# ---- block 1 ----
Fig. 1: block 1, met1 routing
Bar = 10 um.
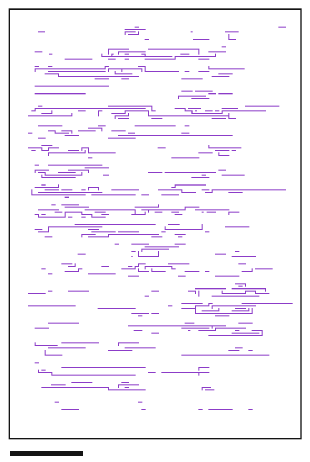
## config.mk

```make
export PLATFORM = sky130hd
export DESIGN_NAME = minutes_hours_counter
export DESIGN_NICKNAME = d
export VERILOG_FILES = /design/src/rtl/clock_pkg.sv /design/src/rtl/hour_fmt_12h.sv /design/src/rtl/minutes_hours_counter.sv
export SDC_FILE = /design/constraint.sdc
export NUM_CORES = 1
export LEC_CHECK = 0
export CELL_PAD_IN_SITES_DETAIL_PLACEMENT = 0
export CELL_PAD_IN_SITES_GLOBAL_PLACEMENT = 1
export CORE_ASPECT_RATIO = 1.5
export CORE_UTILIZATION = 42
export CTS_CLUSTER_SIZE = 14
export DETAILED_ROUTE_END_ITERATION = 6
export DONT_BUFFER_PORTS = 1
export PLACE_DENSITY = 0.71
export SYNTH_ARGS = -nofsm -noshare
export SYNTH_HDL_FRONTEND = slang
export SYNTH_SLANG_ARGS = --single-unit
```

## constraint.sdc

```tcl
create_clock -name clk -period 2.15 [get_ports clk]
set_clock_uncertainty 0.1 [all_clocks]
set_input_delay 0.43 -clock clk [delete_from_list [all_inputs] [get_ports clk]]
set_output_delay 0.43 -clock clk [all_outputs]
set_load 0.05 [all_outputs]
```

## src/rtl/clock_pkg.sv

```systemverilog
// Shared time-of-day constants and types for the clock datapath
// (seconds_counter, minutes_hours_counter, display and alarm blocks).
package clock_pkg;

  localparam int SEC_W   = 6;
  localparam int MIN_W   = 6;
  localparam int HR_W    = 5;

  localparam int SEC_MAX = 59;
  localparam int MIN_MAX = 59;
  localparam int HR_MAX  = 23;

  // First hour of the afternoon in 24h format; also the 12h display span.
  localparam int NOON_HR = 12;

  typedef struct packed {
    logic [HR_W-1:0]  hours;
    logic [MIN_W-1:0] minutes;
  } time_t;

endpackage : clock_pkg

```

## src/rtl/hour_fmt_12h.sv

```systemverilog
// Combinational 24h -> 12h display converter: 0 -> 12 AM, 12 -> 12 PM,
// 13..23 -> 1..11 PM. Shared by any block that drives a 12h display.
module hour_fmt_12h
#(
  parameter int HR_W = 5
) (
  input  logic [HR_W-1:0] hours,
  output logic [3:0]      hours_12,
  output logic            pm
);
  import clock_pkg::*;

  localparam logic [HR_W-1:0] NOON = HR_W'(NOON_HR);

  // Fold the 24h value onto 1..12 and flag the afternoon half.
  always_comb begin
    // NOTE: every output gets a default first so no path leaves it unassigned,
    // which would otherwise infer a latch.
    hours_12 = 4'(NOON_HR);
    pm       = 1'b0;
    if (hours == '0) begin
      hours_12 = 4'(NOON_HR);
    end else if (hours < NOON) begin
      hours_12 = 4'(hours);
    end else if (hours == NOON) begin
      hours_12 = 4'(NOON_HR);
      pm       = 1'b1;
    end else begin
      hours_12 = 4'(hours - NOON);
      pm       = 1'b1;
    end
  end

endmodule : hour_fmt_12h

```

## src/rtl/minutes_hours_counter.sv

```systemverilog
// Minutes/hours stage of the clock. Counts tick_minute pulses into a 24h
// time, emits hour/day carry pulses, accepts range-checked presets and
// reports rejected presets with a one-cycle load_err pulse.
module minutes_hours_counter
#(
  parameter int MIN_W   = 6,
  parameter int HR_W    = 5,
  parameter int MIN_MAX = 59,
  parameter int HR_MAX  = 23
) (
  input  logic             clk,
  input  logic             rst,
  input  logic             tick_minute,
  input  logic             count_en,
  input  logic             load,
  input  logic [MIN_W-1:0] load_min,
  input  logic [HR_W-1:0]  load_hr,
  output logic [MIN_W-1:0] minutes,
  output logic [HR_W-1:0]  hours,
  output logic [3:0]       hours_12,
  output logic             pm,
  output logic             tick_hour,
  output logic             tick_day,
  output logic             load_err
);
  import clock_pkg::*;

  localparam logic [MIN_W-1:0] MIN_LAST = MIN_W'(MIN_MAX);
  localparam logic [HR_W-1:0]  HR_LAST  = HR_W'(HR_MAX);

  logic load_ok;
  logic load_bad;
  logic do_count;

  // Classify the request: a valid preset wins over counting, an invalid one
  // is only flagged and lets a coincident tick through.
  always_comb begin
    load_ok  = load && (load_min <= MIN_LAST) && (load_hr <= HR_LAST);
    load_bad = load && !load_ok;
    do_count = tick_minute && count_en && !load_ok;
  end

  // Time registers and one-cycle carry/error pulses.
  always_ff @(posedge clk) begin
    if (rst) begin
      minutes   <= '0;
      hours     <= '0;
      tick_hour <= 1'b0;
      tick_day  <= 1'b0;
      load_err  <= 1'b0;
    end else begin
      // NOTE: sequential state uses non-blocking assignments so every register
      // samples pre-edge values; pulses default low so they last one cycle.
      tick_hour <= 1'b0;
      tick_day  <= 1'b0;
      load_err  <= load_bad;
      if (load_ok) begin
        minutes <= load_min;
        hours   <= load_hr;
      end else if (do_count) begin
        if (minutes == MIN_LAST) begin
          minutes   <= '0;
          tick_hour <= 1'b1;
          if (hours == HR_LAST) begin
            hours    <= '0;
            tick_day <= 1'b1;
          end else begin
            hours <= hours + 1'b1;
          end
        end else begin
          minutes <= minutes + 1'b1;
        end
      end
    end
  end

  hour_fmt_12h #(
    .HR_W (HR_W)
  ) u_hour_fmt_12h (
    .hours    (hours),
    .hours_12 (hours_12),
    .pm       (pm)
  );

endmodule : minutes_hours_counter
```

==> flow_summary.ini <==
; generated from flow reports
[run_status]
outcome = completed

[final_layout]
largest_register_ffs = 6
comb_area_um2 = 639
syn_to_final_growth_pct = 29.3
dominant_cells = logic gates
comb_cells = 91

[synthesis]
adder_share_pct = 8.26
synth_cell_types = 34
ys_sh_aoi_pct = 22.7
edf_count = 0
ys_ff = 14
ys_cells = 116

[route]
wl_um = 2410
route.detailed.drc = 0
firstDrtPassIters = 3
drt_iter0_drc = 10
wl_met3_um = 114

[global_routing]
antenna_found_initial = 0
grt_max_degree = 15
grt_pass1_vias = 848

[floorplanning]
num_tap_cells = 22
ioPinCount = 35

[final_timing]
slew_headroom_pct = 68.2
fin_hold_ws_ns = 0.0970
fmax_mhz = 478
setup_tns_ns = 0

[worst_setup_path]
start_kind = register
cp-end-kind = output pin
crit_path_start = hours[3]
crit_fanout = 3

[power_and_ir_drop]
ir_drop_uv = 393

[worst_hold_path]
hold_path.class = in2reg

[cts]
clk_path_buf_depth = 2
## Picture notes: Fig. 1
- wire length on this layer: 856 um
- main direction: horizontal
- share of all routed wire: 36%
- nets with wire on the layer: 134


# ---- block 2 ----
Fig. 2: block 2, met1 routing
Bar = 20 um.
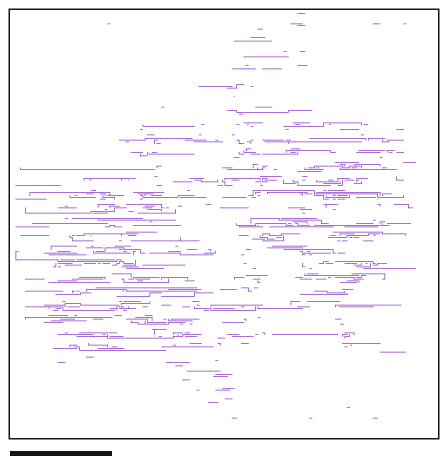
==> config.mk <==
export PLATFORM = sky130hd
export DESIGN_NAME = dcache_req_sequencer
export DESIGN_NICKNAME = d
export VERILOG_FILES = /design/src/rtl/dcache_req_sequencer.sv
export SDC_FILE = /design/constraint.sdc
export NUM_CORES = 1
export LEC_CHECK = 0
export CAP_MARGIN = 20
export CORE_MARGIN = 1
export CORE_UTILIZATION = 30
export DETAILED_ROUTE_END_ITERATION = 10
export SLEW_MARGIN = 20
export SYNTH_ARGS = -nofsm -noshare
export SYNTH_HDL_FRONTEND = slang
export SYNTH_SLANG_ARGS = --single-unit
==> constraint.sdc <==
create_clock -name clk -period 2.05 [get_ports clk]
set_clock_uncertainty 0.05 [all_clocks]
set_input_delay 0.205 -clock clk [delete_from_list [all_inputs] [get_ports clk]]
set_output_delay 0.205 -clock clk [all_outputs]
set_load 0.02 [all_outputs]
==> src/rtl/dcache_req_sequencer.sv <==
// rtl/dcache_req_sequencer.sv - table-driven read/write request generator for the data-cache CPU port
// Optional stall counter output is enabled by defining DCACHE_REQ_SEQ_STALL_CNT_EN.
module dcache_req_sequencer #(
    parameter int                ADDR_W     = 32,
    parameter int                DATA_W     = 32,
    parameter int                DEPTH      = 32,
    parameter int                N_READS    = 20,
    parameter logic [ADDR_W-1:0] BASE_ADDR  = '0,
    parameter int                STRIDE     = 4,
    parameter logic [DATA_W-1:0] WDATA_SEED = DATA_W'(32'hA5A5_0000)
) (
    input  logic              clk,
    input  logic              reset,
    input  logic              flush,
    input  logic              loop_mode,
    input  logic              requested_data_to_mem,
    output logic              mem_read,
    output logic              mem_write,
    output logic [ADDR_W-1:0] address,
    output logic [DATA_W-1:0] writedata,
    output logic              done,
    output logic [15:0]       issued_count
`ifdef DCACHE_REQ_SEQ_STALL_CNT_EN
    ,
    output logic [15:0]       stall_cycles
`endif
);

    localparam int                IDX_W    = (DEPTH > 2) ? $clog2(DEPTH) : 1;
    localparam logic [IDX_W-1:0]  LAST_IDX = IDX_W'(DEPTH - 1);
    localparam logic [ADDR_W-1:0] STRIDE_A = ADDR_W'(STRIDE);

    typedef enum logic [1:0] {
        S_IDLE,
        S_ISSUE,
        S_DONE
    } state_t;

    state_t              r_state;
    logic [IDX_W-1:0]    r_index;
    logic                r_mem_read;
    logic                r_mem_write;
    logic [ADDR_W-1:0]   r_address;
    logic [DATA_W-1:0]   r_writedata;
    logic                r_done;
    logic [15:0]         r_issued;

    state_t              w_state_nxt;
    logic [IDX_W-1:0]    w_index_nxt;
    logic                w_rd_nxt;
    logic                w_wr_nxt;
    logic [ADDR_W-1:0]   w_addr_nxt;
    logic [DATA_W-1:0]   w_wdata_nxt;
    logic                w_done_nxt;
    logic [15:0]         w_cnt_nxt;

    // DEPTH is a power of two, so index+1 at the last entry wraps to 0 for loop mode.
    logic [IDX_W-1:0]    w_load_idx;
    logic [ADDR_W-1:0]   w_entry_addr;
    logic                w_entry_rd;
    logic [DATA_W-1:0]   w_entry_wdata;

    assign w_load_idx    = (r_state == S_ISSUE) ? r_index + 1'b1 : '0;
    assign w_entry_addr  = BASE_ADDR + ADDR_W'(w_load_idx) * STRIDE_A;
    assign w_entry_rd    = (int'(w_load_idx) < N_READS);
    assign w_entry_wdata = w_entry_rd ? '0 : (WDATA_SEED ^ DATA_W'(w_entry_addr));

    always_ff @(posedge clk) begin
        if (reset) begin
            r_state     <= S_IDLE;
            r_index     <= '0;
            r_mem_read  <= 1'b0;
            r_mem_write <= 1'b0;
            r_address   <= '0;
            r_writedata <= '0;
            r_done      <= 1'b0;
            r_issued    <= '0;
        end else begin
            r_state     <= w_state_nxt;
            r_index     <= w_index_nxt;
            r_mem_read  <= w_rd_nxt;
            r_mem_write <= w_wr_nxt;
            r_address   <= w_addr_nxt;
            r_writedata <= w_wdata_nxt;
            r_done      <= w_done_nxt;
            r_issued    <= w_cnt_nxt;
        end
    end

    always_comb begin
        w_state_nxt = r_state;
        w_index_nxt = r_index;
        w_rd_nxt    = r_mem_read;
        w_wr_nxt    = r_mem_write;
        w_addr_nxt  = r_address;
        w_wdata_nxt = r_writedata;
        w_done_nxt  = r_done;
        w_cnt_nxt   = r_issued;

        if (flush) begin
            w_state_nxt = S_IDLE;
            w_index_nxt = '0;
            w_rd_nxt    = 1'b0;
            w_wr_nxt    = 1'b0;
            w_addr_nxt  = '0;
            w_wdata_nxt = '0;
            w_done_nxt  = 1'b0;
        end else begin
            case (r_state)
                S_IDLE: begin
                    w_state_nxt = S_ISSUE;
                    w_index_nxt = w_load_idx;
                    w_rd_nxt    = w_entry_rd;
                    w_wr_nxt    = !w_entry_rd;
                    w_addr_nxt  = w_entry_addr;
                    w_wdata_nxt = w_entry_wdata;
                end
                S_ISSUE: begin
                    if (!requested_data_to_mem) begin
                        w_cnt_nxt = r_issued + 16'd1;
                        if (r_index != LAST_IDX || loop_mode) begin
                            w_index_nxt = w_load_idx;
                            w_rd_nxt    = w_entry_rd;
                            w_wr_nxt    = !w_entry_rd;
                            w_addr_nxt  = w_entry_addr;
                            w_wdata_nxt = w_entry_wdata;
                        end else begin
                            w_state_nxt = S_DONE;
                            w_rd_nxt    = 1'b0;
                            w_wr_nxt    = 1'b0;
                            w_addr_nxt  = '0;
                            w_wdata_nxt = '0;
                            w_done_nxt  = 1'b1;
                        end
                    end
                end
                S_DONE: begin
                    w_state_nxt = S_DONE;
                end
                default: begin
                    w_state_nxt = S_IDLE;
                end
            endcase
        end
    end

    assign mem_read     = r_mem_read;
    assign mem_write    = r_mem_write;
    assign address      = r_address;
    assign writedata    = r_writedata;
    assign done         = r_done;
    assign issued_count = r_issued;

`ifdef DCACHE_REQ_SEQ_STALL_CNT_EN
    // Survives flush so stall statistics accumulate across restarts.
    logic [15:0] r_stall_cycles;

    always_ff @(posedge clk) begin
        if (reset) begin
            r_stall_cycles <= '0;
        end else if (r_state == S_ISSUE && requested_data_to_mem
                     && r_stall_cycles != 16'hFFFF) begin
            r_stall_cycles <= r_stall_cycles + 16'd1;
        end
    end

    assign stall_cycles = r_stall_cycles;
`endif

endmodule
==> flow_summary.ini <==
; generated from flow reports
[final_layout]
num-nonclk-buffers = 56
lay_top_count = conb_1
comb_area_um2 = 1010
nClkBuffers = 8
antennaDiodeCount = 0

[route]
num_vias = 1548
firstDrtPassIters = 4

[worst_setup_path]
cp-end-kind = register
r2r-start = r_state[0]
r2r_slack_ns = 0.10
start_kind = register
crit_fanout = 5
timing.rr.end = issued_count[15]

[place]
place_hpwl_um = 2890

[global_routing]
grtUsageMet3_pct = 3.26
overflow = 0
grt_max_degree = 21

[synthesis]
ys_cells = 235
synth_area_um2 = 2010
synth.area.top_cells = dfxtp_1 (36%), buf_4 (20%), nor2_1 (5.4%)
ys_ff = 36
syn_area_per_cell_um2 = 8.54
ys_sh_simple_pct = 19.8
synth_cell_types = 40

[final_timing]
hold_violations = 0

[floorplanning]
fp-utilization_pct = 31.4

[power_and_ir_drop]
power_frac_comb_pct = 12.2
sw_frac_of_total_pct = 27.4

[run_status]
outcome = completed
About Fig. 2:
- nets with wire on the layer: 222
- longest straight run: 26.2 um


# ---- block 3 ----
Fig. 3: block 3, met1 routing
Bar = 50 um.
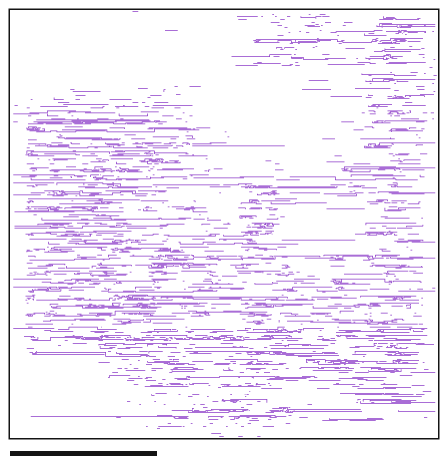
Fig. 4: block 3, M2 wires
Bar = 50 um.
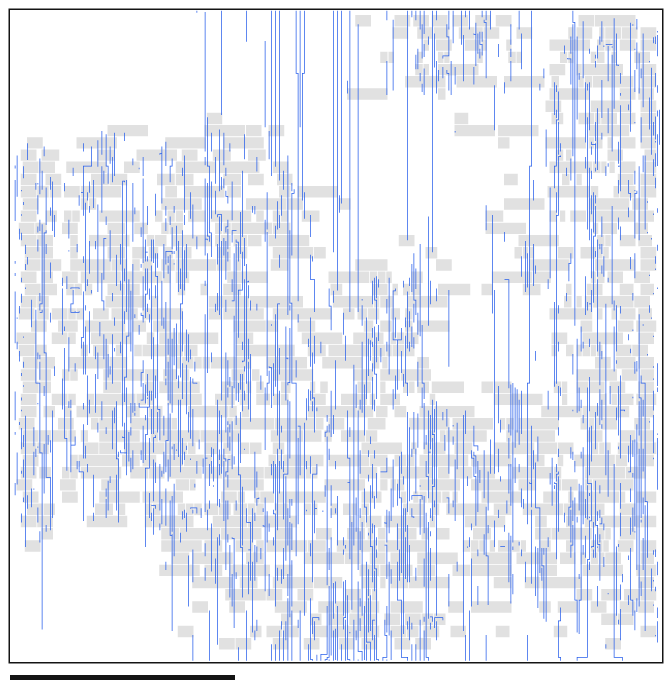
===== config.mk =====
export PLATFORM = sky130hd
export DESIGN_NAME = fetch_unit
export DESIGN_NICKNAME = d
export VERILOG_FILES = /design/src/rtl/fetch_unit.sv
export SDC_FILE = /design/constraint.sdc
export NUM_CORES = 1
export LEC_CHECK = 0
export ABC_AREA = 0
export CAP_MARGIN = 20
export CORE_UTILIZATION = 32
export DETAILED_ROUTE_END_ITERATION = 7
export MAX_ROUTING_LAYER = met4
export PLACE_DENSITY = 0.69
export SLEW_MARGIN = 0
export SYNTH_ARGS = -nofsm -noshare
export SYNTH_HDL_FRONTEND = slang
export SYNTH_SLANG_ARGS = --single-unit

===== constraint.sdc =====
create_clock -name clk -period 1.99 [get_ports clk]
set_input_delay 0.2985 -clock clk [delete_from_list [all_inputs] [get_ports clk]]
set_output_delay 0.2985 -clock clk [all_outputs]
set_load 0.05 [all_outputs]

===== src/rtl/fetch_unit.sv =====
// Instruction fetch front end: owns the PC, issues one fetch at a time, holds the decoded word.
// Optional misaligned-redirect trap enabled with `define FETCH_MISALIGN_TRAP_EN (adds misalign_o, HALT state).
module fetch_unit #(
  parameter logic [31:0] RESET_PC  = 32'h0000_0000,
  parameter logic [31:0] NOP_INSTR = 32'h0000_0013
) (
  input  logic        clk,
  input  logic        rst_n,
  output logic        imem_req_valid,
  input  logic        imem_req_ready,
  output logic [31:0] imem_addr,
  input  logic        imem_rsp_valid,
  input  logic [31:0] imem_rsp_data,
  input  logic        stall_i,
  input  logic [1:0]  pcsrc_EX,
  input  logic [31:0] branch_target_EX,
  input  logic [31:0] jal_target_EX,
  output logic        instr_valid,
  output logic [31:0] instr_o,
  output logic [31:0] pc_o,
  output logic [6:0]  opcode,
  output logic [2:0]  funct3,
  output logic [6:0]  funct7,
  output logic [11:0] csr,
  output logic [4:0]  rd,
  output logic [4:0]  rs1,
  output logic [4:0]  rs2
`ifdef FETCH_MISALIGN_TRAP_EN
  ,
  output logic        misalign_o
`endif
);

`ifdef FETCH_MISALIGN_TRAP_EN
  typedef enum logic [1:0] {S_ISSUE, S_WAIT, S_HOLD, S_HALT} state_t;
`else
  typedef enum logic [1:0] {S_ISSUE, S_WAIT, S_HOLD} state_t;
`endif

  state_t      state;
  logic [31:0] pc;
  logic [31:0] fetch_pc;
  logic        kill;
  logic        redir;
  logic [31:0] redir_tgt;
  logic [31:0] redir_pc;
  logic        req_fire;

  always_comb begin
    redir     = 1'b0;
    redir_tgt = '0;
    case (pcsrc_EX)
      2'd1: begin redir = 1'b1; redir_tgt = branch_target_EX; end
      2'd2: begin redir = 1'b1; redir_tgt = jal_target_EX;    end
      default: ;
    endcase
  end

  assign redir_pc  = redir_tgt & 32'hFFFF_FFFC;
  assign req_fire  = imem_req_valid & imem_req_ready;
  assign imem_addr = pc;

  assign opcode = instr_o[6:0];
  assign rd     = instr_o[11:7];
  assign funct3 = instr_o[14:12];
  assign rs1    = instr_o[19:15];
  assign rs2    = instr_o[24:20];
  assign funct7 = instr_o[31:25];
  assign csr    = instr_o[31:20];

`ifdef FETCH_MISALIGN_TRAP_EN
  logic trap;
  assign trap = redir & (|redir_tgt[1:0]) & (state != S_HALT);
`endif

  always_ff @(posedge clk or negedge rst_n) begin
    if (!rst_n) begin
      state          <= S_ISSUE;
      pc             <= RESET_PC;
      fetch_pc       <= RESET_PC;
      kill           <= 1'b0;
      instr_valid    <= 1'b0;
      instr_o        <= NOP_INSTR;
      pc_o           <= RESET_PC;
      imem_req_valid <= 1'b0;
`ifdef FETCH_MISALIGN_TRAP_EN
      misalign_o     <= 1'b0;
`endif
    end
`ifdef FETCH_MISALIGN_TRAP_EN
    else if (trap) begin
      state          <= S_HALT;
      misalign_o     <= 1'b1;
      pc             <= redir_pc;
      kill           <= 1'b0;
      instr_valid    <= 1'b0;
      instr_o        <= NOP_INSTR;
      imem_req_valid <= 1'b0;
    end
`endif
    else begin
      case (state)
        S_ISSUE: begin
          if (redir) begin
            pc          <= redir_pc;
            instr_valid <= 1'b0;
            instr_o     <= NOP_INSTR;
            // a fetch accepted in the redirect cycle is already wrong-path
            if (req_fire) begin
              state          <= S_WAIT;
              kill           <= 1'b1;
              imem_req_valid <= 1'b0;
            end else begin
              imem_req_valid <= 1'b1;
            end
          end else if (req_fire) begin
            state          <= S_WAIT;
            fetch_pc       <= pc;
            imem_req_valid <= 1'b0;
          end else begin
            imem_req_valid <= 1'b1;
          end
        end
        S_WAIT: begin
          if (redir) begin
            pc          <= redir_pc;
            instr_valid <= 1'b0;
            instr_o     <= NOP_INSTR;
            if (imem_rsp_valid) begin
              kill           <= 1'b0;
              state          <= S_ISSUE;
              imem_req_valid <= 1'b1;
            end else begin
              kill <= 1'b1;
            end
          end else if (imem_rsp_valid) begin
            if (kill) begin
              kill           <= 1'b0;
              state          <= S_ISSUE;
              imem_req_valid <= 1'b1;
            end else begin
              instr_o     <= imem_rsp_data;
              pc_o        <= fetch_pc;
              instr_valid <= 1'b1;
              pc          <= fetch_pc + 32'd4;
              if (stall_i) begin
                state <= S_HOLD;
              end else begin
                state          <= S_ISSUE;
                imem_req_valid <= 1'b1;
              end
            end
          end
        end
        S_HOLD: begin
          if (redir) begin
            pc             <= redir_pc;
            instr_valid    <= 1'b0;
            instr_o        <= NOP_INSTR;
            state          <= S_ISSUE;
            imem_req_valid <= 1'b1;
          end else if (!stall_i) begin
            state          <= S_ISSUE;
            imem_req_valid <= 1'b1;
          end
        end
`ifdef FETCH_MISALIGN_TRAP_EN
        S_HALT: ;
`endif
        default: begin
          state          <= S_ISSUE;
          imem_req_valid <= 1'b0;
        end
      endcase
    end
  end

endmodule


==> flow_summary.ini <==
; generated from flow reports
[floorplanning]
core_um2 = 20200
die_y_um = 145

[power_and_ir_drop]
p_per_area_nw_per_um2 = 1650
p_seq_w = 0.00446

[route]
ant_nets = 0
wl_um = 18600
drt_iter0_drc = 261
num_vias = 5368

[final_layout]
buffer_area_share_pct = 27.7
comb_share_pct = 28.2
fin_util_pct = 48.1
lay_top_count = clkdlybuf4s50_1
regArea_um2 = 3330
comb_area_um2 = 2740

[global_routing]
gr-usage-met1_pct = 24.1
grtUsageMet3_pct = 4.75
grt.met2_usage_pct = 30.1
antenna_found_initial = 0

[worst_setup_path]
cp_slowest_stage_delay_ns = 0.82
crit_family = buffers and inverters
arrival_ns = 1.64
crit_path_start = instr_o[26]

[cts]
cts_tree = built
cts-hold-fix-buffers = 1

[job]
maxCapViolations = 0

[final_timing]
slew_viol_final = 0

[synthesis]
top_cell_area_share_pct = 49.6
flop_cell = dfrtp_1
synthCells = 633
adder_share_pct = 1.33
synth_area_leader_cell = dfrtp_1

[run_status]
outcome = completed
## Picture notes: Fig. 3
- share of all routed wire: 44%
- nets with wire on the layer: 779
- wire length on this layer: 8,140 um

## Picture notes: Fig. 4
- wire length on this layer: 9,050 um
- main direction: vertical
- nets with wire on the layer: 780


# ---- block 4 ----
Fig. 5: block 4, met1 routing
Bar = 50 um.
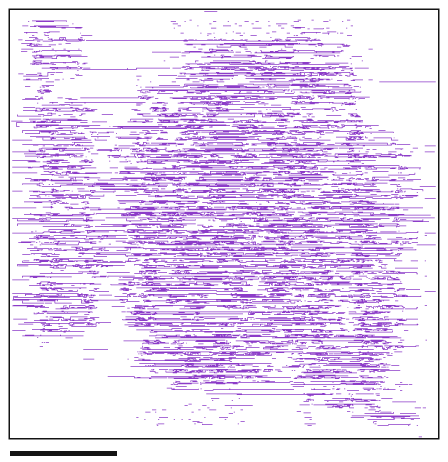
$ cat src/rtl/pipe_pkg.sv
// Shared pipeline definitions: widths, NOP encoding, fetch FSM states.
package pipe_pkg;
  localparam int          XLEN      = 32;
  localparam logic [31:0] NOP_INSTN = 32'h0000_0000;
  localparam logic [31:0] PC_STEP   = 32'd4;

  typedef enum logic [1:0] {
    FETCH = 2'd0,
    HOLD  = 2'd1,
    DRAIN = 2'd2
  } fetch_state_t;

  // Instructions are word aligned; low two address bits are always dropped.
  function automatic logic [31:0] align_pc(input logic [31:0] a);
    return a & ~32'd3;
  endfunction
endpackage

$ cat src/rtl/if_fetch_unit_pc_reg.sv
// PC register: redirect load (aligned) beats increment beats hold.
module pc_reg
  import pipe_pkg::*;
#(
  parameter logic [31:0] RESET_PC = 32'h0000_0000
) (
  input  logic        clk,
  input  logic        rst,
  input  logic        load,
  input  logic [31:0] load_pc,
  input  logic        inc,
  output logic [31:0] pc,
  output logic [31:0] pc_nxt
);

  // Next PC; exported so the fetch FSM can start a request at it.
  always_comb begin
    pc_nxt = pc;
    if (load)     pc_nxt = align_pc(load_pc);
    else if (inc) pc_nxt = pc + PC_STEP;
  end

  // PC state, wraps mod 2^32.
  always_ff @(posedge clk) begin
    if (rst) pc <= align_pc(RESET_PC);
    else     pc <= pc_nxt;
  end

endmodule

$ cat src/rtl/if_fetch_unit.sv
// Instruction fetch stage feeding IF/ID: owns the PC, talks req/ack to imem,
// buffers a word across a stall, and discards stale data after a redirect.
module if_fetch_unit
  import pipe_pkg::*;
#(
  parameter logic [31:0] RESET_PC = 32'h0000_0000,
  parameter int          XLEN     = 32
) (
  input  logic            clk,
  input  logic            rst,
  input  logic            stall,
  input  logic            redirect,
  input  logic [XLEN-1:0] redirect_pc,
  output logic            imem_req,
  output logic [XLEN-1:0] imem_addr,
  input  logic            imem_ack,
  input  logic [XLEN-1:0] imem_rdata,
  output logic [XLEN-1:0] if_instn,
  output logic [XLEN-1:0] if_pc,
  output logic [XLEN-1:0] if_pcplus4,
  output logic            if_valid
);

  fetch_state_t    state;
  logic [XLEN-1:0] pc, pc_nxt, req_addr, buf_instn, buf_pc;
  logic            pc_inc;

  // Advance the PC only when a word actually moves to the outputs.
  always_comb begin
    pc_inc = 1'b0;
    if (!redirect && !stall)
      pc_inc = (state == FETCH && imem_ack) || (state == HOLD);
  end

  pc_reg #(.RESET_PC(RESET_PC)) u_pc (
    .clk     (clk),
    .rst     (rst),
    .load    (redirect),
    .load_pc (redirect_pc),
    .inc     (pc_inc),
    .pc      (pc),
    .pc_nxt  (pc_nxt)
  );

  // HOLD is the only state without a request in flight; reset kills it at once.
  assign imem_req  = !rst && (state != HOLD);
  assign imem_addr = req_addr;

  // Fetch FSM plus IF/ID output registers and the one-entry skid buffer.
  always_ff @(posedge clk) begin
    if (rst) begin
      state      <= FETCH;
      req_addr   <= align_pc(RESET_PC);
      buf_instn  <= NOP_INSTN;
      buf_pc     <= '0;
      if_valid   <= 1'b0;
      if_instn   <= NOP_INSTN;
      if_pc      <= '0;
      if_pcplus4 <= '0;
    end else begin
      unique case (state)
        FETCH: begin
          if (redirect) begin
            if_valid <= 1'b0;
            if_instn <= NOP_INSTN;
            // Acked word is dropped; otherwise the old request must drain.
            if (imem_ack) req_addr <= pc_nxt;
            else          state    <= DRAIN;
          end else if (imem_ack) begin
            if (!stall) begin
              if_valid   <= 1'b1;
              if_instn   <= imem_rdata;
              if_pc      <= pc;
              if_pcplus4 <= pc + PC_STEP;
              req_addr   <= pc_nxt;
            end else begin
              buf_instn <= imem_rdata;
              buf_pc    <= pc;
              state     <= HOLD;
            end
          end else if (!stall) begin
            if_valid <= 1'b0;
            if_instn <= NOP_INSTN;
          end
        end
        HOLD: begin
          if (redirect) begin
            if_valid <= 1'b0;
            if_instn <= NOP_INSTN;
            state    <= FETCH;
            req_addr <= pc_nxt;
          end else if (!stall) begin
            if_valid   <= 1'b1;
            if_instn   <= buf_instn;
            if_pc      <= buf_pc;
            if_pcplus4 <= buf_pc + PC_STEP;
            state      <= FETCH;
            req_addr   <= pc_nxt;
          end
        end
        DRAIN: begin
          if (redirect || !stall) begin
            if_valid <= 1'b0;
            if_instn <= NOP_INSTN;
          end
          // Stale response arrives: throw it away and start at the live PC.
          if (imem_ack) begin
            state    <= FETCH;
            req_addr <= pc_nxt;
          end
        end
        default: state <= FETCH;
      endcase
    end
  end

endmodule

$ cat config.mk
export PLATFORM = sky130hd
export DESIGN_NAME = if_fetch_unit
export DESIGN_NICKNAME = d
export VERILOG_FILES = /design/src/rtl/pipe_pkg.sv /design/src/rtl/if_fetch_unit_pc_reg.sv /design/src/rtl/if_fetch_unit.sv
export SDC_FILE = /design/constraint.sdc
export NUM_CORES = 1
export LEC_CHECK = 0
export ABC_AREA = 0
export CAP_MARGIN = 20
export CORE_MARGIN = 3
export CORE_UTILIZATION = 33
export CTS_CLUSTER_SIZE = 40
export DETAILED_ROUTE_END_ITERATION = 10
export GPL_TIMING_DRIVEN = 0
export SLEW_MARGIN = 20
export SYNTH_ARGS = -nofsm -noshare
export SYNTH_HDL_FRONTEND = slang
export SYNTH_SLANG_ARGS = --single-unit
$ cat constraint.sdc
create_clock -name clk -period 2 [get_ports clk]
set_input_delay 0.2 -clock clk [delete_from_list [all_inputs] [get_ports clk]]
set_output_delay 0.2 -clock clk [all_outputs]
set_load 0.01 [all_outputs]
==> flow_summary.ini <==
; generated from flow reports
[worst_setup_path]
cp-end-kind = register
crit_path_end = imem_addr[18]
crit_chain = inv_4 -> ha_4 -> buf_6 -> nand2b_4 -> nor3_1 -> o21ai_0 -> o211ai_1 -> a311oi_1
path_buffers = 2
critical_path_class = reg2reg

[synthesis]
synthArstFlopShare_pct = 0
synth_cell_types = 80
common_cells = nand2_1 (241), dfxtp_1 (225), nor2_1 (169), a21oi_1 (140), clkbuf_1 (100)
ys_warn_count = 0
edf_count = 0
synthCells = 1630

[final_timing]
setup_violations = 53
period_needed_ns = 2.20
setup_tns_ns = -3.14
setup_ws_ns = -0.203
hold_violations = 0
slew_viol_final = 0

[route]
wl_um = 60800
viasPerCell = 5.91
drt_iter0_drc = 1421
wl_met2_um = 27500
firstDrtPassIters = 6
route.detailed.drc = 0

[cts]
cts_buffers = 28
path_clk_slew_ns = 0.06
htreeDepth = 1

[worst_hold_path]
worstHoldPathCells = 3
hp-start = imem_rdata[13]

[power_and_ir_drop]
p_leak_nw = 6.85
seqPwrFrac_pct = 34.0

[floorplanning]
fp-utilization_pct = 33.7
die_x_um = 200

[run_status]
violations = negative setup slack
outcome = complete, but fails checks

[final_layout]
syn_to_final_growth_pct = 54.5
nFillCells = 3413
buffer_area_share_pct = 22.1
comb_area_um2 = 8680

[global_routing]
grt.met2_usage_pct = 46.7
antenna_found_initial = 3
About Fig. 5:
- share of all routed wire: 39%
- wire length on this layer: 23.7 mm
- main direction: horizontal
- nets with wire on the layer: 1,906
- longest straight run: 82.8 um


# ---- block 5 ----
Fig. 6: block 5, routing congestion
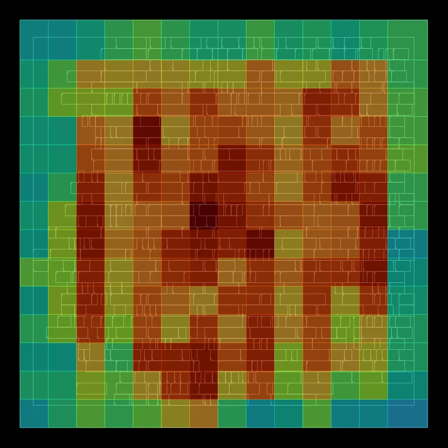
Fig. 7: block 5, signal wires on met3
Bar = 20 um.
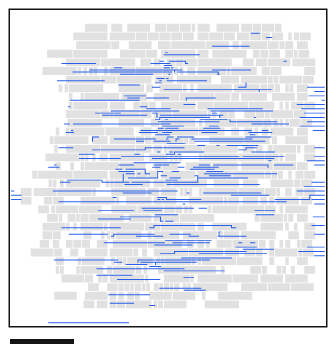
Fig. 8: block 5, M2 wires
Bar = 20 um.
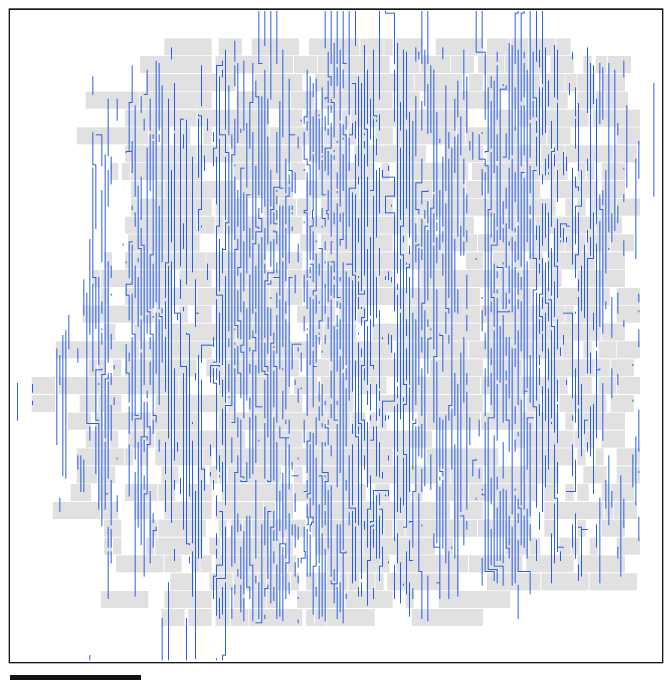
`src/rtl/regfile_pkg.sv`:
```
// Shared encodings and helpers for the parametrised register file.
// Write-source select values and an address range check used by the top and the scoreboard.
package regfile_pkg;

    typedef enum logic [1:0] {
        SRC_NONE = 2'b00,
        SRC_MOVE = 2'b01,
        SRC_OR   = 2'b10,
        SRC_ALU  = 2'b11
    } src_sel_e;

    localparam int MIN_REGS = 2;
    localparam int MAX_REGS = 32;

    function automatic src_sel_e decode_src(input logic [1:0] sel);
        return src_sel_e'(sel);
    endfunction

    // Address fields are $clog2 wide, so a non-power-of-2 file has unmapped codes.
    function automatic logic addr_ok(input int addr, input int num_regs);
        return (addr >= 0) && (addr < num_regs);
    endfunction

endpackage

```
`src/rtl/regfile_scoreboard.sv`:
```
// Pending-writeback scoreboard: one bit per register, set by a reservation, cleared by a write.
// REGFILE_BYPASS_EN selects whether the busy lookup sees the post-edge or pre-edge bits.
module regfile_scoreboard
    import regfile_pkg::*;
#(
    parameter int NUM_REGS = 8,
    parameter int ADDR_W   = 3
) (
    input  logic              clk,
    input  logic              rst,
    input  logic              rsv_en,
    input  logic [ADDR_W-1:0] rsv_addr,
    input  logic              clr_en,
    input  logic [ADDR_W-1:0] clr_addr,
    input  logic [ADDR_W-1:0] rd_addr_a,
    input  logic [ADDR_W-1:0] rd_addr_b,
    output logic              busy_a,
    output logic              busy_b
);

    logic [NUM_REGS-1:0] pend;
    logic [NUM_REGS-1:0] pend_next;
    logic [NUM_REGS-1:0] pend_view;

    // Set is applied after clear so a same-address reserve stays outstanding.
    always_comb begin
        pend_next = pend;
        if (clr_en && addr_ok(int'(clr_addr), NUM_REGS)) begin
            pend_next[clr_addr] = 1'b0;
        end
        if (rsv_en && addr_ok(int'(rsv_addr), NUM_REGS)) begin
            pend_next[rsv_addr] = 1'b1;
        end
    end

`ifdef REGFILE_BYPASS_EN
    assign pend_view = pend_next;
`else
    assign pend_view = pend;
`endif

    assign busy_a = addr_ok(int'(rd_addr_a), NUM_REGS) && pend_view[rd_addr_a];
    assign busy_b = addr_ok(int'(rd_addr_b), NUM_REGS) && pend_view[rd_addr_b];

    always_ff @(posedge clk) begin
        if (rst) begin
            pend <= '0;
        end else begin
            pend <= pend_next;
        end
    end

endmodule

```
`src/rtl/regfile_param.sv`:
```
// Parametrised register file: source mux, storage, two registered read ports and sticky err.
// Optional macro REGFILE_BYPASS_EN forwards same-cycle write data/pend state to the read ports.
module regfile_param
    import regfile_pkg::*;
#(
    parameter  int DATA_W   = 8,
    parameter  int NUM_REGS = 8,
    parameter  int ZERO_R0  = 0,
    localparam int ADDR_W   = $clog2(NUM_REGS)
) (
    input  logic              clk,
    input  logic              rst,
    input  logic [DATA_W-1:0] OR2,
    input  logic [DATA_W-1:0] ALU_IN,
    input  logic [1:0]        mux_sel,
    input  logic              wr_en,
    input  logic [ADDR_W-1:0] wr_addr,
    input  logic [ADDR_W-1:0] mv_addr,
    input  logic              rd_en,
    input  logic [ADDR_W-1:0] rd_addr_a,
    input  logic [ADDR_W-1:0] rd_addr_b,
    input  logic              rsv_en,
    input  logic [ADDR_W-1:0] rsv_addr,
    output logic [DATA_W-1:0] dataout_A,
    output logic [DATA_W-1:0] dataout_B,
    output logic              busy_A,
    output logic              busy_B,
    output logic              err
);

    logic [DATA_W-1:0] regs [NUM_REGS];

    src_sel_e          src;
    logic [DATA_W-1:0] wr_data;
    logic              wr_valid;
    logic              wr_store;
    logic              err_set;
    logic [DATA_W-1:0] rd_val_a;
    logic [DATA_W-1:0] rd_val_b;
    logic              busy_a_now;
    logic              busy_b_now;

    function automatic logic is_zero_reg(input logic [ADDR_W-1:0] a);
        return (ZERO_R0 != 0) && (a == '0);
    endfunction

    function automatic logic [DATA_W-1:0] read_reg(input logic [ADDR_W-1:0] a);
        if (!addr_ok(int'(a), NUM_REGS) || is_zero_reg(a)) begin
            return '0;
        end
        return regs[a];
    endfunction

    assign src = decode_src(mux_sel);

    always_comb begin
        wr_data = '0;
        case (src)
            SRC_MOVE: wr_data = read_reg(mv_addr);
            SRC_OR:   wr_data = OR2;
            SRC_ALU:  wr_data = ALU_IN;
            default:  wr_data = '0;
        endcase
    end

    // A write to a hardwired r0 still completes (retires its reservation) but stores nothing.
    assign wr_valid = wr_en && (src != SRC_NONE) && addr_ok(int'(wr_addr), NUM_REGS);
    assign wr_store = wr_valid && !is_zero_reg(wr_addr);
    assign err_set  = wr_en && ((src == SRC_NONE) || !addr_ok(int'(wr_addr), NUM_REGS));

`ifdef REGFILE_BYPASS_EN
    assign rd_val_a = (wr_store && (rd_addr_a == wr_addr)) ? wr_data : read_reg(rd_addr_a);
    assign rd_val_b = (wr_store && (rd_addr_b == wr_addr)) ? wr_data : read_reg(rd_addr_b);
`else
    assign rd_val_a = read_reg(rd_addr_a);
    assign rd_val_b = read_reg(rd_addr_b);
`endif

    regfile_scoreboard #(
        .NUM_REGS (NUM_REGS),
        .ADDR_W   (ADDR_W)
    ) u_scoreboard (
        .clk       (clk),
        .rst       (rst),
        .rsv_en    (rsv_en),
        .rsv_addr  (rsv_addr),
        .clr_en    (wr_valid),
        .clr_addr  (wr_addr),
        .rd_addr_a (rd_addr_a),
        .rd_addr_b (rd_addr_b),
        .busy_a    (busy_a_now),
        .busy_b    (busy_b_now)
    );

    always_ff @(posedge clk) begin
        if (rst) begin
            for (int i = 0; i < NUM_REGS; i++) begin
                regs[i] <= '0;
            end
            dataout_A <= '0;
            dataout_B <= '0;
            busy_A    <= 1'b0;
            busy_B    <= 1'b0;
            err       <= 1'b0;
        end else begin
            if (wr_store) begin
                regs[wr_addr] <= wr_data;
            end
            if (err_set) begin
                err <= 1'b1;
            end
            if (rd_en) begin
                dataout_A <= rd_val_a;
                dataout_B <= rd_val_b;
                busy_A    <= busy_a_now;
                busy_B    <= busy_b_now;
            end
        end
    end

endmodule

```
`config.mk`:
```
export PLATFORM = sky130hd
export DESIGN_NAME = regfile_param
export DESIGN_NICKNAME = d
export VERILOG_FILES = /design/src/rtl/regfile_pkg.sv /design/src/rtl/regfile_scoreboard.sv /design/src/rtl/regfile_param.sv
export SDC_FILE = /design/constraint.sdc
export NUM_CORES = 1
export LEC_CHECK = 0
export CAP_MARGIN = 20
export CORE_MARGIN = 3
export CORE_UTILIZATION = 57
export DETAILED_ROUTE_END_ITERATION = 7
export PLACE_DENSITY = 0.86
export SLEW_MARGIN = 20
export SYNTH_ARGS = -nofsm -noshare
export SYNTH_HDL_FRONTEND = slang
export SYNTH_SLANG_ARGS = --single-unit
```
`constraint.sdc`:
```
create_clock -name clk -period 2.2 [get_ports clk]
set_input_delay 0.44 -clock clk [delete_from_list [all_inputs] [get_ports clk]]
set_output_delay 0.44 -clock clk [all_outputs]
set_load 0.05 [all_outputs]
```
==> flow_summary.ini <==
; generated from flow reports
[run_status]
outcome = completed

[final_layout]
regMostFlops = regs
clk_share_pct = 3.32
syn_to_final_growth_pct = 27.2
dominant_cells = registers
lay_top_count = nor2_1

[cts]
cts_tree = built
clock-sinks = 91
cts-hold-fix-buffers = 0

[power_and_ir_drop]
sw_frac_of_total_pct = 27.5
power_leader = sequential cells
seqPwrFrac_pct = 49.1
powerComb_w = 0.000853
p_clk_share_pct = 29.8
ir_drop_uv = 314

[place]
portBuffers = 56
gp_congestion = 0.913
pre_cts_ws_ns = -0.347

[worst_setup_path]
crit_fanout = 10
crit_path_start = mv_addr[1]
cp-end-kind = register
reg2reg_depth = 5
path_depth = 8
crit_path_end = regs[2][2]
timing.rr.end = regs[6][3]

[global_routing]
overflow = 0
grt_pass1_vias = 4056

[synthesis]
synth_cell_types = 30
ys_warn_count = 0
synthCells = 389
ys_sh_aoi_pct = 9.33

[route]
routed.top_layer = met4
route.detailed.drc = 0
wl_met3_um = 1950
num_vias = 4079
ant_nets = 0

[worst_hold_path]
hp-start = u_scoreboard.pend[0]
worstHoldPathCells = 2

[final_timing]
worst_pin_slew_ns = 0.600
setup_ws_ns = 0.198
## Picture notes: Fig. 6
GRT met2 Usage: 52.7%
grt peak-use layer: met2
post-layout util: 75.9%

## Picture notes: Fig. 7
- wire length on this layer: 1,950 um
- main direction: horizontal
- share of all routed wire: 13%
- longest straight run: 71.5 um

## Picture notes: Fig. 8
- main direction: vertical
- share of all routed wire: 50%
- nets with wire on the layer: 462
- longest straight run: 50.5 um
- wire length on this layer: 7,640 um


# ---- block 6 ----
Fig. 9: block 6, M2 wires
Bar = 10 um.
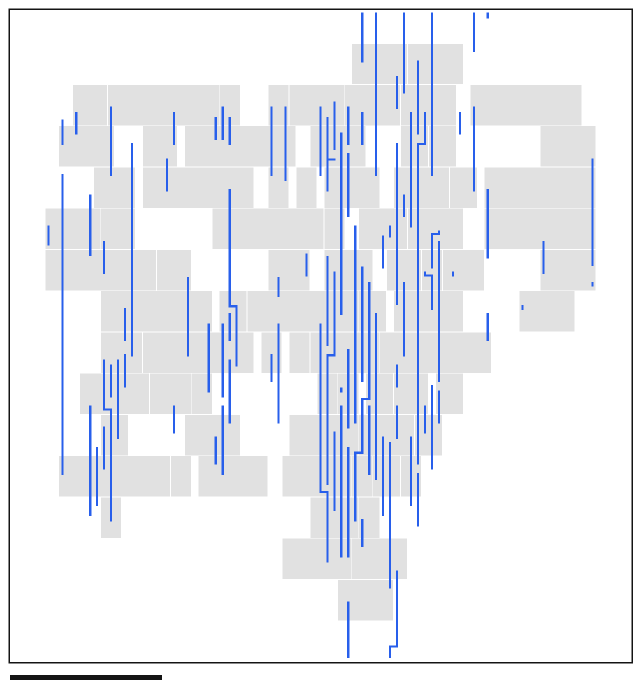
Fig. 10: block 6, signal wires on met3
Bar = 10 um.
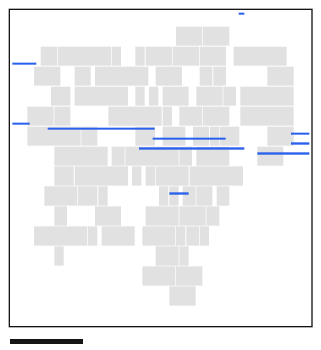
`src/rtl/sr_drv_pkg.sv`:
```
// Shared types and sizing helpers for the SR latch write driver.
// Holds the FSM encoding and parameter floors.
package sr_drv_pkg;

  typedef enum logic [1:0] {
    IDLE,
    PULSE,
    GUARD,
    CHECK
  } state_t;

  localparam int PULSE_W_MIN = 1;
  localparam int GUARD_W_MIN = 2;

  function automatic int cnt_w(
    input int pw,
    input int gw
  );
    int m;
    m = (pw > gw) ? pw : gw;
    if (m < 2) begin
      return 1;
    end
    return $clog2(m);
  endfunction

endpackage

```
`src/rtl/sr_fb_sync.sv`:
```
// Two-flop synchroniser for the asynchronous Q/Qbar readback.
// Both bits cleared by synchronous reset.
module sr_fb_sync (
  input  logic       clock,
  input  logic       reset,
  input  logic [1:0] i_d,
  output logic [1:0] o_q
);

  logic [1:0] r_meta;
  logic [1:0] r_sync;

  always_ff @(posedge clock) begin
    if (reset) begin
      r_meta <= '0;
      r_sync <= '0;
    end else begin
      r_meta <= i_d;
      r_sync <= r_meta;
    end
  end

  assign o_q = r_sync;

endmodule

```
`src/rtl/sr_latch_driver.sv`:
```
// Write controller for a NOR SR latch: exclusive S/R pulse,
// guard interval, then synchronised readback check.
module sr_latch_driver
  import sr_drv_pkg::*;
#(
  parameter int PULSE_W = 2,
  parameter int GUARD_W = 3
) (
  input  logic clock,
  input  logic reset,
  input  logic req_valid,
  input  logic req_value,
  output logic req_ready,
  output logic S,
  output logic R,
  input  logic q_fb,
  input  logic qbar_fb,
  output logic done,
  output logic err,
  output logic level,
  output logic level_valid
);

  localparam int CW = cnt_w(PULSE_W, GUARD_W);
  localparam logic [CW-1:0] P_LOAD = CW'(PULSE_W - 1);
  localparam logic [CW-1:0] G_LOAD = CW'(GUARD_W - 1);

  if (PULSE_W < PULSE_W_MIN) begin : g_pw_chk
    $error("PULSE_W below minimum");
  end
  if (GUARD_W < GUARD_W_MIN) begin : g_gw_chk
    $error("GUARD_W below minimum");
  end

  state_t          r_state;
  state_t          w_next;
  logic [CW-1:0]   r_cnt;
  logic [CW-1:0]   w_cnt;
  logic            r_tgt;
  logic            w_tgt;
  logic            r_s;
  logic            r_r;
  logic            r_lvl;
  logic            r_lv;
  logic [1:0]      w_fb_s;
  logic            w_acc;
  logic            w_cnt_z;
  logic            w_mis;
  logic            w_idle;
  logic            w_chk;

  sr_fb_sync u_sync (
    .clock (clock),
    .reset (reset),
    .i_d   ({q_fb, qbar_fb}),
    .o_q   (w_fb_s)
  );

  assign w_idle  = (r_state == IDLE);
  assign w_chk   = (r_state == CHECK);
  assign w_acc   = req_valid && w_idle;
  assign w_cnt_z = (r_cnt == '0);

  // equal Q/Qbar can never satisfy both terms
  assign w_mis = !((w_fb_s[1] == r_tgt) &&
                   (w_fb_s[0] == ~r_tgt));

  always_comb begin
    w_next = r_state;
    w_cnt  = r_cnt;
    w_tgt  = r_tgt;
    unique case (1'b1)
      (r_state == IDLE): begin
        if (w_acc) begin
          w_next = PULSE;
          w_cnt  = P_LOAD;
          w_tgt  = req_value;
        end
      end
      (r_state == PULSE): begin
        if (w_cnt_z) begin
          w_next = GUARD;
          w_cnt  = G_LOAD;
        end else begin
          w_cnt = r_cnt - 1'b1;
        end
      end
      (r_state == GUARD): begin
        if (w_cnt_z) begin
          w_next = CHECK;
        end else begin
          w_cnt = r_cnt - 1'b1;
        end
      end
      (r_state == CHECK): begin
        w_next = IDLE;
      end
      default: begin
        w_next = IDLE;
      end
    endcase
  end

  always_ff @(posedge clock) begin
    if (reset) begin
      r_state <= IDLE;
      r_cnt   <= '0;
      r_tgt   <= 1'b0;
      r_s     <= 1'b0;
      r_r     <= 1'b0;
      r_lvl   <= 1'b0;
      r_lv    <= 1'b0;
    end else begin
      r_state <= w_next;
      r_cnt   <= w_cnt;
      r_tgt   <= w_tgt;
      // drives follow next state so S/R line up with PULSE
      r_s     <= (w_next == PULSE) && w_tgt;
      r_r     <= (w_next == PULSE) && !w_tgt;
      if (w_chk) begin
        r_lvl <= r_tgt;
        r_lv  <= !w_mis;
      end else if (w_acc) begin
        r_lv  <= 1'b0;
      end
    end
  end

  assign req_ready   = w_idle;
  assign S           = r_s;
  assign R           = r_r;
  assign done        = w_chk;
  assign err         = w_chk && w_mis;
  assign level       = r_lvl;
  assign level_valid = r_lv;

endmodule

```
`config.mk`:
```
export PLATFORM = sky130hd
export DESIGN_NAME = sr_latch_driver
export DESIGN_NICKNAME = d
export VERILOG_FILES = /design/src/rtl/sr_drv_pkg.sv /design/src/rtl/sr_fb_sync.sv /design/src/rtl/sr_latch_driver.sv
export SDC_FILE = /design/constraint.sdc
export NUM_CORES = 1
export LEC_CHECK = 0
export CAP_MARGIN = 20
export CORE_AREA = 2 2 39 41
export CTS_CLUSTER_DIAMETER = 50
export CTS_CLUSTER_SIZE = 24
export DETAILED_ROUTE_END_ITERATION = 8
export DIE_AREA = 0 0 41 43
export PLACE_DENSITY = 0.72
export SLEW_MARGIN = 20
export SYNTH_ARGS = -nofsm -noshare
export SYNTH_HDL_FRONTEND = slang
export SYNTH_SLANG_ARGS = --single-unit
```
`constraint.sdc`:
```
create_clock -name clock -period 4.47 [get_ports clock]
set_clock_uncertainty 0.05 [all_clocks]
set_input_delay 0.447 -clock clock [delete_from_list [all_inputs] [get_ports clock]]
set_output_delay 0.447 -clock clock [all_outputs]
set_load 0.01 [all_outputs]
```
==> flow_summary.ini <==
; generated from flow reports
[final_layout]
comb_area_um2 = 305
drive_gt1_share_pct = 7.69
antennaDiodeCount = 0

[cts]
ctsResizeCount = 0

[final_timing]
slew_viol_final = 0
setup_tns_ns = 0
fmax_mhz = 442

[synthesis]
xor_area_share_pct = 0
fp_nets = 76
synth_cell_types = 21
adder_share_pct = 14.7
synthArstFlopShare_pct = 0
synth.area.top_cells = dfxtp_1 (44%), ha_1 (15%), nor2b_1 (5.3%)
synth_area_um2 = 596

[run_status]
outcome = completed

[worst_setup_path]
reg2reg_depth = 6
r2r_slack_ns = 2.70
path_depth = 3
critical_path_class = reg2out
crit_family = buffers and inverters

[global_routing]
grt_max_degree = 12

[route]
met1_length_um = 465
viasPerCell = 4.93
routed.top_layer = met4
wl_met3_um = 56

[power_and_ir_drop]
p_clk_share_pct = 16.9
power_leader = combinational cells
ir_drop_uv = 239

[floorplanning]
core_um2 = 1380

[worst_hold_path]
worstHoldPathCells = 1
hp-start = u_sync.r_meta[1]

[place]
dp_cells = 90
Notes on Fig. 9 above:
- main direction: vertical
- longest straight run: 21.1 um
- wire length on this layer: 475 um
- share of all routed wire: 47%
- nets with wire on the layer: 73

Notes on Fig. 10 above:
- wire length on this layer: 56.7 um
- nets with wire on the layer: 8
- share of all routed wire: 5.6%
- main direction: horizontal


# ---- block 7 ----
Fig. 11: block 7, met1 routing
Bar = 20 um.
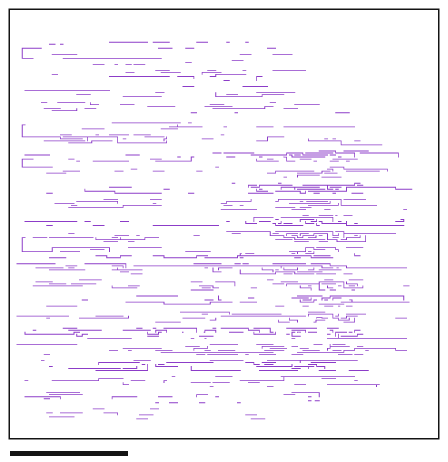
Fig. 12: block 7, M2 wires
Bar = 20 um.
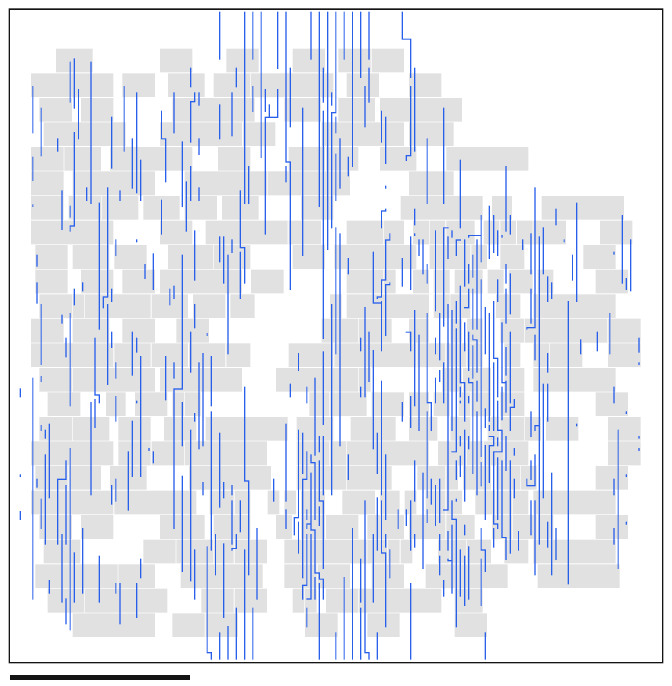
**src/rtl/fetch_decode_stage_if.sv**
```systemverilog
// Fetch/decode stage bus: run control and fetch data in, latched instruction and status out.
interface fetch_decode_stage_if #(
  parameter int unsigned PC_size = 16,
  parameter int unsigned DW      = 9,
  parameter int unsigned CNT_W   = 16
);
  logic               Start;
  logic               Flush;
  logic               Stall;
  logic [PC_size-1:0] PC_in;
  logic [DW-1:0]      Instruction_in;
  logic [PC_size-1:0] PC_out;
  logic [DW-1:0]      Instruction_out;
  logic               Valid_out;
  logic               FetchHold;
  logic               Done;
  logic [CNT_W-1:0]   InstCount;

  modport master (
    output Start, Flush, Stall, PC_in, Instruction_in,
    input  PC_out, Instruction_out, Valid_out, FetchHold, Done, InstCount
  );

  modport slave (
    input  Start, Flush, Stall, PC_in, Instruction_in,
    output PC_out, Instruction_out, Valid_out, FetchHold, Done, InstCount
  );
endinterface

```
**src/rtl/fetch_decode_stage.sv**
```systemverilog
// Fetch-to-decode pipeline register with run/halt control, branch bubbles,
// HALT detection and a saturating retired-instruction counter.
module fetch_decode_stage #(
  parameter int unsigned    PC_size    = 16,
  parameter int unsigned    DW         = 9,
  parameter logic [DW-1:0]  HALT_INSTR = 9'h1FF,
  parameter int unsigned    CNT_W      = 16
) (
  input logic              CLK,
  input logic              Reset,
  fetch_decode_stage_if.slave bus
);

  typedef enum logic [1:0] {IDLE, RUN, HALTED} state_t;

  state_t             state_q, state_d;
  logic [PC_size-1:0] pc_q, pc_d;
  logic [DW-1:0]      instr_q, instr_d;
  logic               valid_q, valid_d;
  logic               done_q, done_d;
  logic [CNT_W-1:0]   cnt_q, cnt_d;

  always_ff @(posedge CLK or posedge Reset) begin
    if (Reset) begin
      state_q <= IDLE;
      pc_q    <= '0;
      instr_q <= '0;
      valid_q <= 1'b0;
      done_q  <= 1'b0;
      cnt_q   <= '0;
    end else begin
      state_q <= state_d;
      pc_q    <= pc_d;
      instr_q <= instr_d;
      valid_q <= valid_d;
      done_q  <= done_d;
      cnt_q   <= cnt_d;
    end
  end

  always_comb begin
    state_d = state_q;
    pc_d    = pc_q;
    instr_d = instr_q;
    valid_d = valid_q;
    done_d  = done_q;
    cnt_d   = cnt_q;
    // Start wins in every state; the fetch data present on that edge is stale.
    if (bus.Start) begin
      state_d = RUN;
      valid_d = 1'b0;
      done_d  = 1'b0;
      cnt_d   = '0;
    end else begin
      unique case (state_q)
        RUN: begin
          if (bus.Flush) begin
            valid_d = 1'b0;
          end else if (!bus.Stall) begin
            pc_d    = bus.PC_in;
            instr_d = bus.Instruction_in;
            valid_d = 1'b1;
            if (cnt_q != '1) cnt_d = cnt_q + CNT_W'(1);
            if (bus.Instruction_in == HALT_INSTR) begin
              state_d = HALTED;
              done_d  = 1'b1;
            end
          end
        end
        HALTED:  valid_d = 1'b0;
        default: ;
      endcase
    end
  end

  assign bus.PC_out          = pc_q;
  assign bus.Instruction_out = instr_q;
  assign bus.Valid_out       = valid_q;
  assign bus.Done            = done_q;
  assign bus.InstCount       = cnt_q;
  assign bus.FetchHold       = (state_q != RUN) | bus.Stall;

endmodule

```
**src/flat_wrapper.sv**
```systemverilog
// flat-port wrapper written by rule: the top's interface ports become plain ports
module fetch_decode_stage_flat 
#(
  parameter int unsigned    PC_size    = 16,
  parameter int unsigned    DW         = 9,
  parameter logic [DW-1:0]  HALT_INSTR = 9'h1FF,
  parameter int unsigned    CNT_W      = 16
)
  (CLK, Reset, bus_Start, bus_Flush, bus_Stall, bus_PC_in, bus_Instruction_in, bus_PC_out, bus_Instruction_out, bus_Valid_out, bus_FetchHold, bus_Done, bus_InstCount);
  fetch_decode_stage_if #(.PC_size(PC_size), .DW(DW), .CNT_W(CNT_W)) bus_i ();
  input logic CLK;
  input logic Reset;
  input wire logic [$bits(bus_i.Start)-1:0] bus_Start;
  input wire logic [$bits(bus_i.Flush)-1:0] bus_Flush;
  input wire logic [$bits(bus_i.Stall)-1:0] bus_Stall;
  input wire logic [$bits(bus_i.PC_in)-1:0] bus_PC_in;
  input wire logic [$bits(bus_i.Instruction_in)-1:0] bus_Instruction_in;
  output wire logic [$bits(bus_i.PC_out)-1:0] bus_PC_out;
  output wire logic [$bits(bus_i.Instruction_out)-1:0] bus_Instruction_out;
  output wire logic [$bits(bus_i.Valid_out)-1:0] bus_Valid_out;
  output wire logic [$bits(bus_i.FetchHold)-1:0] bus_FetchHold;
  output wire logic [$bits(bus_i.Done)-1:0] bus_Done;
  output wire logic [$bits(bus_i.InstCount)-1:0] bus_InstCount;
  assign bus_i.Start = bus_Start;
  assign bus_i.Flush = bus_Flush;
  assign bus_i.Stall = bus_Stall;
  assign bus_i.PC_in = bus_PC_in;
  assign bus_i.Instruction_in = bus_Instruction_in;
  assign bus_PC_out = bus_i.PC_out;
  assign bus_Instruction_out = bus_i.Instruction_out;
  assign bus_Valid_out = bus_i.Valid_out;
  assign bus_FetchHold = bus_i.FetchHold;
  assign bus_Done = bus_i.Done;
  assign bus_InstCount = bus_i.InstCount;
  fetch_decode_stage #(.PC_size(PC_size), .DW(DW), .HALT_INSTR(HALT_INSTR), .CNT_W(CNT_W)) u_core (.CLK(CLK), .Reset(Reset), .bus(bus_i));
endmodule
```
**config.mk**
```make
export PLATFORM = sky130hd
export DESIGN_NAME = fetch_decode_stage_flat
export DESIGN_NICKNAME = d
export VERILOG_FILES = /design/src/rtl/fetch_decode_stage_if.sv /design/src/rtl/fetch_decode_stage.sv /design/src/flat_wrapper.sv
export SDC_FILE = /design/constraint.sdc
export NUM_CORES = 1
export LEC_CHECK = 0
export CAP_MARGIN = 25
export CORE_MARGIN = 2
export CORE_UTILIZATION = 44
export CTS_CLUSTER_SIZE = 30
export DETAILED_ROUTE_END_ITERATION = 16
export GPL_TIMING_DRIVEN = 0
export PLACE_DENSITY = 0.87
export SYNTH_ARGS = -nofsm -noshare
export SYNTH_HDL_FRONTEND = slang
export SYNTH_SLANG_ARGS = --single-unit
```
**constraint.sdc**
```tcl
create_clock -name CLK -period 2.8 [get_ports CLK]
set_input_delay 0.56 -clock CLK [delete_from_list [all_inputs] [get_ports CLK]]
set_output_delay 0.56 -clock CLK [all_outputs]
set_load 0.01 [all_outputs]
```
==> flow_summary.ini <==
; generated from flow reports
[worst_setup_path]
critPathRequiredTime_ns = 2.98
crit_fanout = 4
crit_chain = clkdlybuf4s50_1 -> nor4b_2 -> nand3_1 -> nor4b_1 -> mux2_1
cp_slowest_stage_delay_ns = 0.49
timing.rr.end = u_core.bus.InstCount[13]
crit_path_start = bus_Flush

[floorplanning]
rows = 24
chip_area_um2 = 5220
die_x_um = 72.3
ioPinCount = 74

[route]
viasPerCell = 5.54
wl_met3_um = 391

[power_and_ir_drop]
p_per_area_nw_per_um2 = 507

[final_timing]
slew_viol_final = 0
setup_violations = 0
rsz0062_at_grt = false
fin_crit_sh_pct = 83.6
hold_violations = 0
setup_ws_ns = 0.460
fin_skew_ns = 0.00755

[synthesis]
synthMuxAreaShare_pct = 16.5
ys_sh_aoi_pct = 8.73
common_cells = dfrtp_1 (44), mux2_1 (23), a21oi_1 (12), nand3_1 (9)
flop_cell = dfrtp_1
synth_cell_types = 33

[global_routing]
grtUsageMet3_pct = 8.19
overflow = 0
grt_use_total_pct = 19.1

[place]
pre_cts_ws_ns = 0.160

[final_layout]
inverters = 3
drive_gt1_share_pct = 9.09
lay_top_count = clkdlybuf4s50_1
final_cell_count_no_fill = 305

[run_status]
outcome = completed
Notes on Fig. 11 above:
- wire length on this layer: 1,820 um
- longest straight run: 31.7 um

Notes on Fig. 12 above:
- longest straight run: 34.0 um
- main direction: vertical
- wire length on this layer: 2,220 um
- nets with wire on the layer: 253
- share of all routed wire: 50%


# ---- block 8 ----
==> config.mk <==
export PLATFORM = sky130hd
export DESIGN_NAME = serial_word_assembler_flat
export DESIGN_NICKNAME = d
export VERILOG_FILES = /design/src/rtl/serial_word_assembler_pkg.sv /design/src/rtl/serial_word_assembler_if.sv /design/src/rtl/serial_word_assembler.sv /design/src/flat_wrapper.sv
export SDC_FILE = /design/constraint.sdc
export NUM_CORES = 1
export LEC_CHECK = 0
export CAP_MARGIN = 40
export CORE_MARGIN = 1.5
export CORE_UTILIZATION = 36
export CTS_BUF_LIST = sky130_fd_sc_hd__clkbuf_2 sky130_fd_sc_hd__clkbuf_4 sky130_fd_sc_hd__clkbuf_8
export DETAILED_ROUTE_END_ITERATION = 10
export HOLD_SLACK_MARGIN = 0.1
export PLACE_DENSITY = 0.66
export SLEW_MARGIN = 20
export SYNTH_ARGS = -nofsm -noshare
export SYNTH_HDL_FRONTEND = slang
export SYNTH_SLANG_ARGS = --single-unit
==> constraint.sdc <==
create_clock -name clk -period 1.6 [get_ports clk]
set_input_delay 0.32 -clock clk [delete_from_list [all_inputs] [get_ports clk]]
set_output_delay 0.32 -clock clk [all_outputs]
set_load 0.02 [all_outputs]
==> src/rtl/serial_word_assembler_pkg.sv <==
// Shared constants for the deserializer and the downstream comma-code locator.
// Latency: n/a (definitions only).
// Backpressure: n/a.
package serial_word_assembler_pkg;

  // Word width and bit-counter width, shared with the comma-code locator
  localparam int WORD_SIZE  = 16;
  localparam int COUNT_SIZE = 5;

  // FSM state encoding
  localparam logic [0:0] ST_IDLE    = 1'b0;
  localparam logic [0:0] ST_COLLECT = 1'b1;

endpackage

==> src/rtl/serial_word_assembler_if.sv <==
// Bit-stream in / word-out bundle between the serial source and the assembler.
// Latency: n/a (wiring only).
// Backpressure: none; the source is qualified by bit_valid only.
interface serial_word_assembler_if
  import serial_word_assembler_pkg::*;
#(
  parameter int WORD_SIZE_P = WORD_SIZE
);

  logic                   serial_in;
  logic                   bit_valid;
  logic                   start;
  logic                   continuous;
  logic [WORD_SIZE_P-1:0] word_out;
  logic                   trigger;
  logic                   busy;
  logic [7:0]             word_count;

  // Serial source / stimulus side
  modport master (
    output serial_in, bit_valid, start, continuous,
    input  word_out, trigger, busy, word_count
  );

  // Assembler side
  modport slave (
    input  serial_in, bit_valid, start, continuous,
    output word_out, trigger, busy, word_count
  );

endinterface

==> src/rtl/serial_word_assembler.sv <==
// Collects an MSB-first serial stream into words and pulses trigger per word.
// Latency: word_out/trigger update on the edge that samples the last bit.
// Backpressure: none; gaps in bit_valid simply stall collection.
module serial_word_assembler
  import serial_word_assembler_pkg::*;
#(
  parameter int word_size  = WORD_SIZE,
  parameter int count_size = COUNT_SIZE
) (
  input  logic                     clk,
  input  logic                     rst,
  serial_word_assembler_if.slave   bus
);

  logic [0:0]            state_q, state_d;
  logic [word_size-1:0]  shift_q, shift_d;
  logic [count_size-1:0] cnt_q,   cnt_d;
  logic [word_size-1:0]  word_q,  word_d;
  logic                  trig_q,  trig_d;
  logic [7:0]            count_q, count_d;

  logic [word_size-1:0]  shifted;
  logic                  last_bit;

  // Shift register contents if the current bit were accepted
  assign shifted  = {shift_q[word_size-2:0], bus.serial_in};
  // The counter never reaches word_size; word_size-1 marks the final bit
  assign last_bit = (cnt_q == count_size'(word_size - 1));

  // Next-state: start (resync) outranks completion; IDLE ignores bare bit_valid
  always_comb begin
    state_d = state_q;
    shift_d = shift_q;
    cnt_d   = cnt_q;
    word_d  = word_q;
    trig_d  = 1'b0;
    count_d = count_q;
    if (bus.start) begin
      state_d = ST_COLLECT;
      cnt_d   = '0;
      if (bus.bit_valid) begin
        shift_d = shifted;
        cnt_d   = count_size'(1);
      end
    end else if (state_q == ST_COLLECT && bus.bit_valid) begin
      shift_d = shifted;
      if (last_bit) begin
        word_d  = shifted;
        trig_d  = 1'b1;
        count_d = count_q + 8'd1;
        cnt_d   = '0;
        state_d = bus.continuous ? ST_COLLECT : ST_IDLE;
      end else begin
        cnt_d = cnt_q + count_size'(1);
      end
    end
  end

  // State registers with synchronous reset
  always_ff @(posedge clk) begin
    if (rst) begin
      state_q <= ST_IDLE;
      shift_q <= '0;
      cnt_q   <= '0;
      word_q  <= '0;
      trig_q  <= 1'b0;
      count_q <= '0;
    end else begin
      state_q <= state_d;
      shift_q <= shift_d;
      cnt_q   <= cnt_d;
      word_q  <= word_d;
      trig_q  <= trig_d;
      count_q <= count_d;
    end
  end

  assign bus.word_out   = word_q;
  assign bus.trigger    = trig_q;
  assign bus.busy       = (state_q == ST_COLLECT);
  assign bus.word_count = count_q;

endmodule

==> src/flat_wrapper.sv <==
// flat-port wrapper written by rule: the top's interface ports become plain ports
module serial_word_assembler_flat import serial_word_assembler_pkg::*;
#(
  parameter int word_size  = WORD_SIZE,
  parameter int count_size = COUNT_SIZE
)
  (clk, rst, bus_serial_in, bus_bit_valid, bus_start, bus_continuous, bus_word_out, bus_trigger, bus_busy, bus_word_count);
  serial_word_assembler_if #(.WORD_SIZE_P(16)) bus_i ();
  input  logic clk;
  input  logic rst;
  input wire logic [$bits(bus_i.serial_in)-1:0] bus_serial_in;
  input wire logic [$bits(bus_i.bit_valid)-1:0] bus_bit_valid;
  input wire logic [$bits(bus_i.start)-1:0] bus_start;
  input wire logic [$bits(bus_i.continuous)-1:0] bus_continuous;
  output wire logic [$bits(bus_i.word_out)-1:0] bus_word_out;
  output wire logic [$bits(bus_i.trigger)-1:0] bus_trigger;
  output wire logic [$bits(bus_i.busy)-1:0] bus_busy;
  output wire logic [$bits(bus_i.word_count)-1:0] bus_word_count;
  assign bus_i.serial_in = bus_serial_in;
  assign bus_i.bit_valid = bus_bit_valid;
  assign bus_i.start = bus_start;
  assign bus_i.continuous = bus_continuous;
  assign bus_word_out = bus_i.word_out;
  assign bus_trigger = bus_i.trigger;
  assign bus_busy = bus_i.busy;
  assign bus_word_count = bus_i.word_count;
  serial_word_assembler #(.word_size(word_size), .count_size(count_size)) u_core (.clk(clk), .rst(rst), .bus(bus_i));
endmodule
Fig. 13: block 8, met1 routing
Bar = 20 um.
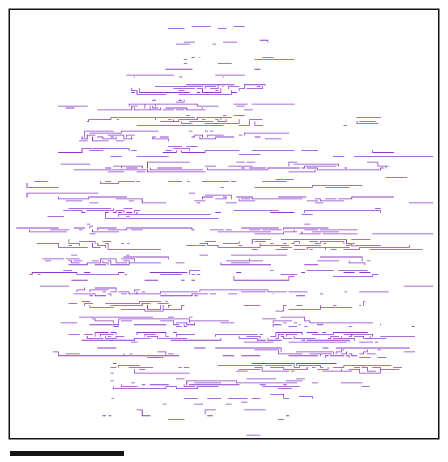
- main direction: horizontal
- wire length on this layer: 2,000 um
- longest straight run: 21.2 um
- nets with wire on the layer: 247
- share of all routed wire: 48%

Fig. 14: block 8, M2 wires
Bar = 20 um.
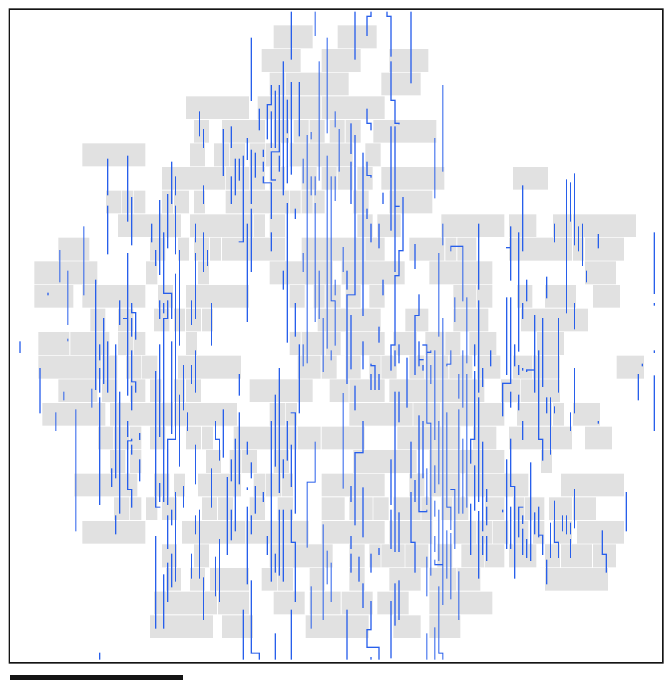
- longest straight run: 33.0 um
- wire length on this layer: 1,970 um

==> flow_summary.ini <==
; generated from flow reports
[worst_setup_path]
path_buffers = 1
crit_chain = clkdlybuf4s50_1
crit_path_end = bus_word_out[15]
crit_path_start = u_core.bus.word_out[15]
r2r_slack_ns = 0.05
path_depth = 1
cp_slowest_cell = clkdlybuf4s50_1

[final_timing]
rsz0062_at_grt = true
setup_violations = 0
setup_ws_ns = 0.0291
period_needed_ns = 1.57

[final_layout]
buffer_area_share_pct = 20.0
regArea_um2 = 921
sh_seq_area_pct = 36.5
final_cell_count_no_fill = 331
finalInstanceArea_um2 = 2520

[worst_hold_path]
worstHoldPathCells = 2
hold_path.class = reg2reg

[place]
place_hpwl_um = 2830
portBuffers = 31

[cts]
clock-sinks = 46
insertion_delay_ns = 0.30
cts-hold-fix-buffers = 0

[synthesis]
common_cells = dfxtp_1 (46), a21oi_1 (36), nand2_1 (33), nand3_1 (24), o21ai_0 (18)
ys_warn_count = 0
edf_count = 0
synth_cell_types = 34
flop_cell = dfxtp_1

[floorplanning]
die_x_um = 75.2

[job]
warning_count = 27
maxCapViolations = 0

[route]
routed.top_layer = met4
viasPerCell = 5.04
wl_um = 4190
drt_iter0_drc = 100

[power_and_ir_drop]
p_clk_w = 0.000873
p_seq_w = 0.00116

[global_routing]
grt_pass1_vias = 1565
grtUsageMet3_pct = 4.02
grt_pass1_wl_um = 7240

[run_status]
outcome = completed
Fig. 15: block 8, signal wires on met3
Bar = 20 um.
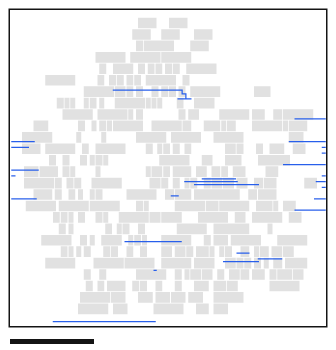
- longest straight run: 24.1 um
- main direction: horizontal
- share of all routed wire: 4.2%


# ---- block 9 ----
### config.mk
export PLATFORM = sky130hd
export DESIGN_NAME = seq_mult_param
export DESIGN_NICKNAME = d
export VERILOG_FILES = /design/src/rtl/seq_mult_param.sv
export SDC_FILE = /design/constraint.sdc
export NUM_CORES = 1
export LEC_CHECK = 0
export ABC_AREA = 1
export CAP_MARGIN = 20
export CORE_ASPECT_RATIO = 1.75
export CORE_MARGIN = 2
export CORE_UTILIZATION = 53
export DETAILED_ROUTE_END_ITERATION = 8
export PLACE_DENSITY_LB_ADDON = 0.1
export SLEW_MARGIN = 20
export SYNTH_ARGS = -nofsm -noshare
export SYNTH_HDL_FRONTEND = slang
export SYNTH_SLANG_ARGS = --single-unit
### constraint.sdc
create_clock -name clk -period 3.9 [get_ports clk]
set_input_delay 0.78 -clock clk [delete_from_list [all_inputs] [get_ports clk]]
set_output_delay 0.78 -clock clk [all_outputs]
set_load 0.03 [all_outputs]
### src/rtl/seq_mult_param.sv
// Parametrised shift-add sequential multiplier, one multiplier bit retired per clock.
// Optional signed operation is enabled by defining SEQ_MULT_SIGNED_EN.
module seq_mult_param #(
   parameter int WIDTH      = 16,
   parameter bit EARLY_EXIT = 1'b1
) (
   input  logic               clk,
   input  logic               reset,
   input  logic               start_valid,
   output logic               start_ready,
   input  logic [WIDTH-1:0]   multiplicand,
   input  logic [WIDTH-1:0]   multiplier,
   input  logic               signed_mode,
   output logic               result_valid,
   input  logic               result_ready,
   output logic [2*WIDTH-1:0] product,
   output logic               busy
);

   localparam int PW = 2 * WIDTH;
   localparam int CW = $clog2(WIDTH + 1);

   typedef enum logic [1:0] {IDLE, RUN, DONE} state_t;

   state_t            state_reg;
   logic [PW-1:0]     mcand_sh_reg;
   logic [WIDTH-1:0]  mplier_sh_reg;
   logic [PW-1:0]     acc_reg;
   logic [CW-1:0]     count_reg;
   logic [PW-1:0]     product_reg;
   logic              start_ready_reg;
   logic              result_valid_reg;
   logic              busy_reg;
   logic              neg_reg;

   logic [WIDTH-1:0]  a_mag;
   logic [WIDTH-1:0]  b_mag;
   logic              neg_in;
   logic [PW-1:0]     acc_sum;
   logic [WIDTH-1:0]  mplier_next;
   logic [CW-1:0]     count_next;
   logic              finish;
   logic [PW-1:0]     final_val;

`ifdef SEQ_MULT_SIGNED_EN
   // Magnitudes fit in WIDTH bits unsigned, including the most negative operand.
   logic neg_a;
   logic neg_b;
   always_comb begin
      neg_a  = signed_mode & multiplicand[WIDTH-1];
      neg_b  = signed_mode & multiplier[WIDTH-1];
      a_mag  = neg_a ? (~multiplicand + 1'b1) : multiplicand;
      b_mag  = neg_b ? (~multiplier + 1'b1) : multiplier;
      neg_in = neg_a ^ neg_b;
   end
`else
   logic unused_signed_mode;
   assign unused_signed_mode = signed_mode;
   always_comb begin
      a_mag  = multiplicand;
      b_mag  = multiplier;
      neg_in = 1'b0;
   end
`endif

   always_comb begin
      acc_sum     = acc_reg + (mplier_sh_reg[0] ? mcand_sh_reg : '0);
      mplier_next = mplier_sh_reg >> 1;
      count_next  = count_reg + CW'(1);
      finish      = (count_next == CW'(WIDTH)) || (EARLY_EXIT && (mplier_next == '0));
`ifdef SEQ_MULT_SIGNED_EN
      final_val   = neg_reg ? (~acc_sum + 1'b1) : acc_sum;
`else
      final_val   = acc_sum;
`endif
   end

   always_ff @(posedge clk or posedge reset) begin
      if (reset) begin
         state_reg        <= IDLE;
         mcand_sh_reg     <= '0;
         mplier_sh_reg    <= '0;
         acc_reg          <= '0;
         count_reg        <= '0;
         product_reg      <= '0;
         neg_reg          <= 1'b0;
         start_ready_reg  <= 1'b1;
         result_valid_reg <= 1'b0;
         busy_reg         <= 1'b0;
      end else begin
         case (state_reg)
            IDLE: begin
               if (start_valid) begin
                  mcand_sh_reg    <= {{WIDTH{1'b0}}, a_mag};
                  mplier_sh_reg   <= b_mag;
                  acc_reg         <= '0;
                  count_reg       <= '0;
                  neg_reg         <= neg_in;
                  start_ready_reg <= 1'b0;
                  busy_reg        <= 1'b1;
                  // A zero multiplier has nothing to retire, so skip RUN entirely.
                  if (EARLY_EXIT && (b_mag == '0)) begin
                     product_reg      <= '0;
                     result_valid_reg <= 1'b1;
                     state_reg        <= DONE;
                  end else begin
                     state_reg <= RUN;
                  end
               end
            end
            RUN: begin
               acc_reg       <= acc_sum;
               mcand_sh_reg  <= mcand_sh_reg << 1;
               mplier_sh_reg <= mplier_next;
               count_reg     <= count_next;
               if (finish) begin
                  product_reg      <= final_val;
                  result_valid_reg <= 1'b1;
                  state_reg        <= DONE;
               end
            end
            DONE: begin
               if (result_ready) begin
                  result_valid_reg <= 1'b0;
                  start_ready_reg  <= 1'b1;
                  busy_reg         <= 1'b0;
                  state_reg        <= IDLE;
               end
            end
            default: begin
               state_reg        <= IDLE;
               start_ready_reg  <= 1'b1;
               result_valid_reg <= 1'b0;
               busy_reg         <= 1'b0;
            end
         endcase
      end
   end

   assign start_ready  = start_ready_reg;
   assign result_valid = result_valid_reg;
   assign busy         = busy_reg;
   assign product      = product_reg;

endmodule

==> flow_summary.ini <==
; generated from flow reports
[route]
wl_met3_um = 596
wl_per_cell_um = 14.1
wl_um = 19200

[final_layout]
fin_util_pct = 63.4
flop-count = 122
num-nets-final = 1240
sh_seq_area_pct = 33.8
nFillCells = 1365

[cts]
post_cts_buffers = 0
cts_tree = built
path_clk_slew_ns = 0.06
htreeDepth = 4

[global_routing]
gr-usage-met1_pct = 31.4

[worst_setup_path]
r2r_slack_ns = 0.98

[final_timing]
setup_ws_ns = 0.978
fin_skew_ns = 0.0142
hold_violations = 0

[worst_hold_path]
holdPathEnd = product[21]

[synthesis]
top_cell = nand2_1
syn_area_per_cell_um2 = 6.87

[place]
pre_cts_ws_ns = 0.861

[run_status]
outcome = completed
Fig. 16: block 9, met1 routing
Bar = 20 um.
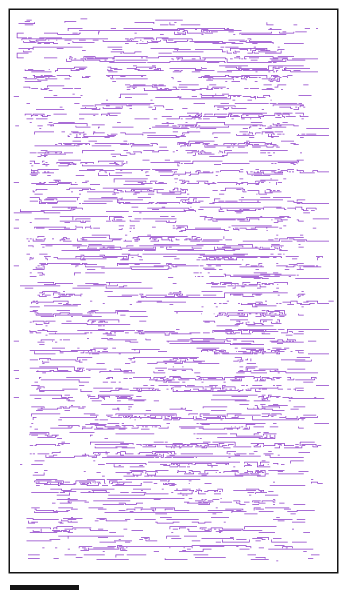
- nets with wire on the layer: 1,134
- share of all routed wire: 41%
- main direction: horizontal
- wire length on this layer: 7,900 um

Fig. 17: block 9, M2 wires
Bar = 20 um.
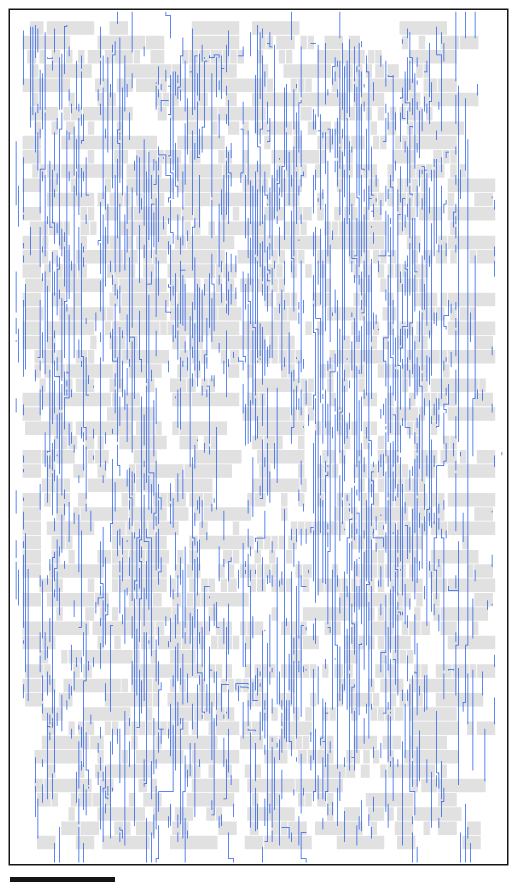
- nets with wire on the layer: 951
- main direction: vertical
- share of all routed wire: 52%
- wire length on this layer: 9,920 um


# ---- block 10 ----
File: config.mk
export PLATFORM = sky130hd
export DESIGN_NAME = pipo_rr_ctrl
export DESIGN_NICKNAME = d
export VERILOG_FILES = /design/src/rtl/pipo_ctrl_pkg.sv /design/src/rtl/pipo_rr_ctrl_rr_arb.sv /design/src/rtl/pipo_rr_ctrl.sv
export SDC_FILE = /design/constraint.sdc
export NUM_CORES = 1
export LEC_CHECK = 0
export CELL_PAD_IN_SITES_DETAIL_PLACEMENT = 0
export CELL_PAD_IN_SITES_GLOBAL_PLACEMENT = 1
export CORE_ASPECT_RATIO = 1.2
export CORE_MARGIN = 2
export CORE_UTILIZATION = 30
export CTS_BUF_LIST = sky130_fd_sc_hd__clkbuf_2 sky130_fd_sc_hd__clkbuf_4 sky130_fd_sc_hd__clkbuf_8
export CTS_CLUSTER_DIAMETER = 80
export DETAILED_ROUTE_END_ITERATION = 7
export GPL_TIMING_DRIVEN = 1
export PLACE_DENSITY = 0.79
export SYNTH_ARGS = -nofsm -noshare
export SYNTH_HDL_FRONTEND = slang
export SYNTH_HIERARCHICAL = 1
export SYNTH_SLANG_ARGS = --single-unit
File: constraint.sdc
create_clock -name clk -period 4.55 [get_ports clk]
set_input_delay 1.365 -clock clk [delete_from_list [all_inputs] [get_ports clk]]
set_output_delay 1.365 -clock clk [all_outputs]
set_load 0.01 [all_outputs]
File: src/rtl/pipo_ctrl_pkg.sv
// Shared types and helpers for the round-robin PIPO holding-register controller.
package pipo_ctrl_pkg;

    typedef enum logic {
        EMPTY = 1'b0,
        FULL  = 1'b1
    } state_t;

    // Ceiling log2, evaluated at elaboration time to size index ports.
    function automatic int unsigned clog2(input int unsigned n);
        int unsigned r;
        r = 0;
        for (int unsigned v = 1; v < n; v = v << 1) begin
            r = r + 1;
        end
        return r;
    endfunction

endpackage

File: src/rtl/pipo_rr_ctrl_rr_arb.sv
// N-input round-robin arbiter; the pointer moves past the winner only when advance=1.
module rr_arb #(
    parameter int unsigned N  = 4,
    parameter int unsigned IW = 2
) (
    input  logic          clk,
    input  logic          rst_,
    input  logic [N-1:0]  req,
    input  logic          advance,
    output logic [N-1:0]  gnt,
    output logic [IW-1:0] gnt_idx
);

    logic [IW-1:0] ptr_q;
    logic [IW-1:0] ptr_d;
    logic          found;
    int unsigned   idx;
    int unsigned   nxt;

    // Scan upward from the pointer, wrapping modulo N; first set request wins.
    always_comb begin
        gnt     = '0;
        gnt_idx = '0;
        found   = 1'b0;
        idx     = 0;
        for (int unsigned k = 0; k < N; k++) begin
            idx = 32'(ptr_q) + k;
            if (idx >= N) begin
                idx = idx - N;
            end
            if (!found && req[IW'(idx)]) begin
                found            = 1'b1;
                gnt[IW'(idx)]    = 1'b1;
                gnt_idx          = IW'(idx);
            end
        end
    end

    // Next pointer is one past the winner, wrapping to 0 after N-1.
    always_comb begin
        nxt = 32'(gnt_idx) + 1;
        if (nxt >= N) begin
            nxt = 0;
        end
        ptr_d = ptr_q;
        if (advance) begin
            ptr_d = IW'(nxt);
        end
    end

    always_ff @(posedge clk or negedge rst_) begin
        if (!rst_) begin
            ptr_q <= '0;
        end else begin
            ptr_q <= ptr_d;
        end
    end

endmodule

File: src/rtl/pipo_rr_ctrl.sv
// Shares one W-bit holding register among N requesters via round-robin arbitration,
// presenting the captured word downstream under valid/ready.
module pipo_rr_ctrl
    import pipo_ctrl_pkg::*;
#(
    parameter int unsigned N = 4,
    parameter int unsigned W = 4
) (
    input  logic                  clk,
    input  logic                  rst_,
    input  logic [N-1:0]          req,
    input  logic [N*W-1:0]        din,
    output logic [N-1:0]          gnt,
    output logic                  out_valid,
    output logic [W-1:0]          out_data,
    output logic [clog2(N)-1:0]   out_src,
    input  logic                  out_ready
);

    localparam int unsigned SW = clog2(N);

    state_t        state_q;
    state_t        state_d;
    logic          load_ok;
    logic          any_gnt;
    logic [N-1:0]  req_gated;
    logic [SW-1:0] gnt_idx;

    // A load may happen into an empty register or into a slot being consumed this cycle;
    // nothing is granted while reset is asserted.
    assign load_ok   = rst_ && ((state_q == EMPTY) || (out_valid && out_ready));
    assign req_gated = req & {N{load_ok}};
    assign any_gnt   = |gnt;
    assign out_valid = (state_q == FULL);

    rr_arb #(
        .N  (N),
        .IW (SW)
    ) u_arb (
        .clk     (clk),
        .rst_    (rst_),
        .req     (req_gated),
        .advance (any_gnt),
        .gnt     (gnt),
        .gnt_idx (gnt_idx)
    );

    always_comb begin
        state_d = state_q;
        case (state_q)
            EMPTY: begin
                if (any_gnt) begin
                    state_d = FULL;
                end
            end
            FULL: begin
                if (out_ready && !any_gnt) begin
                    state_d = EMPTY;
                end
            end
            default: state_d = EMPTY;
        endcase
    end

    always_ff @(posedge clk or negedge rst_) begin
        if (!rst_) begin
            state_q <= EMPTY;
        end else begin
            state_q <= state_d;
        end
    end

    // Holding register: captures the granted word and its source index.
    always_ff @(posedge clk or negedge rst_) begin
        if (!rst_) begin
            out_data <= '0;
            out_src  <= '0;
        end else if (any_gnt) begin
            out_data <= din[32'(gnt_idx)*W +: W];
            out_src  <= gnt_idx;
        end
    end

endmodule

==> flow_summary.ini <==
; generated from flow reports
[route]
drt_iter0_drc = 14
wl_per_cell_um = 13.1
ant_nets = 0

[worst_setup_path]
path_depth = 9
critPathRequiredTime_ns = 3.18

[place]
placed_area_um2 = 1360
place_hpwl_um = 1810

[final_timing]
fin_hold_ws_ns = 0.507
setup_violations = 3
setup_ws_ns = -0.137

[synthesis]
synthArstFlopShare_pct = 100
ys_ff = 9
synth_area_um2 = 896

[floorplanning]
die_x_um = 53.9

[run_status]
violations = negative setup slack
outcome = complete, but fails checks

[final_layout]
sh_seq_area_pct = 15.5

[global_routing]
grt_pass1_wl_um = 4000

[cts]
clk_path_buf_depth = 2
Fig. 18: block 10, met1 routing
Bar = 20 um.
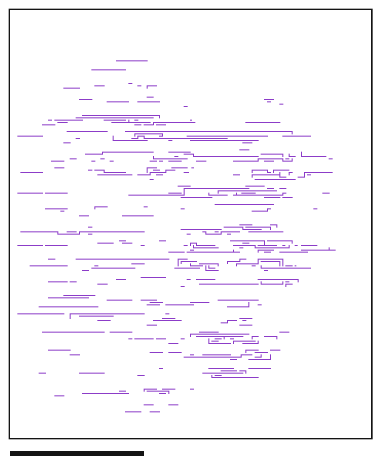
- main direction: horizontal
- wire length on this layer: 846 um
- nets with wire on the layer: 135
- longest straight run: 24.8 um


# ---- block 11 ----
===== src/rtl/ctrl_pkg.sv =====
// Shared types and constants for the multicycle controller: instruction
// classes, FSM states and the fixed ALU opcodes the controller issues.
// Build option: MULTICYCLE_CTRL_MEM_TIMEOUT_EN (used in multicycle_ctrl).
package ctrl_pkg;

    typedef enum logic [1:0] {
        T_R = 2'b00,
        T_M = 2'b01,
        T_B = 2'b10,
        T_S = 2'b11
    } instr_type_t;

    typedef enum logic [2:0] {
        S_IDLE   = 3'd0,
        S_DECODE = 3'd1,
        S_EXEC   = 3'd2,
        S_MEM    = 3'd3,
        S_WB     = 3'd4,
        S_HALT   = 3'd5
    } state_t;

    localparam logic [2:0] ALU_LOAD  = 3'b011;
    localparam logic [2:0] ALU_STORE = 3'b100;
    localparam logic [2:0] ALU_CMP   = 3'b101;
    localparam logic [2:0] ALU_LI    = 3'b110;

    // funct codes that make an M-type instruction legal
    localparam int unsigned FUNCT_LOAD  = 0;
    localparam int unsigned FUNCT_STORE = 1;

endpackage


===== src/rtl/instr_decode.sv =====
// Combinational field decode of the latched instruction register.
// Build option: none (MULTICYCLE_CTRL_MEM_TIMEOUT_EN only affects the top).
module instr_decode
    import ctrl_pkg::*;
#(
    parameter int INSTR_W  = 9,
    parameter int ALU_OP_W = 3
) (
    input  logic [INSTR_W-1:0]  i_ir,
    output instr_type_t         o_type,
    output logic [ALU_OP_W-1:0] o_funct,
    output logic                o_legal,
    output logic                o_is_halt
);

    // Only M-type carries funct values that can be illegal; an S-type with
    // every bit below the type field set is the halt instruction.
    always_comb begin
        o_type    = instr_type_t'(i_ir[INSTR_W-1 -: 2]);
        o_funct   = i_ir[INSTR_W-3 -: ALU_OP_W];
        o_legal   = (o_type != T_M)
                 || (o_funct == ALU_OP_W'(FUNCT_LOAD))
                 || (o_funct == ALU_OP_W'(FUNCT_STORE));
        o_is_halt = (o_type == T_S) && (&i_ir[INSTR_W-3:0]);
    end

endmodule


===== src/rtl/multicycle_ctrl.sv =====
// Multicycle instruction controller: accepts one instruction at a time,
// walks it through DECODE/EXEC/MEM/WB and drives the datapath strobes.
// Build option: define MULTICYCLE_CTRL_MEM_TIMEOUT_EN to bound MEM waits by
// TIMEOUT cycles (fault + HALT on expiry); otherwise MEM waits forever.
//
// state  | meaning
// IDLE   | ready for a new instruction, latches it into ir when valid
// DECODE | one cycle to classify ir; illegal M funct faults here
// EXEC   | ALU step for R/B/S; branch retires here
// MEM    | load/store strobe held until mem_ack; store retires on ack
// WB     | register write-back and retire
// HALT   | done asserted, everything else quiet until reset
module multicycle_ctrl
    import ctrl_pkg::*;
#(
    parameter int INSTR_W  = 9,
    parameter int ALU_OP_W = 3,
    parameter int TIMEOUT  = 15
) (
    input  logic                clk,
    input  logic                reset,
    input  logic                instr_valid,
    output logic                instr_ready,
    input  logic [INSTR_W-1:0]  instr,
    input  logic                zero_flag,
    input  logic                mem_ack,
    output logic                jump,
    output logic                mem_read,
    output logic                mem_write,
    output logic                reg_write,
    output logic                pc_en,
    output logic [ALU_OP_W-1:0] alu_op,
    output logic                done,
    output logic                fault
);

    if (INSTR_W < ALU_OP_W + 3) begin : g_bad_width
        $error("INSTR_W must be at least ALU_OP_W+3");
    end
    if (TIMEOUT < 1) begin : g_bad_timeout
        $error("TIMEOUT must be at least 1");
    end

    state_t               r_state;
    logic [INSTR_W-1:0]   r_ir;
    logic                 r_fault;

    instr_type_t          w_type;
    logic [ALU_OP_W-1:0]  w_funct;
    logic                 w_legal;
    logic                 w_is_halt;
    logic                 w_is_store;

`ifdef MULTICYCLE_CTRL_MEM_TIMEOUT_EN
    localparam int WAIT_W = $clog2(TIMEOUT + 1);
    localparam logic [WAIT_W-1:0] WAIT_LAST = WAIT_W'(TIMEOUT - 1);
    logic [WAIT_W-1:0]    r_wait;
`endif

    instr_decode #(
        .INSTR_W  (INSTR_W),
        .ALU_OP_W (ALU_OP_W)
    ) u_decode (
        .i_ir      (r_ir),
        .o_type    (w_type),
        .o_funct   (w_funct),
        .o_legal   (w_legal),
        .o_is_halt (w_is_halt)
    );

    assign w_is_store = (w_funct == ALU_OP_W'(FUNCT_STORE));

    // State, instruction latch, sticky fault and optional MEM wait counter.
    always_ff @(posedge clk) begin
        if (reset) begin
            r_state <= S_IDLE;
            r_ir    <= '0;
            r_fault <= 1'b0;
`ifdef MULTICYCLE_CTRL_MEM_TIMEOUT_EN
            r_wait  <= '0;
`endif
        end else begin
            case (r_state)
                S_IDLE: begin
                    if (instr_valid) begin
                        r_ir    <= instr;
                        r_state <= S_DECODE;
                    end
                end
                S_DECODE: begin
`ifdef MULTICYCLE_CTRL_MEM_TIMEOUT_EN
                    r_wait <= '0;
`endif
                    if (!w_legal) begin
                        r_fault <= 1'b1;
                        r_state <= S_HALT;
                    end else if (w_type == T_M) begin
                        r_state <= S_MEM;
                    end else begin
                        r_state <= S_EXEC;
                    end
                end
                S_EXEC: begin
                    if (w_type == T_B) begin
                        r_state <= S_IDLE;
                    end else if (w_is_halt) begin
                        r_state <= S_HALT;
                    end else begin
                        r_state <= S_WB;
                    end
                end
                S_MEM: begin
                    if (mem_ack) begin
                        r_state <= w_is_store ? S_IDLE : S_WB;
`ifdef MULTICYCLE_CTRL_MEM_TIMEOUT_EN
                    end else if (r_wait == WAIT_LAST) begin
                        r_fault <= 1'b1;
                        r_state <= S_HALT;
                    end else begin
                        r_wait <= r_wait + 1'b1;
`endif
                    end
                end
                S_WB: begin
                    r_state <= S_IDLE;
                end
                S_HALT: begin
                    r_state <= S_HALT;
                end
                default: begin
                    r_state <= S_IDLE;
                end
            endcase
        end
    end

    // Datapath strobes decoded from state and ir; the branch jump and the
    // store-retire pc_en follow the inputs sampled in that same cycle, and a
    // mem_ack arriving together with reset must not retire the store.
    always_comb begin
        instr_ready = 1'b0;
        jump        = 1'b0;
        mem_read    = 1'b0;
        mem_write   = 1'b0;
        reg_write   = 1'b0;
        pc_en       = 1'b0;
        alu_op      = '0;
        done        = 1'b0;
        case (r_state)
            S_IDLE: begin
                instr_ready = 1'b1;
            end
            S_EXEC: begin
                case (w_type)
                    T_R: alu_op = w_funct;
                    T_B: begin
                        alu_op = ALU_OP_W'(ALU_CMP);
                        jump   = zero_flag;
                        pc_en  = 1'b1;
                    end
                    T_S: begin
                        if (!w_is_halt) begin
                            alu_op = ALU_OP_W'(ALU_LI);
                        end
                    end
                    default: alu_op = '0;
                endcase
            end
            S_MEM: begin
                if (w_is_store) begin
                    alu_op    = ALU_OP_W'(ALU_STORE);
                    mem_write = 1'b1;
                    pc_en     = mem_ack && !reset;
                end else begin
                    alu_op    = ALU_OP_W'(ALU_LOAD);
                    mem_read  = 1'b1;
                end
            end
            S_WB: begin
                reg_write = 1'b1;
                pc_en     = 1'b1;
            end
            S_HALT: begin
                done = 1'b1;
            end
            default: begin
                instr_ready = 1'b0;
            end
        endcase
    end

    assign fault = r_fault;

endmodule


===== config.mk =====
export PLATFORM = sky130hd
export DESIGN_NAME = multicycle_ctrl
export DESIGN_NICKNAME = d
export VERILOG_FILES = /design/src/rtl/ctrl_pkg.sv /design/src/rtl/instr_decode.sv /design/src/rtl/multicycle_ctrl.sv
export SDC_FILE = /design/constraint.sdc
export NUM_CORES = 1
export LEC_CHECK = 0
export CAP_MARGIN = 15
export CORE_ASPECT_RATIO = 1.1
export CORE_MARGIN = 2
export CORE_UTILIZATION = 35
export CTS_BUF_LIST = sky130_fd_sc_hd__clkbuf_2
export CTS_CLUSTER_DIAMETER = 40
export CTS_CLUSTER_SIZE = 30
export DETAILED_ROUTE_END_ITERATION = 10
export GPL_TIMING_DRIVEN = 0
export PLACE_DENSITY = 0.76
export SETUP_SLACK_MARGIN = 0.5
export SYNTH_ARGS = -nofsm -noshare
export SYNTH_HDL_FRONTEND = slang
export SYNTH_SLANG_ARGS = --single-unit

===== constraint.sdc =====
create_clock -name clk -period 1.63 [get_ports clk]
set_clock_uncertainty 0.1 [all_clocks]
set_input_delay 0.2445 -clock clk [delete_from_list [all_inputs] [get_ports clk]]
set_output_delay 0.2445 -clock clk [all_outputs]
set_load 0.005 [all_outputs]

Fig. 19: block 11, met1 routing
Bar = 10 um.
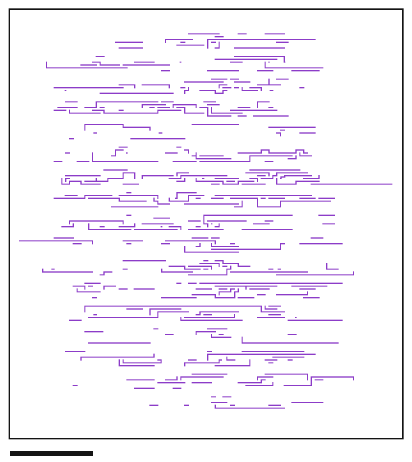
- longest straight run: 21.2 um
- nets with wire on the layer: 150
- wire length on this layer: 969 um
- share of all routed wire: 37%
- main direction: horizontal

==> flow_summary.ini <==
; generated from flow reports
[run_status]
outcome = complete, but fails checks
violations = negative setup slack

[synthesis]
synth_seq_share_pct = 36.6
synth_area_leader_cell = dfxtp_1

[final_layout]
comb_area_um2 = 552
drive_gt1_share_pct = 56.5

[final_timing]
setup_ws_ns = -0.332
fmax_mhz = 510
setup_violations = 20

[worst_setup_path]
crit_family = simple AND/OR/NAND/NOR gates

[worst_hold_path]
hp-start = r_ir[1]

[place]
place_hpwl_um = 1270

[route]
wl_per_cell_um = 14.9
viasPerCell = 5.27
met1_length_um = 969

[power_and_ir_drop]
power_frac_comb_pct = 50.5

[cts]
cts-hold-fix-buffers = 0

[global_routing]
grt.met2_usage_pct = 34.9

# ---- block 12 ----
Fig. 20: block 12, routing congestion
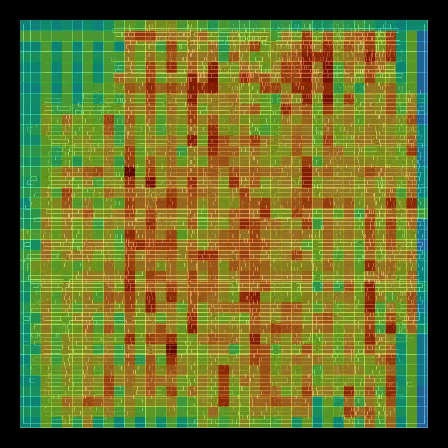
Fig. 21: block 12, M4 wires
Bar = 100 um.
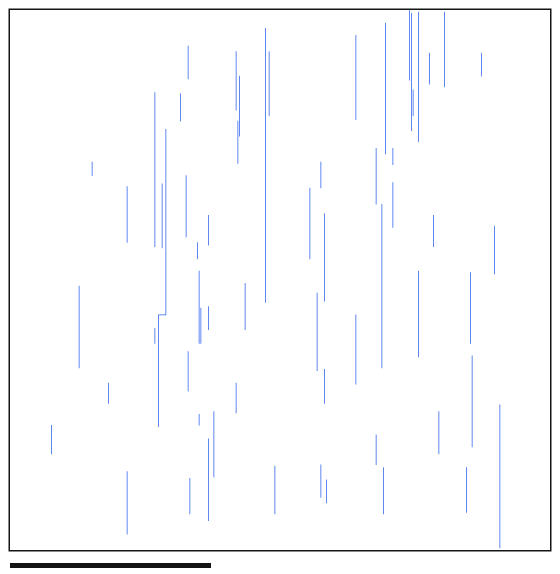
### config.mk
export PLATFORM = sky130hd
export DESIGN_NAME = axil_ram_scoreboard
export DESIGN_NICKNAME = d
export VERILOG_FILES = /design/src/rtl/axil_ram_scoreboard.sv
export SDC_FILE = /design/constraint.sdc
export NUM_CORES = 1
export LEC_CHECK = 0
export CORE_MARGIN = 2
export CORE_UTILIZATION = 60
export CTS_CLUSTER_DIAMETER = 50
export DETAILED_ROUTE_END_ITERATION = 10
export PLACE_DENSITY = 0.78
export SLEW_MARGIN = 20
export SYNTH_ARGS = -nofsm -noshare
export SYNTH_HDL_FRONTEND = slang
export SYNTH_SLANG_ARGS = --single-unit
### constraint.sdc
create_clock -name clk -period 5.5 [get_ports clk]
set_clock_uncertainty 0.05 [all_clocks]
set_input_delay 0.825 -clock clk [delete_from_list [all_inputs] [get_ports clk]]
set_output_delay 0.825 -clock clk [all_outputs]
set_load 0.005 [all_outputs]
### src/rtl/axil_ram_scoreboard.sv
// axil_ram_scoreboard: passive checker for an AXI4-Lite RAM slave, shadowing a window of words.
// Latency: a write commits one cycle after both AW and W heads are present; flags/counters update one cycle after the R/B handshake.
// Backpressure: none exerted (pure tap); a push into a full tracking FIFO is dropped and raises proto.

module axil_ram_scoreboard_fifo #(
  parameter int WIDTH = 8,
  parameter int DEPTH = 4
) (
  input  logic             clk,
  input  logic             rst,
  input  logic             push,
  input  logic [WIDTH-1:0] push_dat,
  input  logic             pop,
  output logic [WIDTH-1:0] head_dat,
  output logic             empty,
  output logic             full
);
  localparam int PW = (DEPTH > 1) ? $clog2(DEPTH) : 1;

  logic [WIDTH-1:0] mem [DEPTH];
  logic [PW-1:0]    wr_ptr;
  logic [PW-1:0]    rd_ptr;
  logic [PW:0]      cnt;
  logic             do_push;
  logic             do_pop;

  assign empty    = (cnt == '0);
  assign full     = (cnt == (PW+1)'(DEPTH));
  assign head_dat = mem[rd_ptr];
  // A full FIFO still accepts a push when the head leaves in the same cycle.
  assign do_push  = push && (!full || pop);
  assign do_pop   = pop && !empty;

  // Storage is never reset; only the pointers define what is valid.
  always_ff @(posedge clk) begin
    if (do_push) mem[wr_ptr] <= push_dat;
  end

  // Pointer and occupancy bookkeeping.
  always_ff @(posedge clk) begin
    if (rst) begin
      wr_ptr <= '0;
      rd_ptr <= '0;
      cnt    <= '0;
    end else begin
      if (do_push) wr_ptr <= (wr_ptr == PW'(DEPTH-1)) ? '0 : wr_ptr + 1'b1;
      if (do_pop)  rd_ptr <= (rd_ptr == PW'(DEPTH-1)) ? '0 : rd_ptr + 1'b1;
      case ({do_push, do_pop})
        2'b10:   cnt <= cnt + 1'b1;
        2'b01:   cnt <= cnt - 1'b1;
        default: cnt <= cnt;
      endcase
    end
  end
endmodule

module axil_ram_scoreboard #(
  parameter int                    DATA_WIDTH    = 32,
  parameter int                    ADDR_WIDTH    = 16,
  parameter int                    STRB_WIDTH    = DATA_WIDTH/8,
  parameter int                    TRACK_WIDTH   = 4,
  parameter logic [ADDR_WIDTH-1:0] TRACK_BASE    = '0,
  parameter int                    INIT_ZERO     = 1,
  parameter int                    WR_FIFO_DEPTH = 4,
  parameter int                    RD_FIFO_DEPTH = 4,
  parameter int                    CNT_WIDTH     = 16
) (
  input  logic                  clk,
  input  logic                  rst,
  input  logic [ADDR_WIDTH-1:0] s_axil_awaddr,
  input  logic                  s_axil_awvalid,
  input  logic                  s_axil_awready,
  input  logic [DATA_WIDTH-1:0] s_axil_wdata,
  input  logic [STRB_WIDTH-1:0] s_axil_wstrb,
  input  logic                  s_axil_wvalid,
  input  logic                  s_axil_wready,
  input  logic [1:0]            s_axil_bresp,
  input  logic                  s_axil_bvalid,
  input  logic                  s_axil_bready,
  input  logic [ADDR_WIDTH-1:0] s_axil_araddr,
  input  logic                  s_axil_arvalid,
  input  logic                  s_axil_arready,
  input  logic [DATA_WIDTH-1:0] s_axil_rdata,
  input  logic [1:0]            s_axil_rresp,
  input  logic                  s_axil_rvalid,
  input  logic                  s_axil_rready,
  output logic [2:0]            err_flags,
  output logic [CNT_WIDTH-1:0]  err_count,
  output logic [CNT_WIDTH-1:0]  check_count,
  output logic [ADDR_WIDTH-1:0] err_addr,
  output logic [DATA_WIDTH-1:0] err_exp,
  output logic [DATA_WIDTH-1:0] err_act
);
  localparam int                  WORDS      = 2**TRACK_WIDTH;
  localparam int                  BSHIFT     = $clog2(STRB_WIDTH);
  localparam logic [ADDR_WIDTH:0] WIN_BYTES  = (ADDR_WIDTH+1)'(WORDS*STRB_WIDTH);
  localparam bit                  ZERO_KNOWN = (INIT_ZERO != 0);

  typedef struct packed {
    logic [DATA_WIDTH-1:0] data;
    logic [STRB_WIDTH-1:0] strb;
  } wbeat_t;

  typedef struct packed {
    logic [ADDR_WIDTH-1:0] addr;
    logic                  chk;
    logic [DATA_WIDTH-1:0] exp;
  } rd_exp_t;

  // Shadow of the tracked window; deliberately survives reset like the RAM it mirrors.
  logic [DATA_WIDTH-1:0] shadow [WORDS];
  logic [WORDS-1:0]      known;

  logic aw_hs, w_hs, b_hs, ar_hs, r_hs;
  assign aw_hs = s_axil_awvalid && s_axil_awready;
  assign w_hs  = s_axil_wvalid  && s_axil_wready;
  assign b_hs  = s_axil_bvalid  && s_axil_bready;
  assign ar_hs = s_axil_arvalid && s_axil_arready;
  assign r_hs  = s_axil_rvalid  && s_axil_rready;

  logic [ADDR_WIDTH-1:0] aw_head;
  wbeat_t                w_push, w_head;
  rd_exp_t               ar_push, ar_head;
  logic aw_empty, aw_full, w_empty, w_full, ar_empty, ar_full;
  logic commit;

  assign commit = !aw_empty && !w_empty;
  assign w_push = '{data: s_axil_wdata, strb: s_axil_wstrb};

  axil_ram_scoreboard_fifo #(.WIDTH(ADDR_WIDTH), .DEPTH(WR_FIFO_DEPTH)) u_aw_fifo (
    .clk(clk), .rst(rst), .push(aw_hs), .push_dat(s_axil_awaddr), .pop(commit),
    .head_dat(aw_head), .empty(aw_empty), .full(aw_full)
  );

  axil_ram_scoreboard_fifo #(.WIDTH($bits(wbeat_t)), .DEPTH(WR_FIFO_DEPTH)) u_w_fifo (
    .clk(clk), .rst(rst), .push(w_hs), .push_dat(w_push), .pop(commit),
    .head_dat(w_head), .empty(w_empty), .full(w_full)
  );

  axil_ram_scoreboard_fifo #(.WIDTH($bits(rd_exp_t)), .DEPTH(RD_FIFO_DEPTH)) u_ar_fifo (
    .clk(clk), .rst(rst), .push(ar_hs), .push_dat(ar_push), .pop(r_hs),
    .head_dat(ar_head), .empty(ar_empty), .full(ar_full)
  );

  // Window decode for the committing write and the incoming read.
  logic [ADDR_WIDTH-1:0]  cm_off, ar_off;
  logic                   cm_hit, ar_hit;
  logic [TRACK_WIDTH-1:0] cm_idx, ar_idx;
  assign cm_off = aw_head - TRACK_BASE;
  assign ar_off = s_axil_araddr - TRACK_BASE;
  assign cm_hit = (aw_head >= TRACK_BASE) && ({1'b0, cm_off} < WIN_BYTES);
  assign ar_hit = (s_axil_araddr >= TRACK_BASE) && ({1'b0, ar_off} < WIN_BYTES);
  assign cm_idx = cm_off[BSHIFT +: TRACK_WIDTH];
  assign ar_idx = ar_off[BSHIFT +: TRACK_WIDTH];

  logic [7:0] b_pend;
  logic       wr_busy;
  assign wr_busy = !aw_empty || !w_empty || (b_pend != '0) || aw_hs || w_hs;

  // Merge strobed bytes of the committing beat over the current (or implicit zero) word.
  logic [DATA_WIDTH-1:0] cm_word;
  always_comb begin
    cm_word = known[cm_idx] ? shadow[cm_idx] : '0;
    for (int i = 0; i < STRB_WIDTH; i++) begin
      if (w_head.strb[i]) cm_word[8*i +: 8] = w_head.data[8*i +: 8];
    end
  end

  // Capture the expectation at AR time using the pre-commit shadow.
  always_comb begin
    ar_push      = '0;
    ar_push.addr = s_axil_araddr;
    ar_push.chk  = ar_hit && (known[ar_idx] || ZERO_KNOWN) && !wr_busy;
    ar_push.exp  = known[ar_idx] ? shadow[ar_idx] : '0;
  end

  // Shadow update on commit; no reset by design.
  always_ff @(posedge clk) begin
    if (commit && cm_hit) begin
      shadow[cm_idx] <= cm_word;
      known[cm_idx]  <= 1'b1;
    end
  end

  // Error event decode, one bit per channel group.
  logic aw_ovf, w_ovf, ar_ovf, b_proto, r_proto, b_resp_err, r_resp_err, r_chk, data_mis;
  logic wr_evt, rd_evt;
  assign aw_ovf     = aw_hs && aw_full && !commit;
  assign w_ovf      = w_hs  && w_full  && !commit;
  assign ar_ovf     = ar_hs && ar_full && !r_hs;
  assign b_proto    = b_hs && (b_pend == '0) && !commit;
  assign r_proto    = r_hs && ar_empty;
  assign b_resp_err = b_hs && (s_axil_bresp != 2'b00);
  assign r_resp_err = r_hs && (s_axil_rresp != 2'b00);
  assign r_chk      = r_hs && !ar_empty && ar_head.chk;
  assign data_mis   = r_chk && (s_axil_rdata != ar_head.exp);
  assign wr_evt     = aw_ovf || w_ovf || b_proto || b_resp_err;
  assign rd_evt     = ar_ovf || r_proto || r_resp_err || data_mis;

  logic [CNT_WIDTH:0] ec_sum;
  assign ec_sum = {1'b0, err_count} + (CNT_WIDTH+1)'({1'b0, wr_evt} + {1'b0, rd_evt});

  // Outstanding-B tracking: commit adds one, accepted B removes one.
  always_ff @(posedge clk) begin
    if (rst) begin
      b_pend <= '0;
    end else begin
      case ({commit, b_hs && !b_proto})
        2'b10:   b_pend <= b_pend + 1'b1;
        2'b01:   b_pend <= b_pend - 1'b1;
        default: b_pend <= b_pend;
      endcase
    end
  end

  // Sticky flags, saturating counters and first-mismatch capture.
  logic captured;
  always_ff @(posedge clk) begin
    if (rst) begin
      err_flags   <= '0;
      err_count   <= '0;
      check_count <= '0;
      err_addr    <= '0;
      err_exp     <= '0;
      err_act     <= '0;
      captured    <= 1'b0;
    end else begin
      err_flags[2] <= err_flags[2] | aw_ovf | w_ovf | ar_ovf | b_proto | r_proto;
      err_flags[1] <= err_flags[1] | b_resp_err | r_resp_err;
      err_flags[0] <= err_flags[0] | data_mis;
      err_count    <= ec_sum[CNT_WIDTH] ? '1 : ec_sum[CNT_WIDTH-1:0];
      if (r_chk && (check_count != '1)) check_count <= check_count + 1'b1;
      if (data_mis && !captured) begin
        captured <= 1'b1;
        err_addr <= ar_head.addr;
        err_exp  <= ar_head.exp;
        err_act  <= s_axil_rdata;
      end
    end
  end
endmodule

==> flow_summary.ini <==
; generated from flow reports
[run_status]
outcome = completed

[final_layout]
dominant_cells = registers
inverters = 27
largest_register_ffs = 512
finalInstanceArea_um2 = 49300
comb_area_um2 = 10900
flop-count = 1075
nClkBuffers = 135

[synthesis]
synth_seq_share_pct = 72.9

[power_and_ir_drop]
p_clk_w = 0.00741
seqPwrFrac_pct = 50.5
ir_drop_uv = 287
p_total_w = 0.0185

[final_timing]
setup_ws_ns = 0.591
fin_hold_ws_ns = 0.396
fin_crit_sh_pct = 89.3
setup_tns_ns = 0

[cts]
insertion_delay_ns = 0.65
clk_path_buf_depth = 3
post_cts_buffers = 0
path_clk_slew_ns = 0.06

[route]
wl_um = 84500
viasPerCell = 6.08
num_vias = 21200
wl_met2_um = 42500

[global_routing]
antenna_found_initial = 4
overflow = 0
grt_pass1_vias = 22200
grt_max_degree = 101

[worst_setup_path]
path_buffers = 2
reg2reg_depth = 15
crit_chain = mux4_2 -> xnor2_1 -> nand4_1 -> nor4_1 -> buf_4 -> nand2_1 -> a311oi_1 -> fa_1 -> inv_1 -> ha_1 -> and3_1 -> nand3_1 -> nor3_1 -> nand4_1 -> a21oi_1
critical_path_class = reg2reg

[floorplanning]
core_um2 = 69900
fp-utilization_pct = 60.4
chip_area_um2 = 72500

[place]
pre_cts_ws_ns = 0.629
dp_cells = 3282
About Fig. 20:
grt peak-use layer: met2
GRT met2 Usage: 38.4%
GR met3 Demand/Resource: 4.87%

About Fig. 21:
- wire length on this layer: 1,980 um
- nets with wire on the layer: 35


# ---- block 13 ----
Fig. 22: block 13, met1 routing
Bar = 20 um.
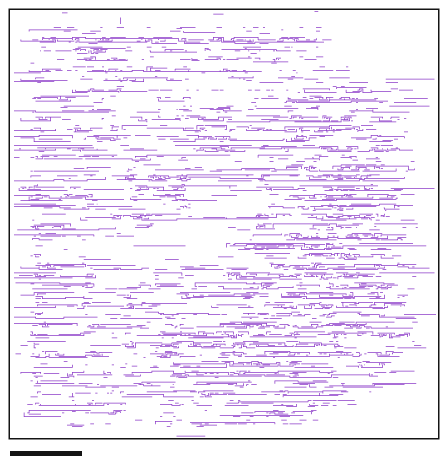
Fig. 23: block 13, M2 wires
Bar = 20 um.
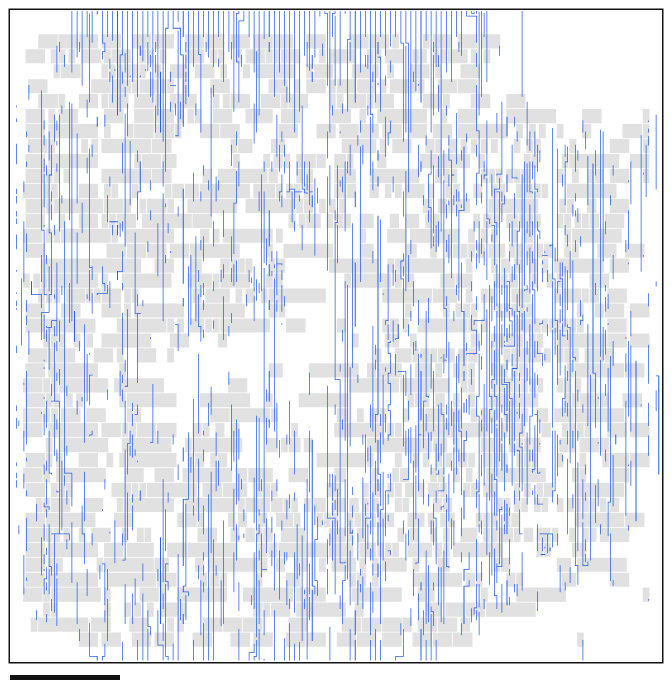
`config.mk`:
```
export PLATFORM = sky130hd
export DESIGN_NAME = ahb5_master
export DESIGN_NICKNAME = d
export VERILOG_FILES = /design/src/rtl/ahb5_pkg.sv /design/src/rtl/ahb5_addr_gen.sv /design/src/rtl/ahb5_master.sv
export SDC_FILE = /design/constraint.sdc
export NUM_CORES = 1
export LEC_CHECK = 0
export ABC_AREA = 1
export CORE_MARGIN = 2
export CORE_UTILIZATION = 40
export CTS_CLUSTER_SIZE = 25
export DETAILED_ROUTE_END_ITERATION = 8
export MAX_ROUTING_LAYER = met4
export PLACE_DENSITY = 0.72
export SLEW_MARGIN = 20
export SYNTH_ARGS = -nofsm -noshare
export SYNTH_HDL_FRONTEND = slang
export SYNTH_SLANG_ARGS = --single-unit
```
`constraint.sdc`:
```
create_clock -name Hclk -period 3.05 [get_ports Hclk]
set_clock_uncertainty 0.2 [all_clocks]
set_input_delay 0.4575 -clock Hclk [delete_from_list [all_inputs] [get_ports Hclk]]
set_output_delay 0.4575 -clock Hclk [all_outputs]
set_load 0.01 [all_outputs]
```
`src/rtl/ahb5_pkg.sv`:
```
// Shared AHB5 encodings and the master FSM state type.
package ahb5_pkg;

  typedef enum logic [1:0] {
    HTRANS_IDLE   = 2'b00,
    HTRANS_BUSY   = 2'b01,
    HTRANS_NONSEQ = 2'b10,
    HTRANS_SEQ    = 2'b11
  } htrans_e;

  typedef enum logic [2:0] {
    HBURST_SINGLE = 3'b000,
    HBURST_INCR   = 3'b001
  } hburst_e;

  typedef enum logic [2:0] {
    HSIZE_BYTE  = 3'b000,
    HSIZE_HALF  = 3'b001,
    HSIZE_WORD  = 3'b010,
    HSIZE_DWORD = 3'b011
  } hsize_e;

  typedef enum logic [1:0] {
    ST_IDLE,
    ST_ACTIVE,
    ST_DRAIN,
    ST_ERR
  } state_e;

  localparam logic [3:0] HPROT_DEFAULT = 4'b0011;

endpackage

```
`src/rtl/ahb5_addr_gen.sv`:
```
// Next-beat address for an incrementing burst and 1 KB boundary crossing flag.
module ahb5_addr_gen #(
  parameter int ADDR_W = 32
) (
  input  logic [ADDR_W-1:0] addr_i,
  input  logic [2:0]        size_i,
  output logic [ADDR_W-1:0] next_addr_o,
  output logic              cross_1k_o
);

  logic [ADDR_W-1:0] incr;

  assign incr        = ADDR_W'(1) << size_i;
  assign next_addr_o = addr_i + incr;
  // Any change above bit 9 means the next beat lives in another 1 KB page.
  assign cross_1k_o  = (next_addr_o[ADDR_W-1:10] != addr_i[ADDR_W-1:10]);

endmodule

```
`src/rtl/ahb5_master.sv`:
```
// AHB5 command-driven burst master; optional HNONSEC driving via AHB5_NONSEC_EN.
module ahb5_master
  import ahb5_pkg::*;
#(
  parameter int ADDR_W = 32,
  parameter int DATA_W = 32
) (
  input  logic              Hclk,
  input  logic              HResetn,
  input  logic              cmd_valid,
  output logic              cmd_ready,
  input  logic              cmd_write,
  input  logic [ADDR_W-1:0] cmd_addr,
  input  logic [2:0]        cmd_size,
  input  logic [3:0]        cmd_len,
  input  logic              cmd_nonsec,
  input  logic [DATA_W-1:0] wr_data,
  output logic              wr_ready,
  output logic [ADDR_W-1:0] HADDR,
  output logic [1:0]        HTRANS,
  output logic              HWRITE,
  output logic [2:0]        HSIZE,
  output logic [2:0]        HBURST,
  output logic [3:0]        HPROT,
  output logic [DATA_W-1:0] HWDATA,
  output logic              HMASTLOCK,
  output logic              HNONSEC,
  input  logic [DATA_W-1:0] HRDATA,
  input  logic              HREADY,
  input  logic              HRESP,
  output logic              rsp_valid,
  output logic [DATA_W-1:0] rsp_rdata,
  output logic              rsp_err,
  output logic              rsp_last
);

  state_e            state_q, state_d;
  logic [ADDR_W-1:0] haddr_q, haddr_d;
  logic [1:0]        htrans_q, htrans_d;
  logic              hwrite_q, hwrite_d;
  logic [2:0]        hsize_q, hsize_d;
  logic [2:0]        hburst_q, hburst_d;
  logic [3:0]        beats_q, beats_d;
  logic              dp_valid_q, dp_valid_d;
  logic              dp_last_q, dp_last_d;
  logic              dp_write_q, dp_write_d;
  logic [DATA_W-1:0] hwdata_q, hwdata_d;
  logic              load_cmd;
  logic [ADDR_W-1:0] next_addr;
  logic              cross_1k;

  ahb5_addr_gen #(.ADDR_W(ADDR_W)) u_addr_gen (
    .addr_i      (haddr_q),
    .size_i      (hsize_q),
    .next_addr_o (next_addr),
    .cross_1k_o  (cross_1k)
  );

  always_comb begin
    state_d    = state_q;
    haddr_d    = haddr_q;
    htrans_d   = htrans_q;
    hwrite_d   = hwrite_q;
    hsize_d    = hsize_q;
    hburst_d   = hburst_q;
    beats_d    = beats_q;
    dp_valid_d = dp_valid_q;
    dp_last_d  = dp_last_q;
    dp_write_d = dp_write_q;
    hwdata_d   = hwdata_q;
    load_cmd   = 1'b0;
    case (state_q)
      ST_IDLE: load_cmd = cmd_valid;
      ST_ACTIVE: begin
        if (dp_valid_q && HRESP && !HREADY) begin
          htrans_d = HTRANS_IDLE;
          state_d  = ST_ERR;
        end else if (HREADY) begin
          dp_valid_d = 1'b1;
          dp_last_d  = (beats_q == 4'd0);
          dp_write_d = hwrite_q;
          if (hwrite_q) hwdata_d = wr_data;
          if (beats_q == 4'd0) begin
            htrans_d = HTRANS_IDLE;
            state_d  = ST_DRAIN;
          end else begin
            haddr_d  = next_addr;
            htrans_d = cross_1k ? HTRANS_NONSEQ : HTRANS_SEQ;
            beats_d  = beats_q - 4'd1;
          end
        end
      end
      ST_DRAIN: begin
        if (HRESP && !HREADY) begin
          state_d = ST_ERR;
        end else if (HREADY) begin
          dp_valid_d = 1'b0;
          state_d    = ST_IDLE;
          load_cmd   = cmd_valid;
        end
      end
      ST_ERR: begin
        if (HREADY) begin
          dp_valid_d = 1'b0;
          state_d    = ST_IDLE;
        end
      end
      default: state_d = ST_IDLE;
    endcase
    // A command accepted here goes straight onto the bus as the next address phase.
    if (load_cmd) begin
      state_d  = ST_ACTIVE;
      haddr_d  = cmd_addr;
      htrans_d = HTRANS_NONSEQ;
      hwrite_d = cmd_write;
      hsize_d  = cmd_size;
      hburst_d = (cmd_len == 4'd0) ? HBURST_SINGLE : HBURST_INCR;
      beats_d  = cmd_len;
    end
  end

  always_ff @(posedge Hclk or negedge HResetn) begin
    if (!HResetn) begin
      state_q    <= ST_IDLE;
      haddr_q    <= '0;
      htrans_q   <= HTRANS_IDLE;
      hwrite_q   <= 1'b0;
      hsize_q    <= 3'd0;
      hburst_q   <= 3'd0;
      beats_q    <= 4'd0;
      dp_valid_q <= 1'b0;
      dp_last_q  <= 1'b0;
      dp_write_q <= 1'b0;
      hwdata_q   <= '0;
    end else begin
      state_q    <= state_d;
      haddr_q    <= haddr_d;
      htrans_q   <= htrans_d;
      hwrite_q   <= hwrite_d;
      hsize_q    <= hsize_d;
      hburst_q   <= hburst_d;
      beats_q    <= beats_d;
      dp_valid_q <= dp_valid_d;
      dp_last_q  <= dp_last_d;
      dp_write_q <= dp_write_d;
      hwdata_q   <= hwdata_d;
    end
  end

`ifdef AHB5_NONSEC_EN
  logic hnonsec_q;
  always_ff @(posedge Hclk or negedge HResetn) begin
    if (!HResetn)      hnonsec_q <= 1'b0;
    else if (load_cmd) hnonsec_q <= cmd_nonsec;
  end
  assign HNONSEC = hnonsec_q;
`else
  logic unused_nonsec;
  assign unused_nonsec = cmd_nonsec;
  assign HNONSEC       = 1'b0;
`endif

  // cmd_ready is gated by reset because the IDLE state itself would otherwise raise it.
  assign cmd_ready = HResetn && ((state_q == ST_IDLE) || ((state_q == ST_DRAIN) && HREADY));
  assign wr_ready  = (state_q == ST_ACTIVE) && hwrite_q && HREADY;

  assign rsp_valid = dp_valid_q && HREADY;
  assign rsp_err   = rsp_valid && (state_q == ST_ERR);
  assign rsp_last  = rsp_valid && (dp_last_q || (state_q == ST_ERR));
  assign rsp_rdata = (rsp_valid && !dp_write_q) ? HRDATA : '0;

  assign HADDR     = haddr_q;
  assign HTRANS    = htrans_q;
  assign HWRITE    = hwrite_q;
  assign HSIZE     = hsize_q;
  assign HBURST    = hburst_q;
  assign HWDATA    = hwdata_q;
  assign HPROT     = HPROT_DEFAULT;
  assign HMASTLOCK = 1'b0;

endmodule

```
==> flow_summary.ini <==
; generated from flow reports
[run_status]
outcome = completed

[synthesis]
synth_cell_types = 46
syn_area_per_cell_um2 = 6.68
synth.area.top_cells = dfrtp_1 (38%), nand2_1 (23%), inv_1 (7.6%)
logic_family = simple AND/OR/NAND/NOR gates
synth_seq_share_pct = 38.1

[floorplanning]
ioPinCount = 226
die_y_um = 119

[final_layout]
comb_share_pct = 33.6
inverters = 114
comb_area_um2 = 2610
lay_top_count = nand2_1
antennaDiodeCount = 1
nFillCells = 1232

[final_timing]
setup_tns_ns = 0

[worst_setup_path]
r2r-start = HSIZE[0]
critical_path_class = in2out
cp_slowest_cell = clkdlybuf4s50_1

[route]
firstDrtPassIters = 5
wl_per_cell_um = 13.4

[global_routing]
gr-usage-met1_pct = 28.9
grt_use_total_pct = 23.4

[place]
portBuffers = 216
dp_cells = 1157

[worst_hold_path]
hp-start = HWDATA[24]

[power_and_ir_drop]
ir_drop_uv = 462
## Picture notes: Fig. 22
- main direction: horizontal
- share of all routed wire: 44%

## Picture notes: Fig. 23
- share of all routed wire: 47%
- main direction: vertical
- wire length on this layer: 7,460 um



==> notes/layouts.md <==
Pictures saved along the way, in no particular order.

Met1 routing.
panel A
Bar = 20 um.
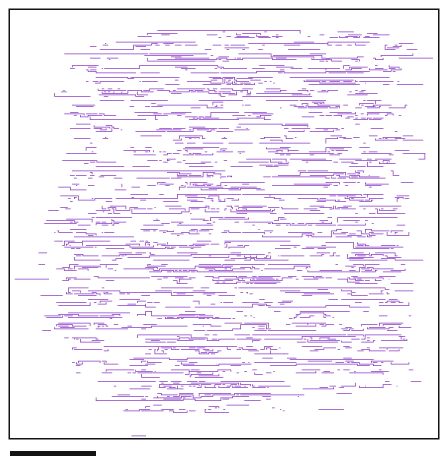
panel B
Bar = 10 um.
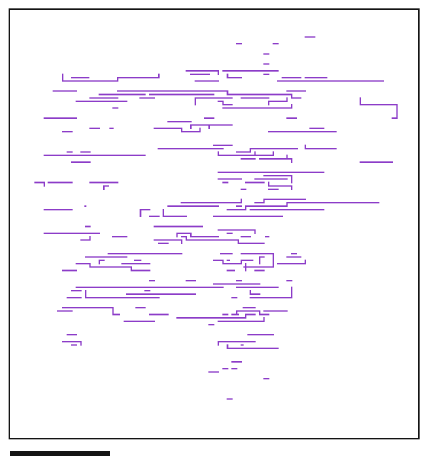
panel C
Bar = 100 um.
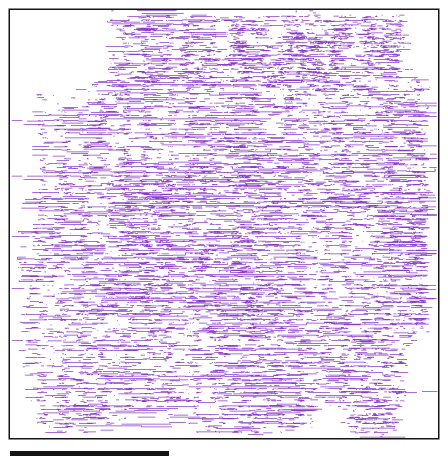
block 12: panel C
block 6: panel B
block 5: panel A
- smallest die: panel B
- largest die: panel C


==> layout pictures side by side <==
Routing congestion.
image #1
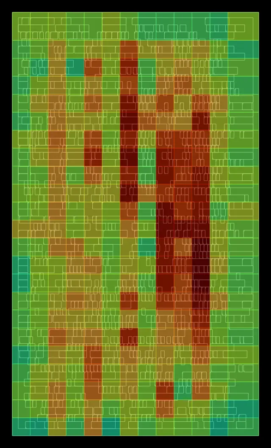
image #2
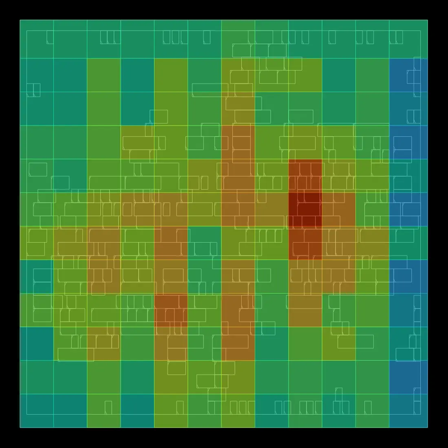
image #3
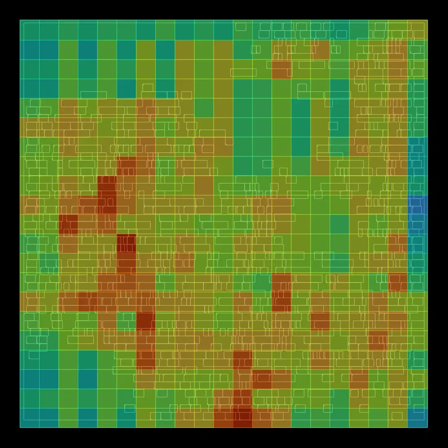
image #4
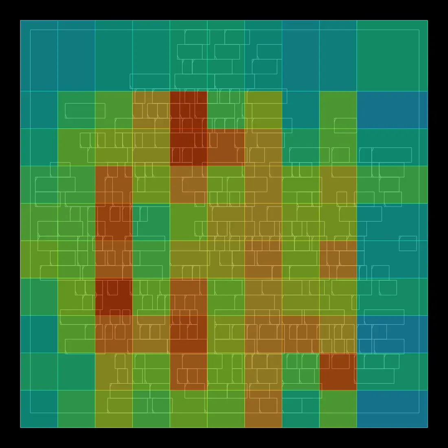
image #5
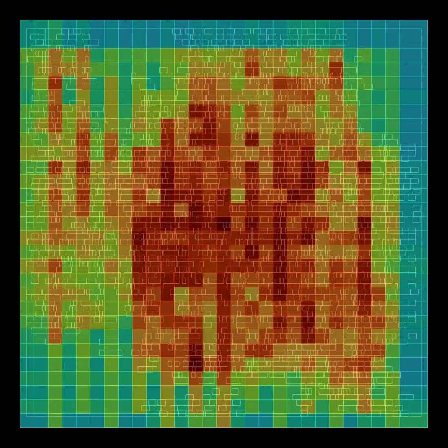
image #6
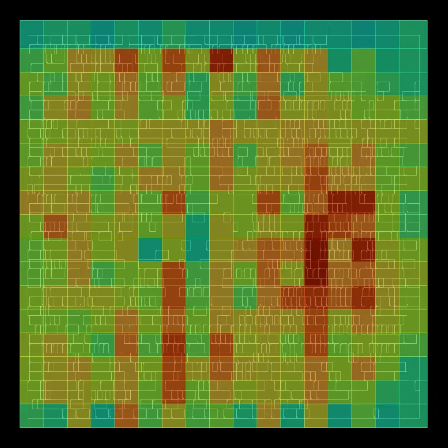
block 4 -> image #5
block 2 -> image #2
block 9 -> image #1
block 3 -> image #3
block 13 -> image #6
block 8 -> image #4
The one with the most wire per cell is image #5.

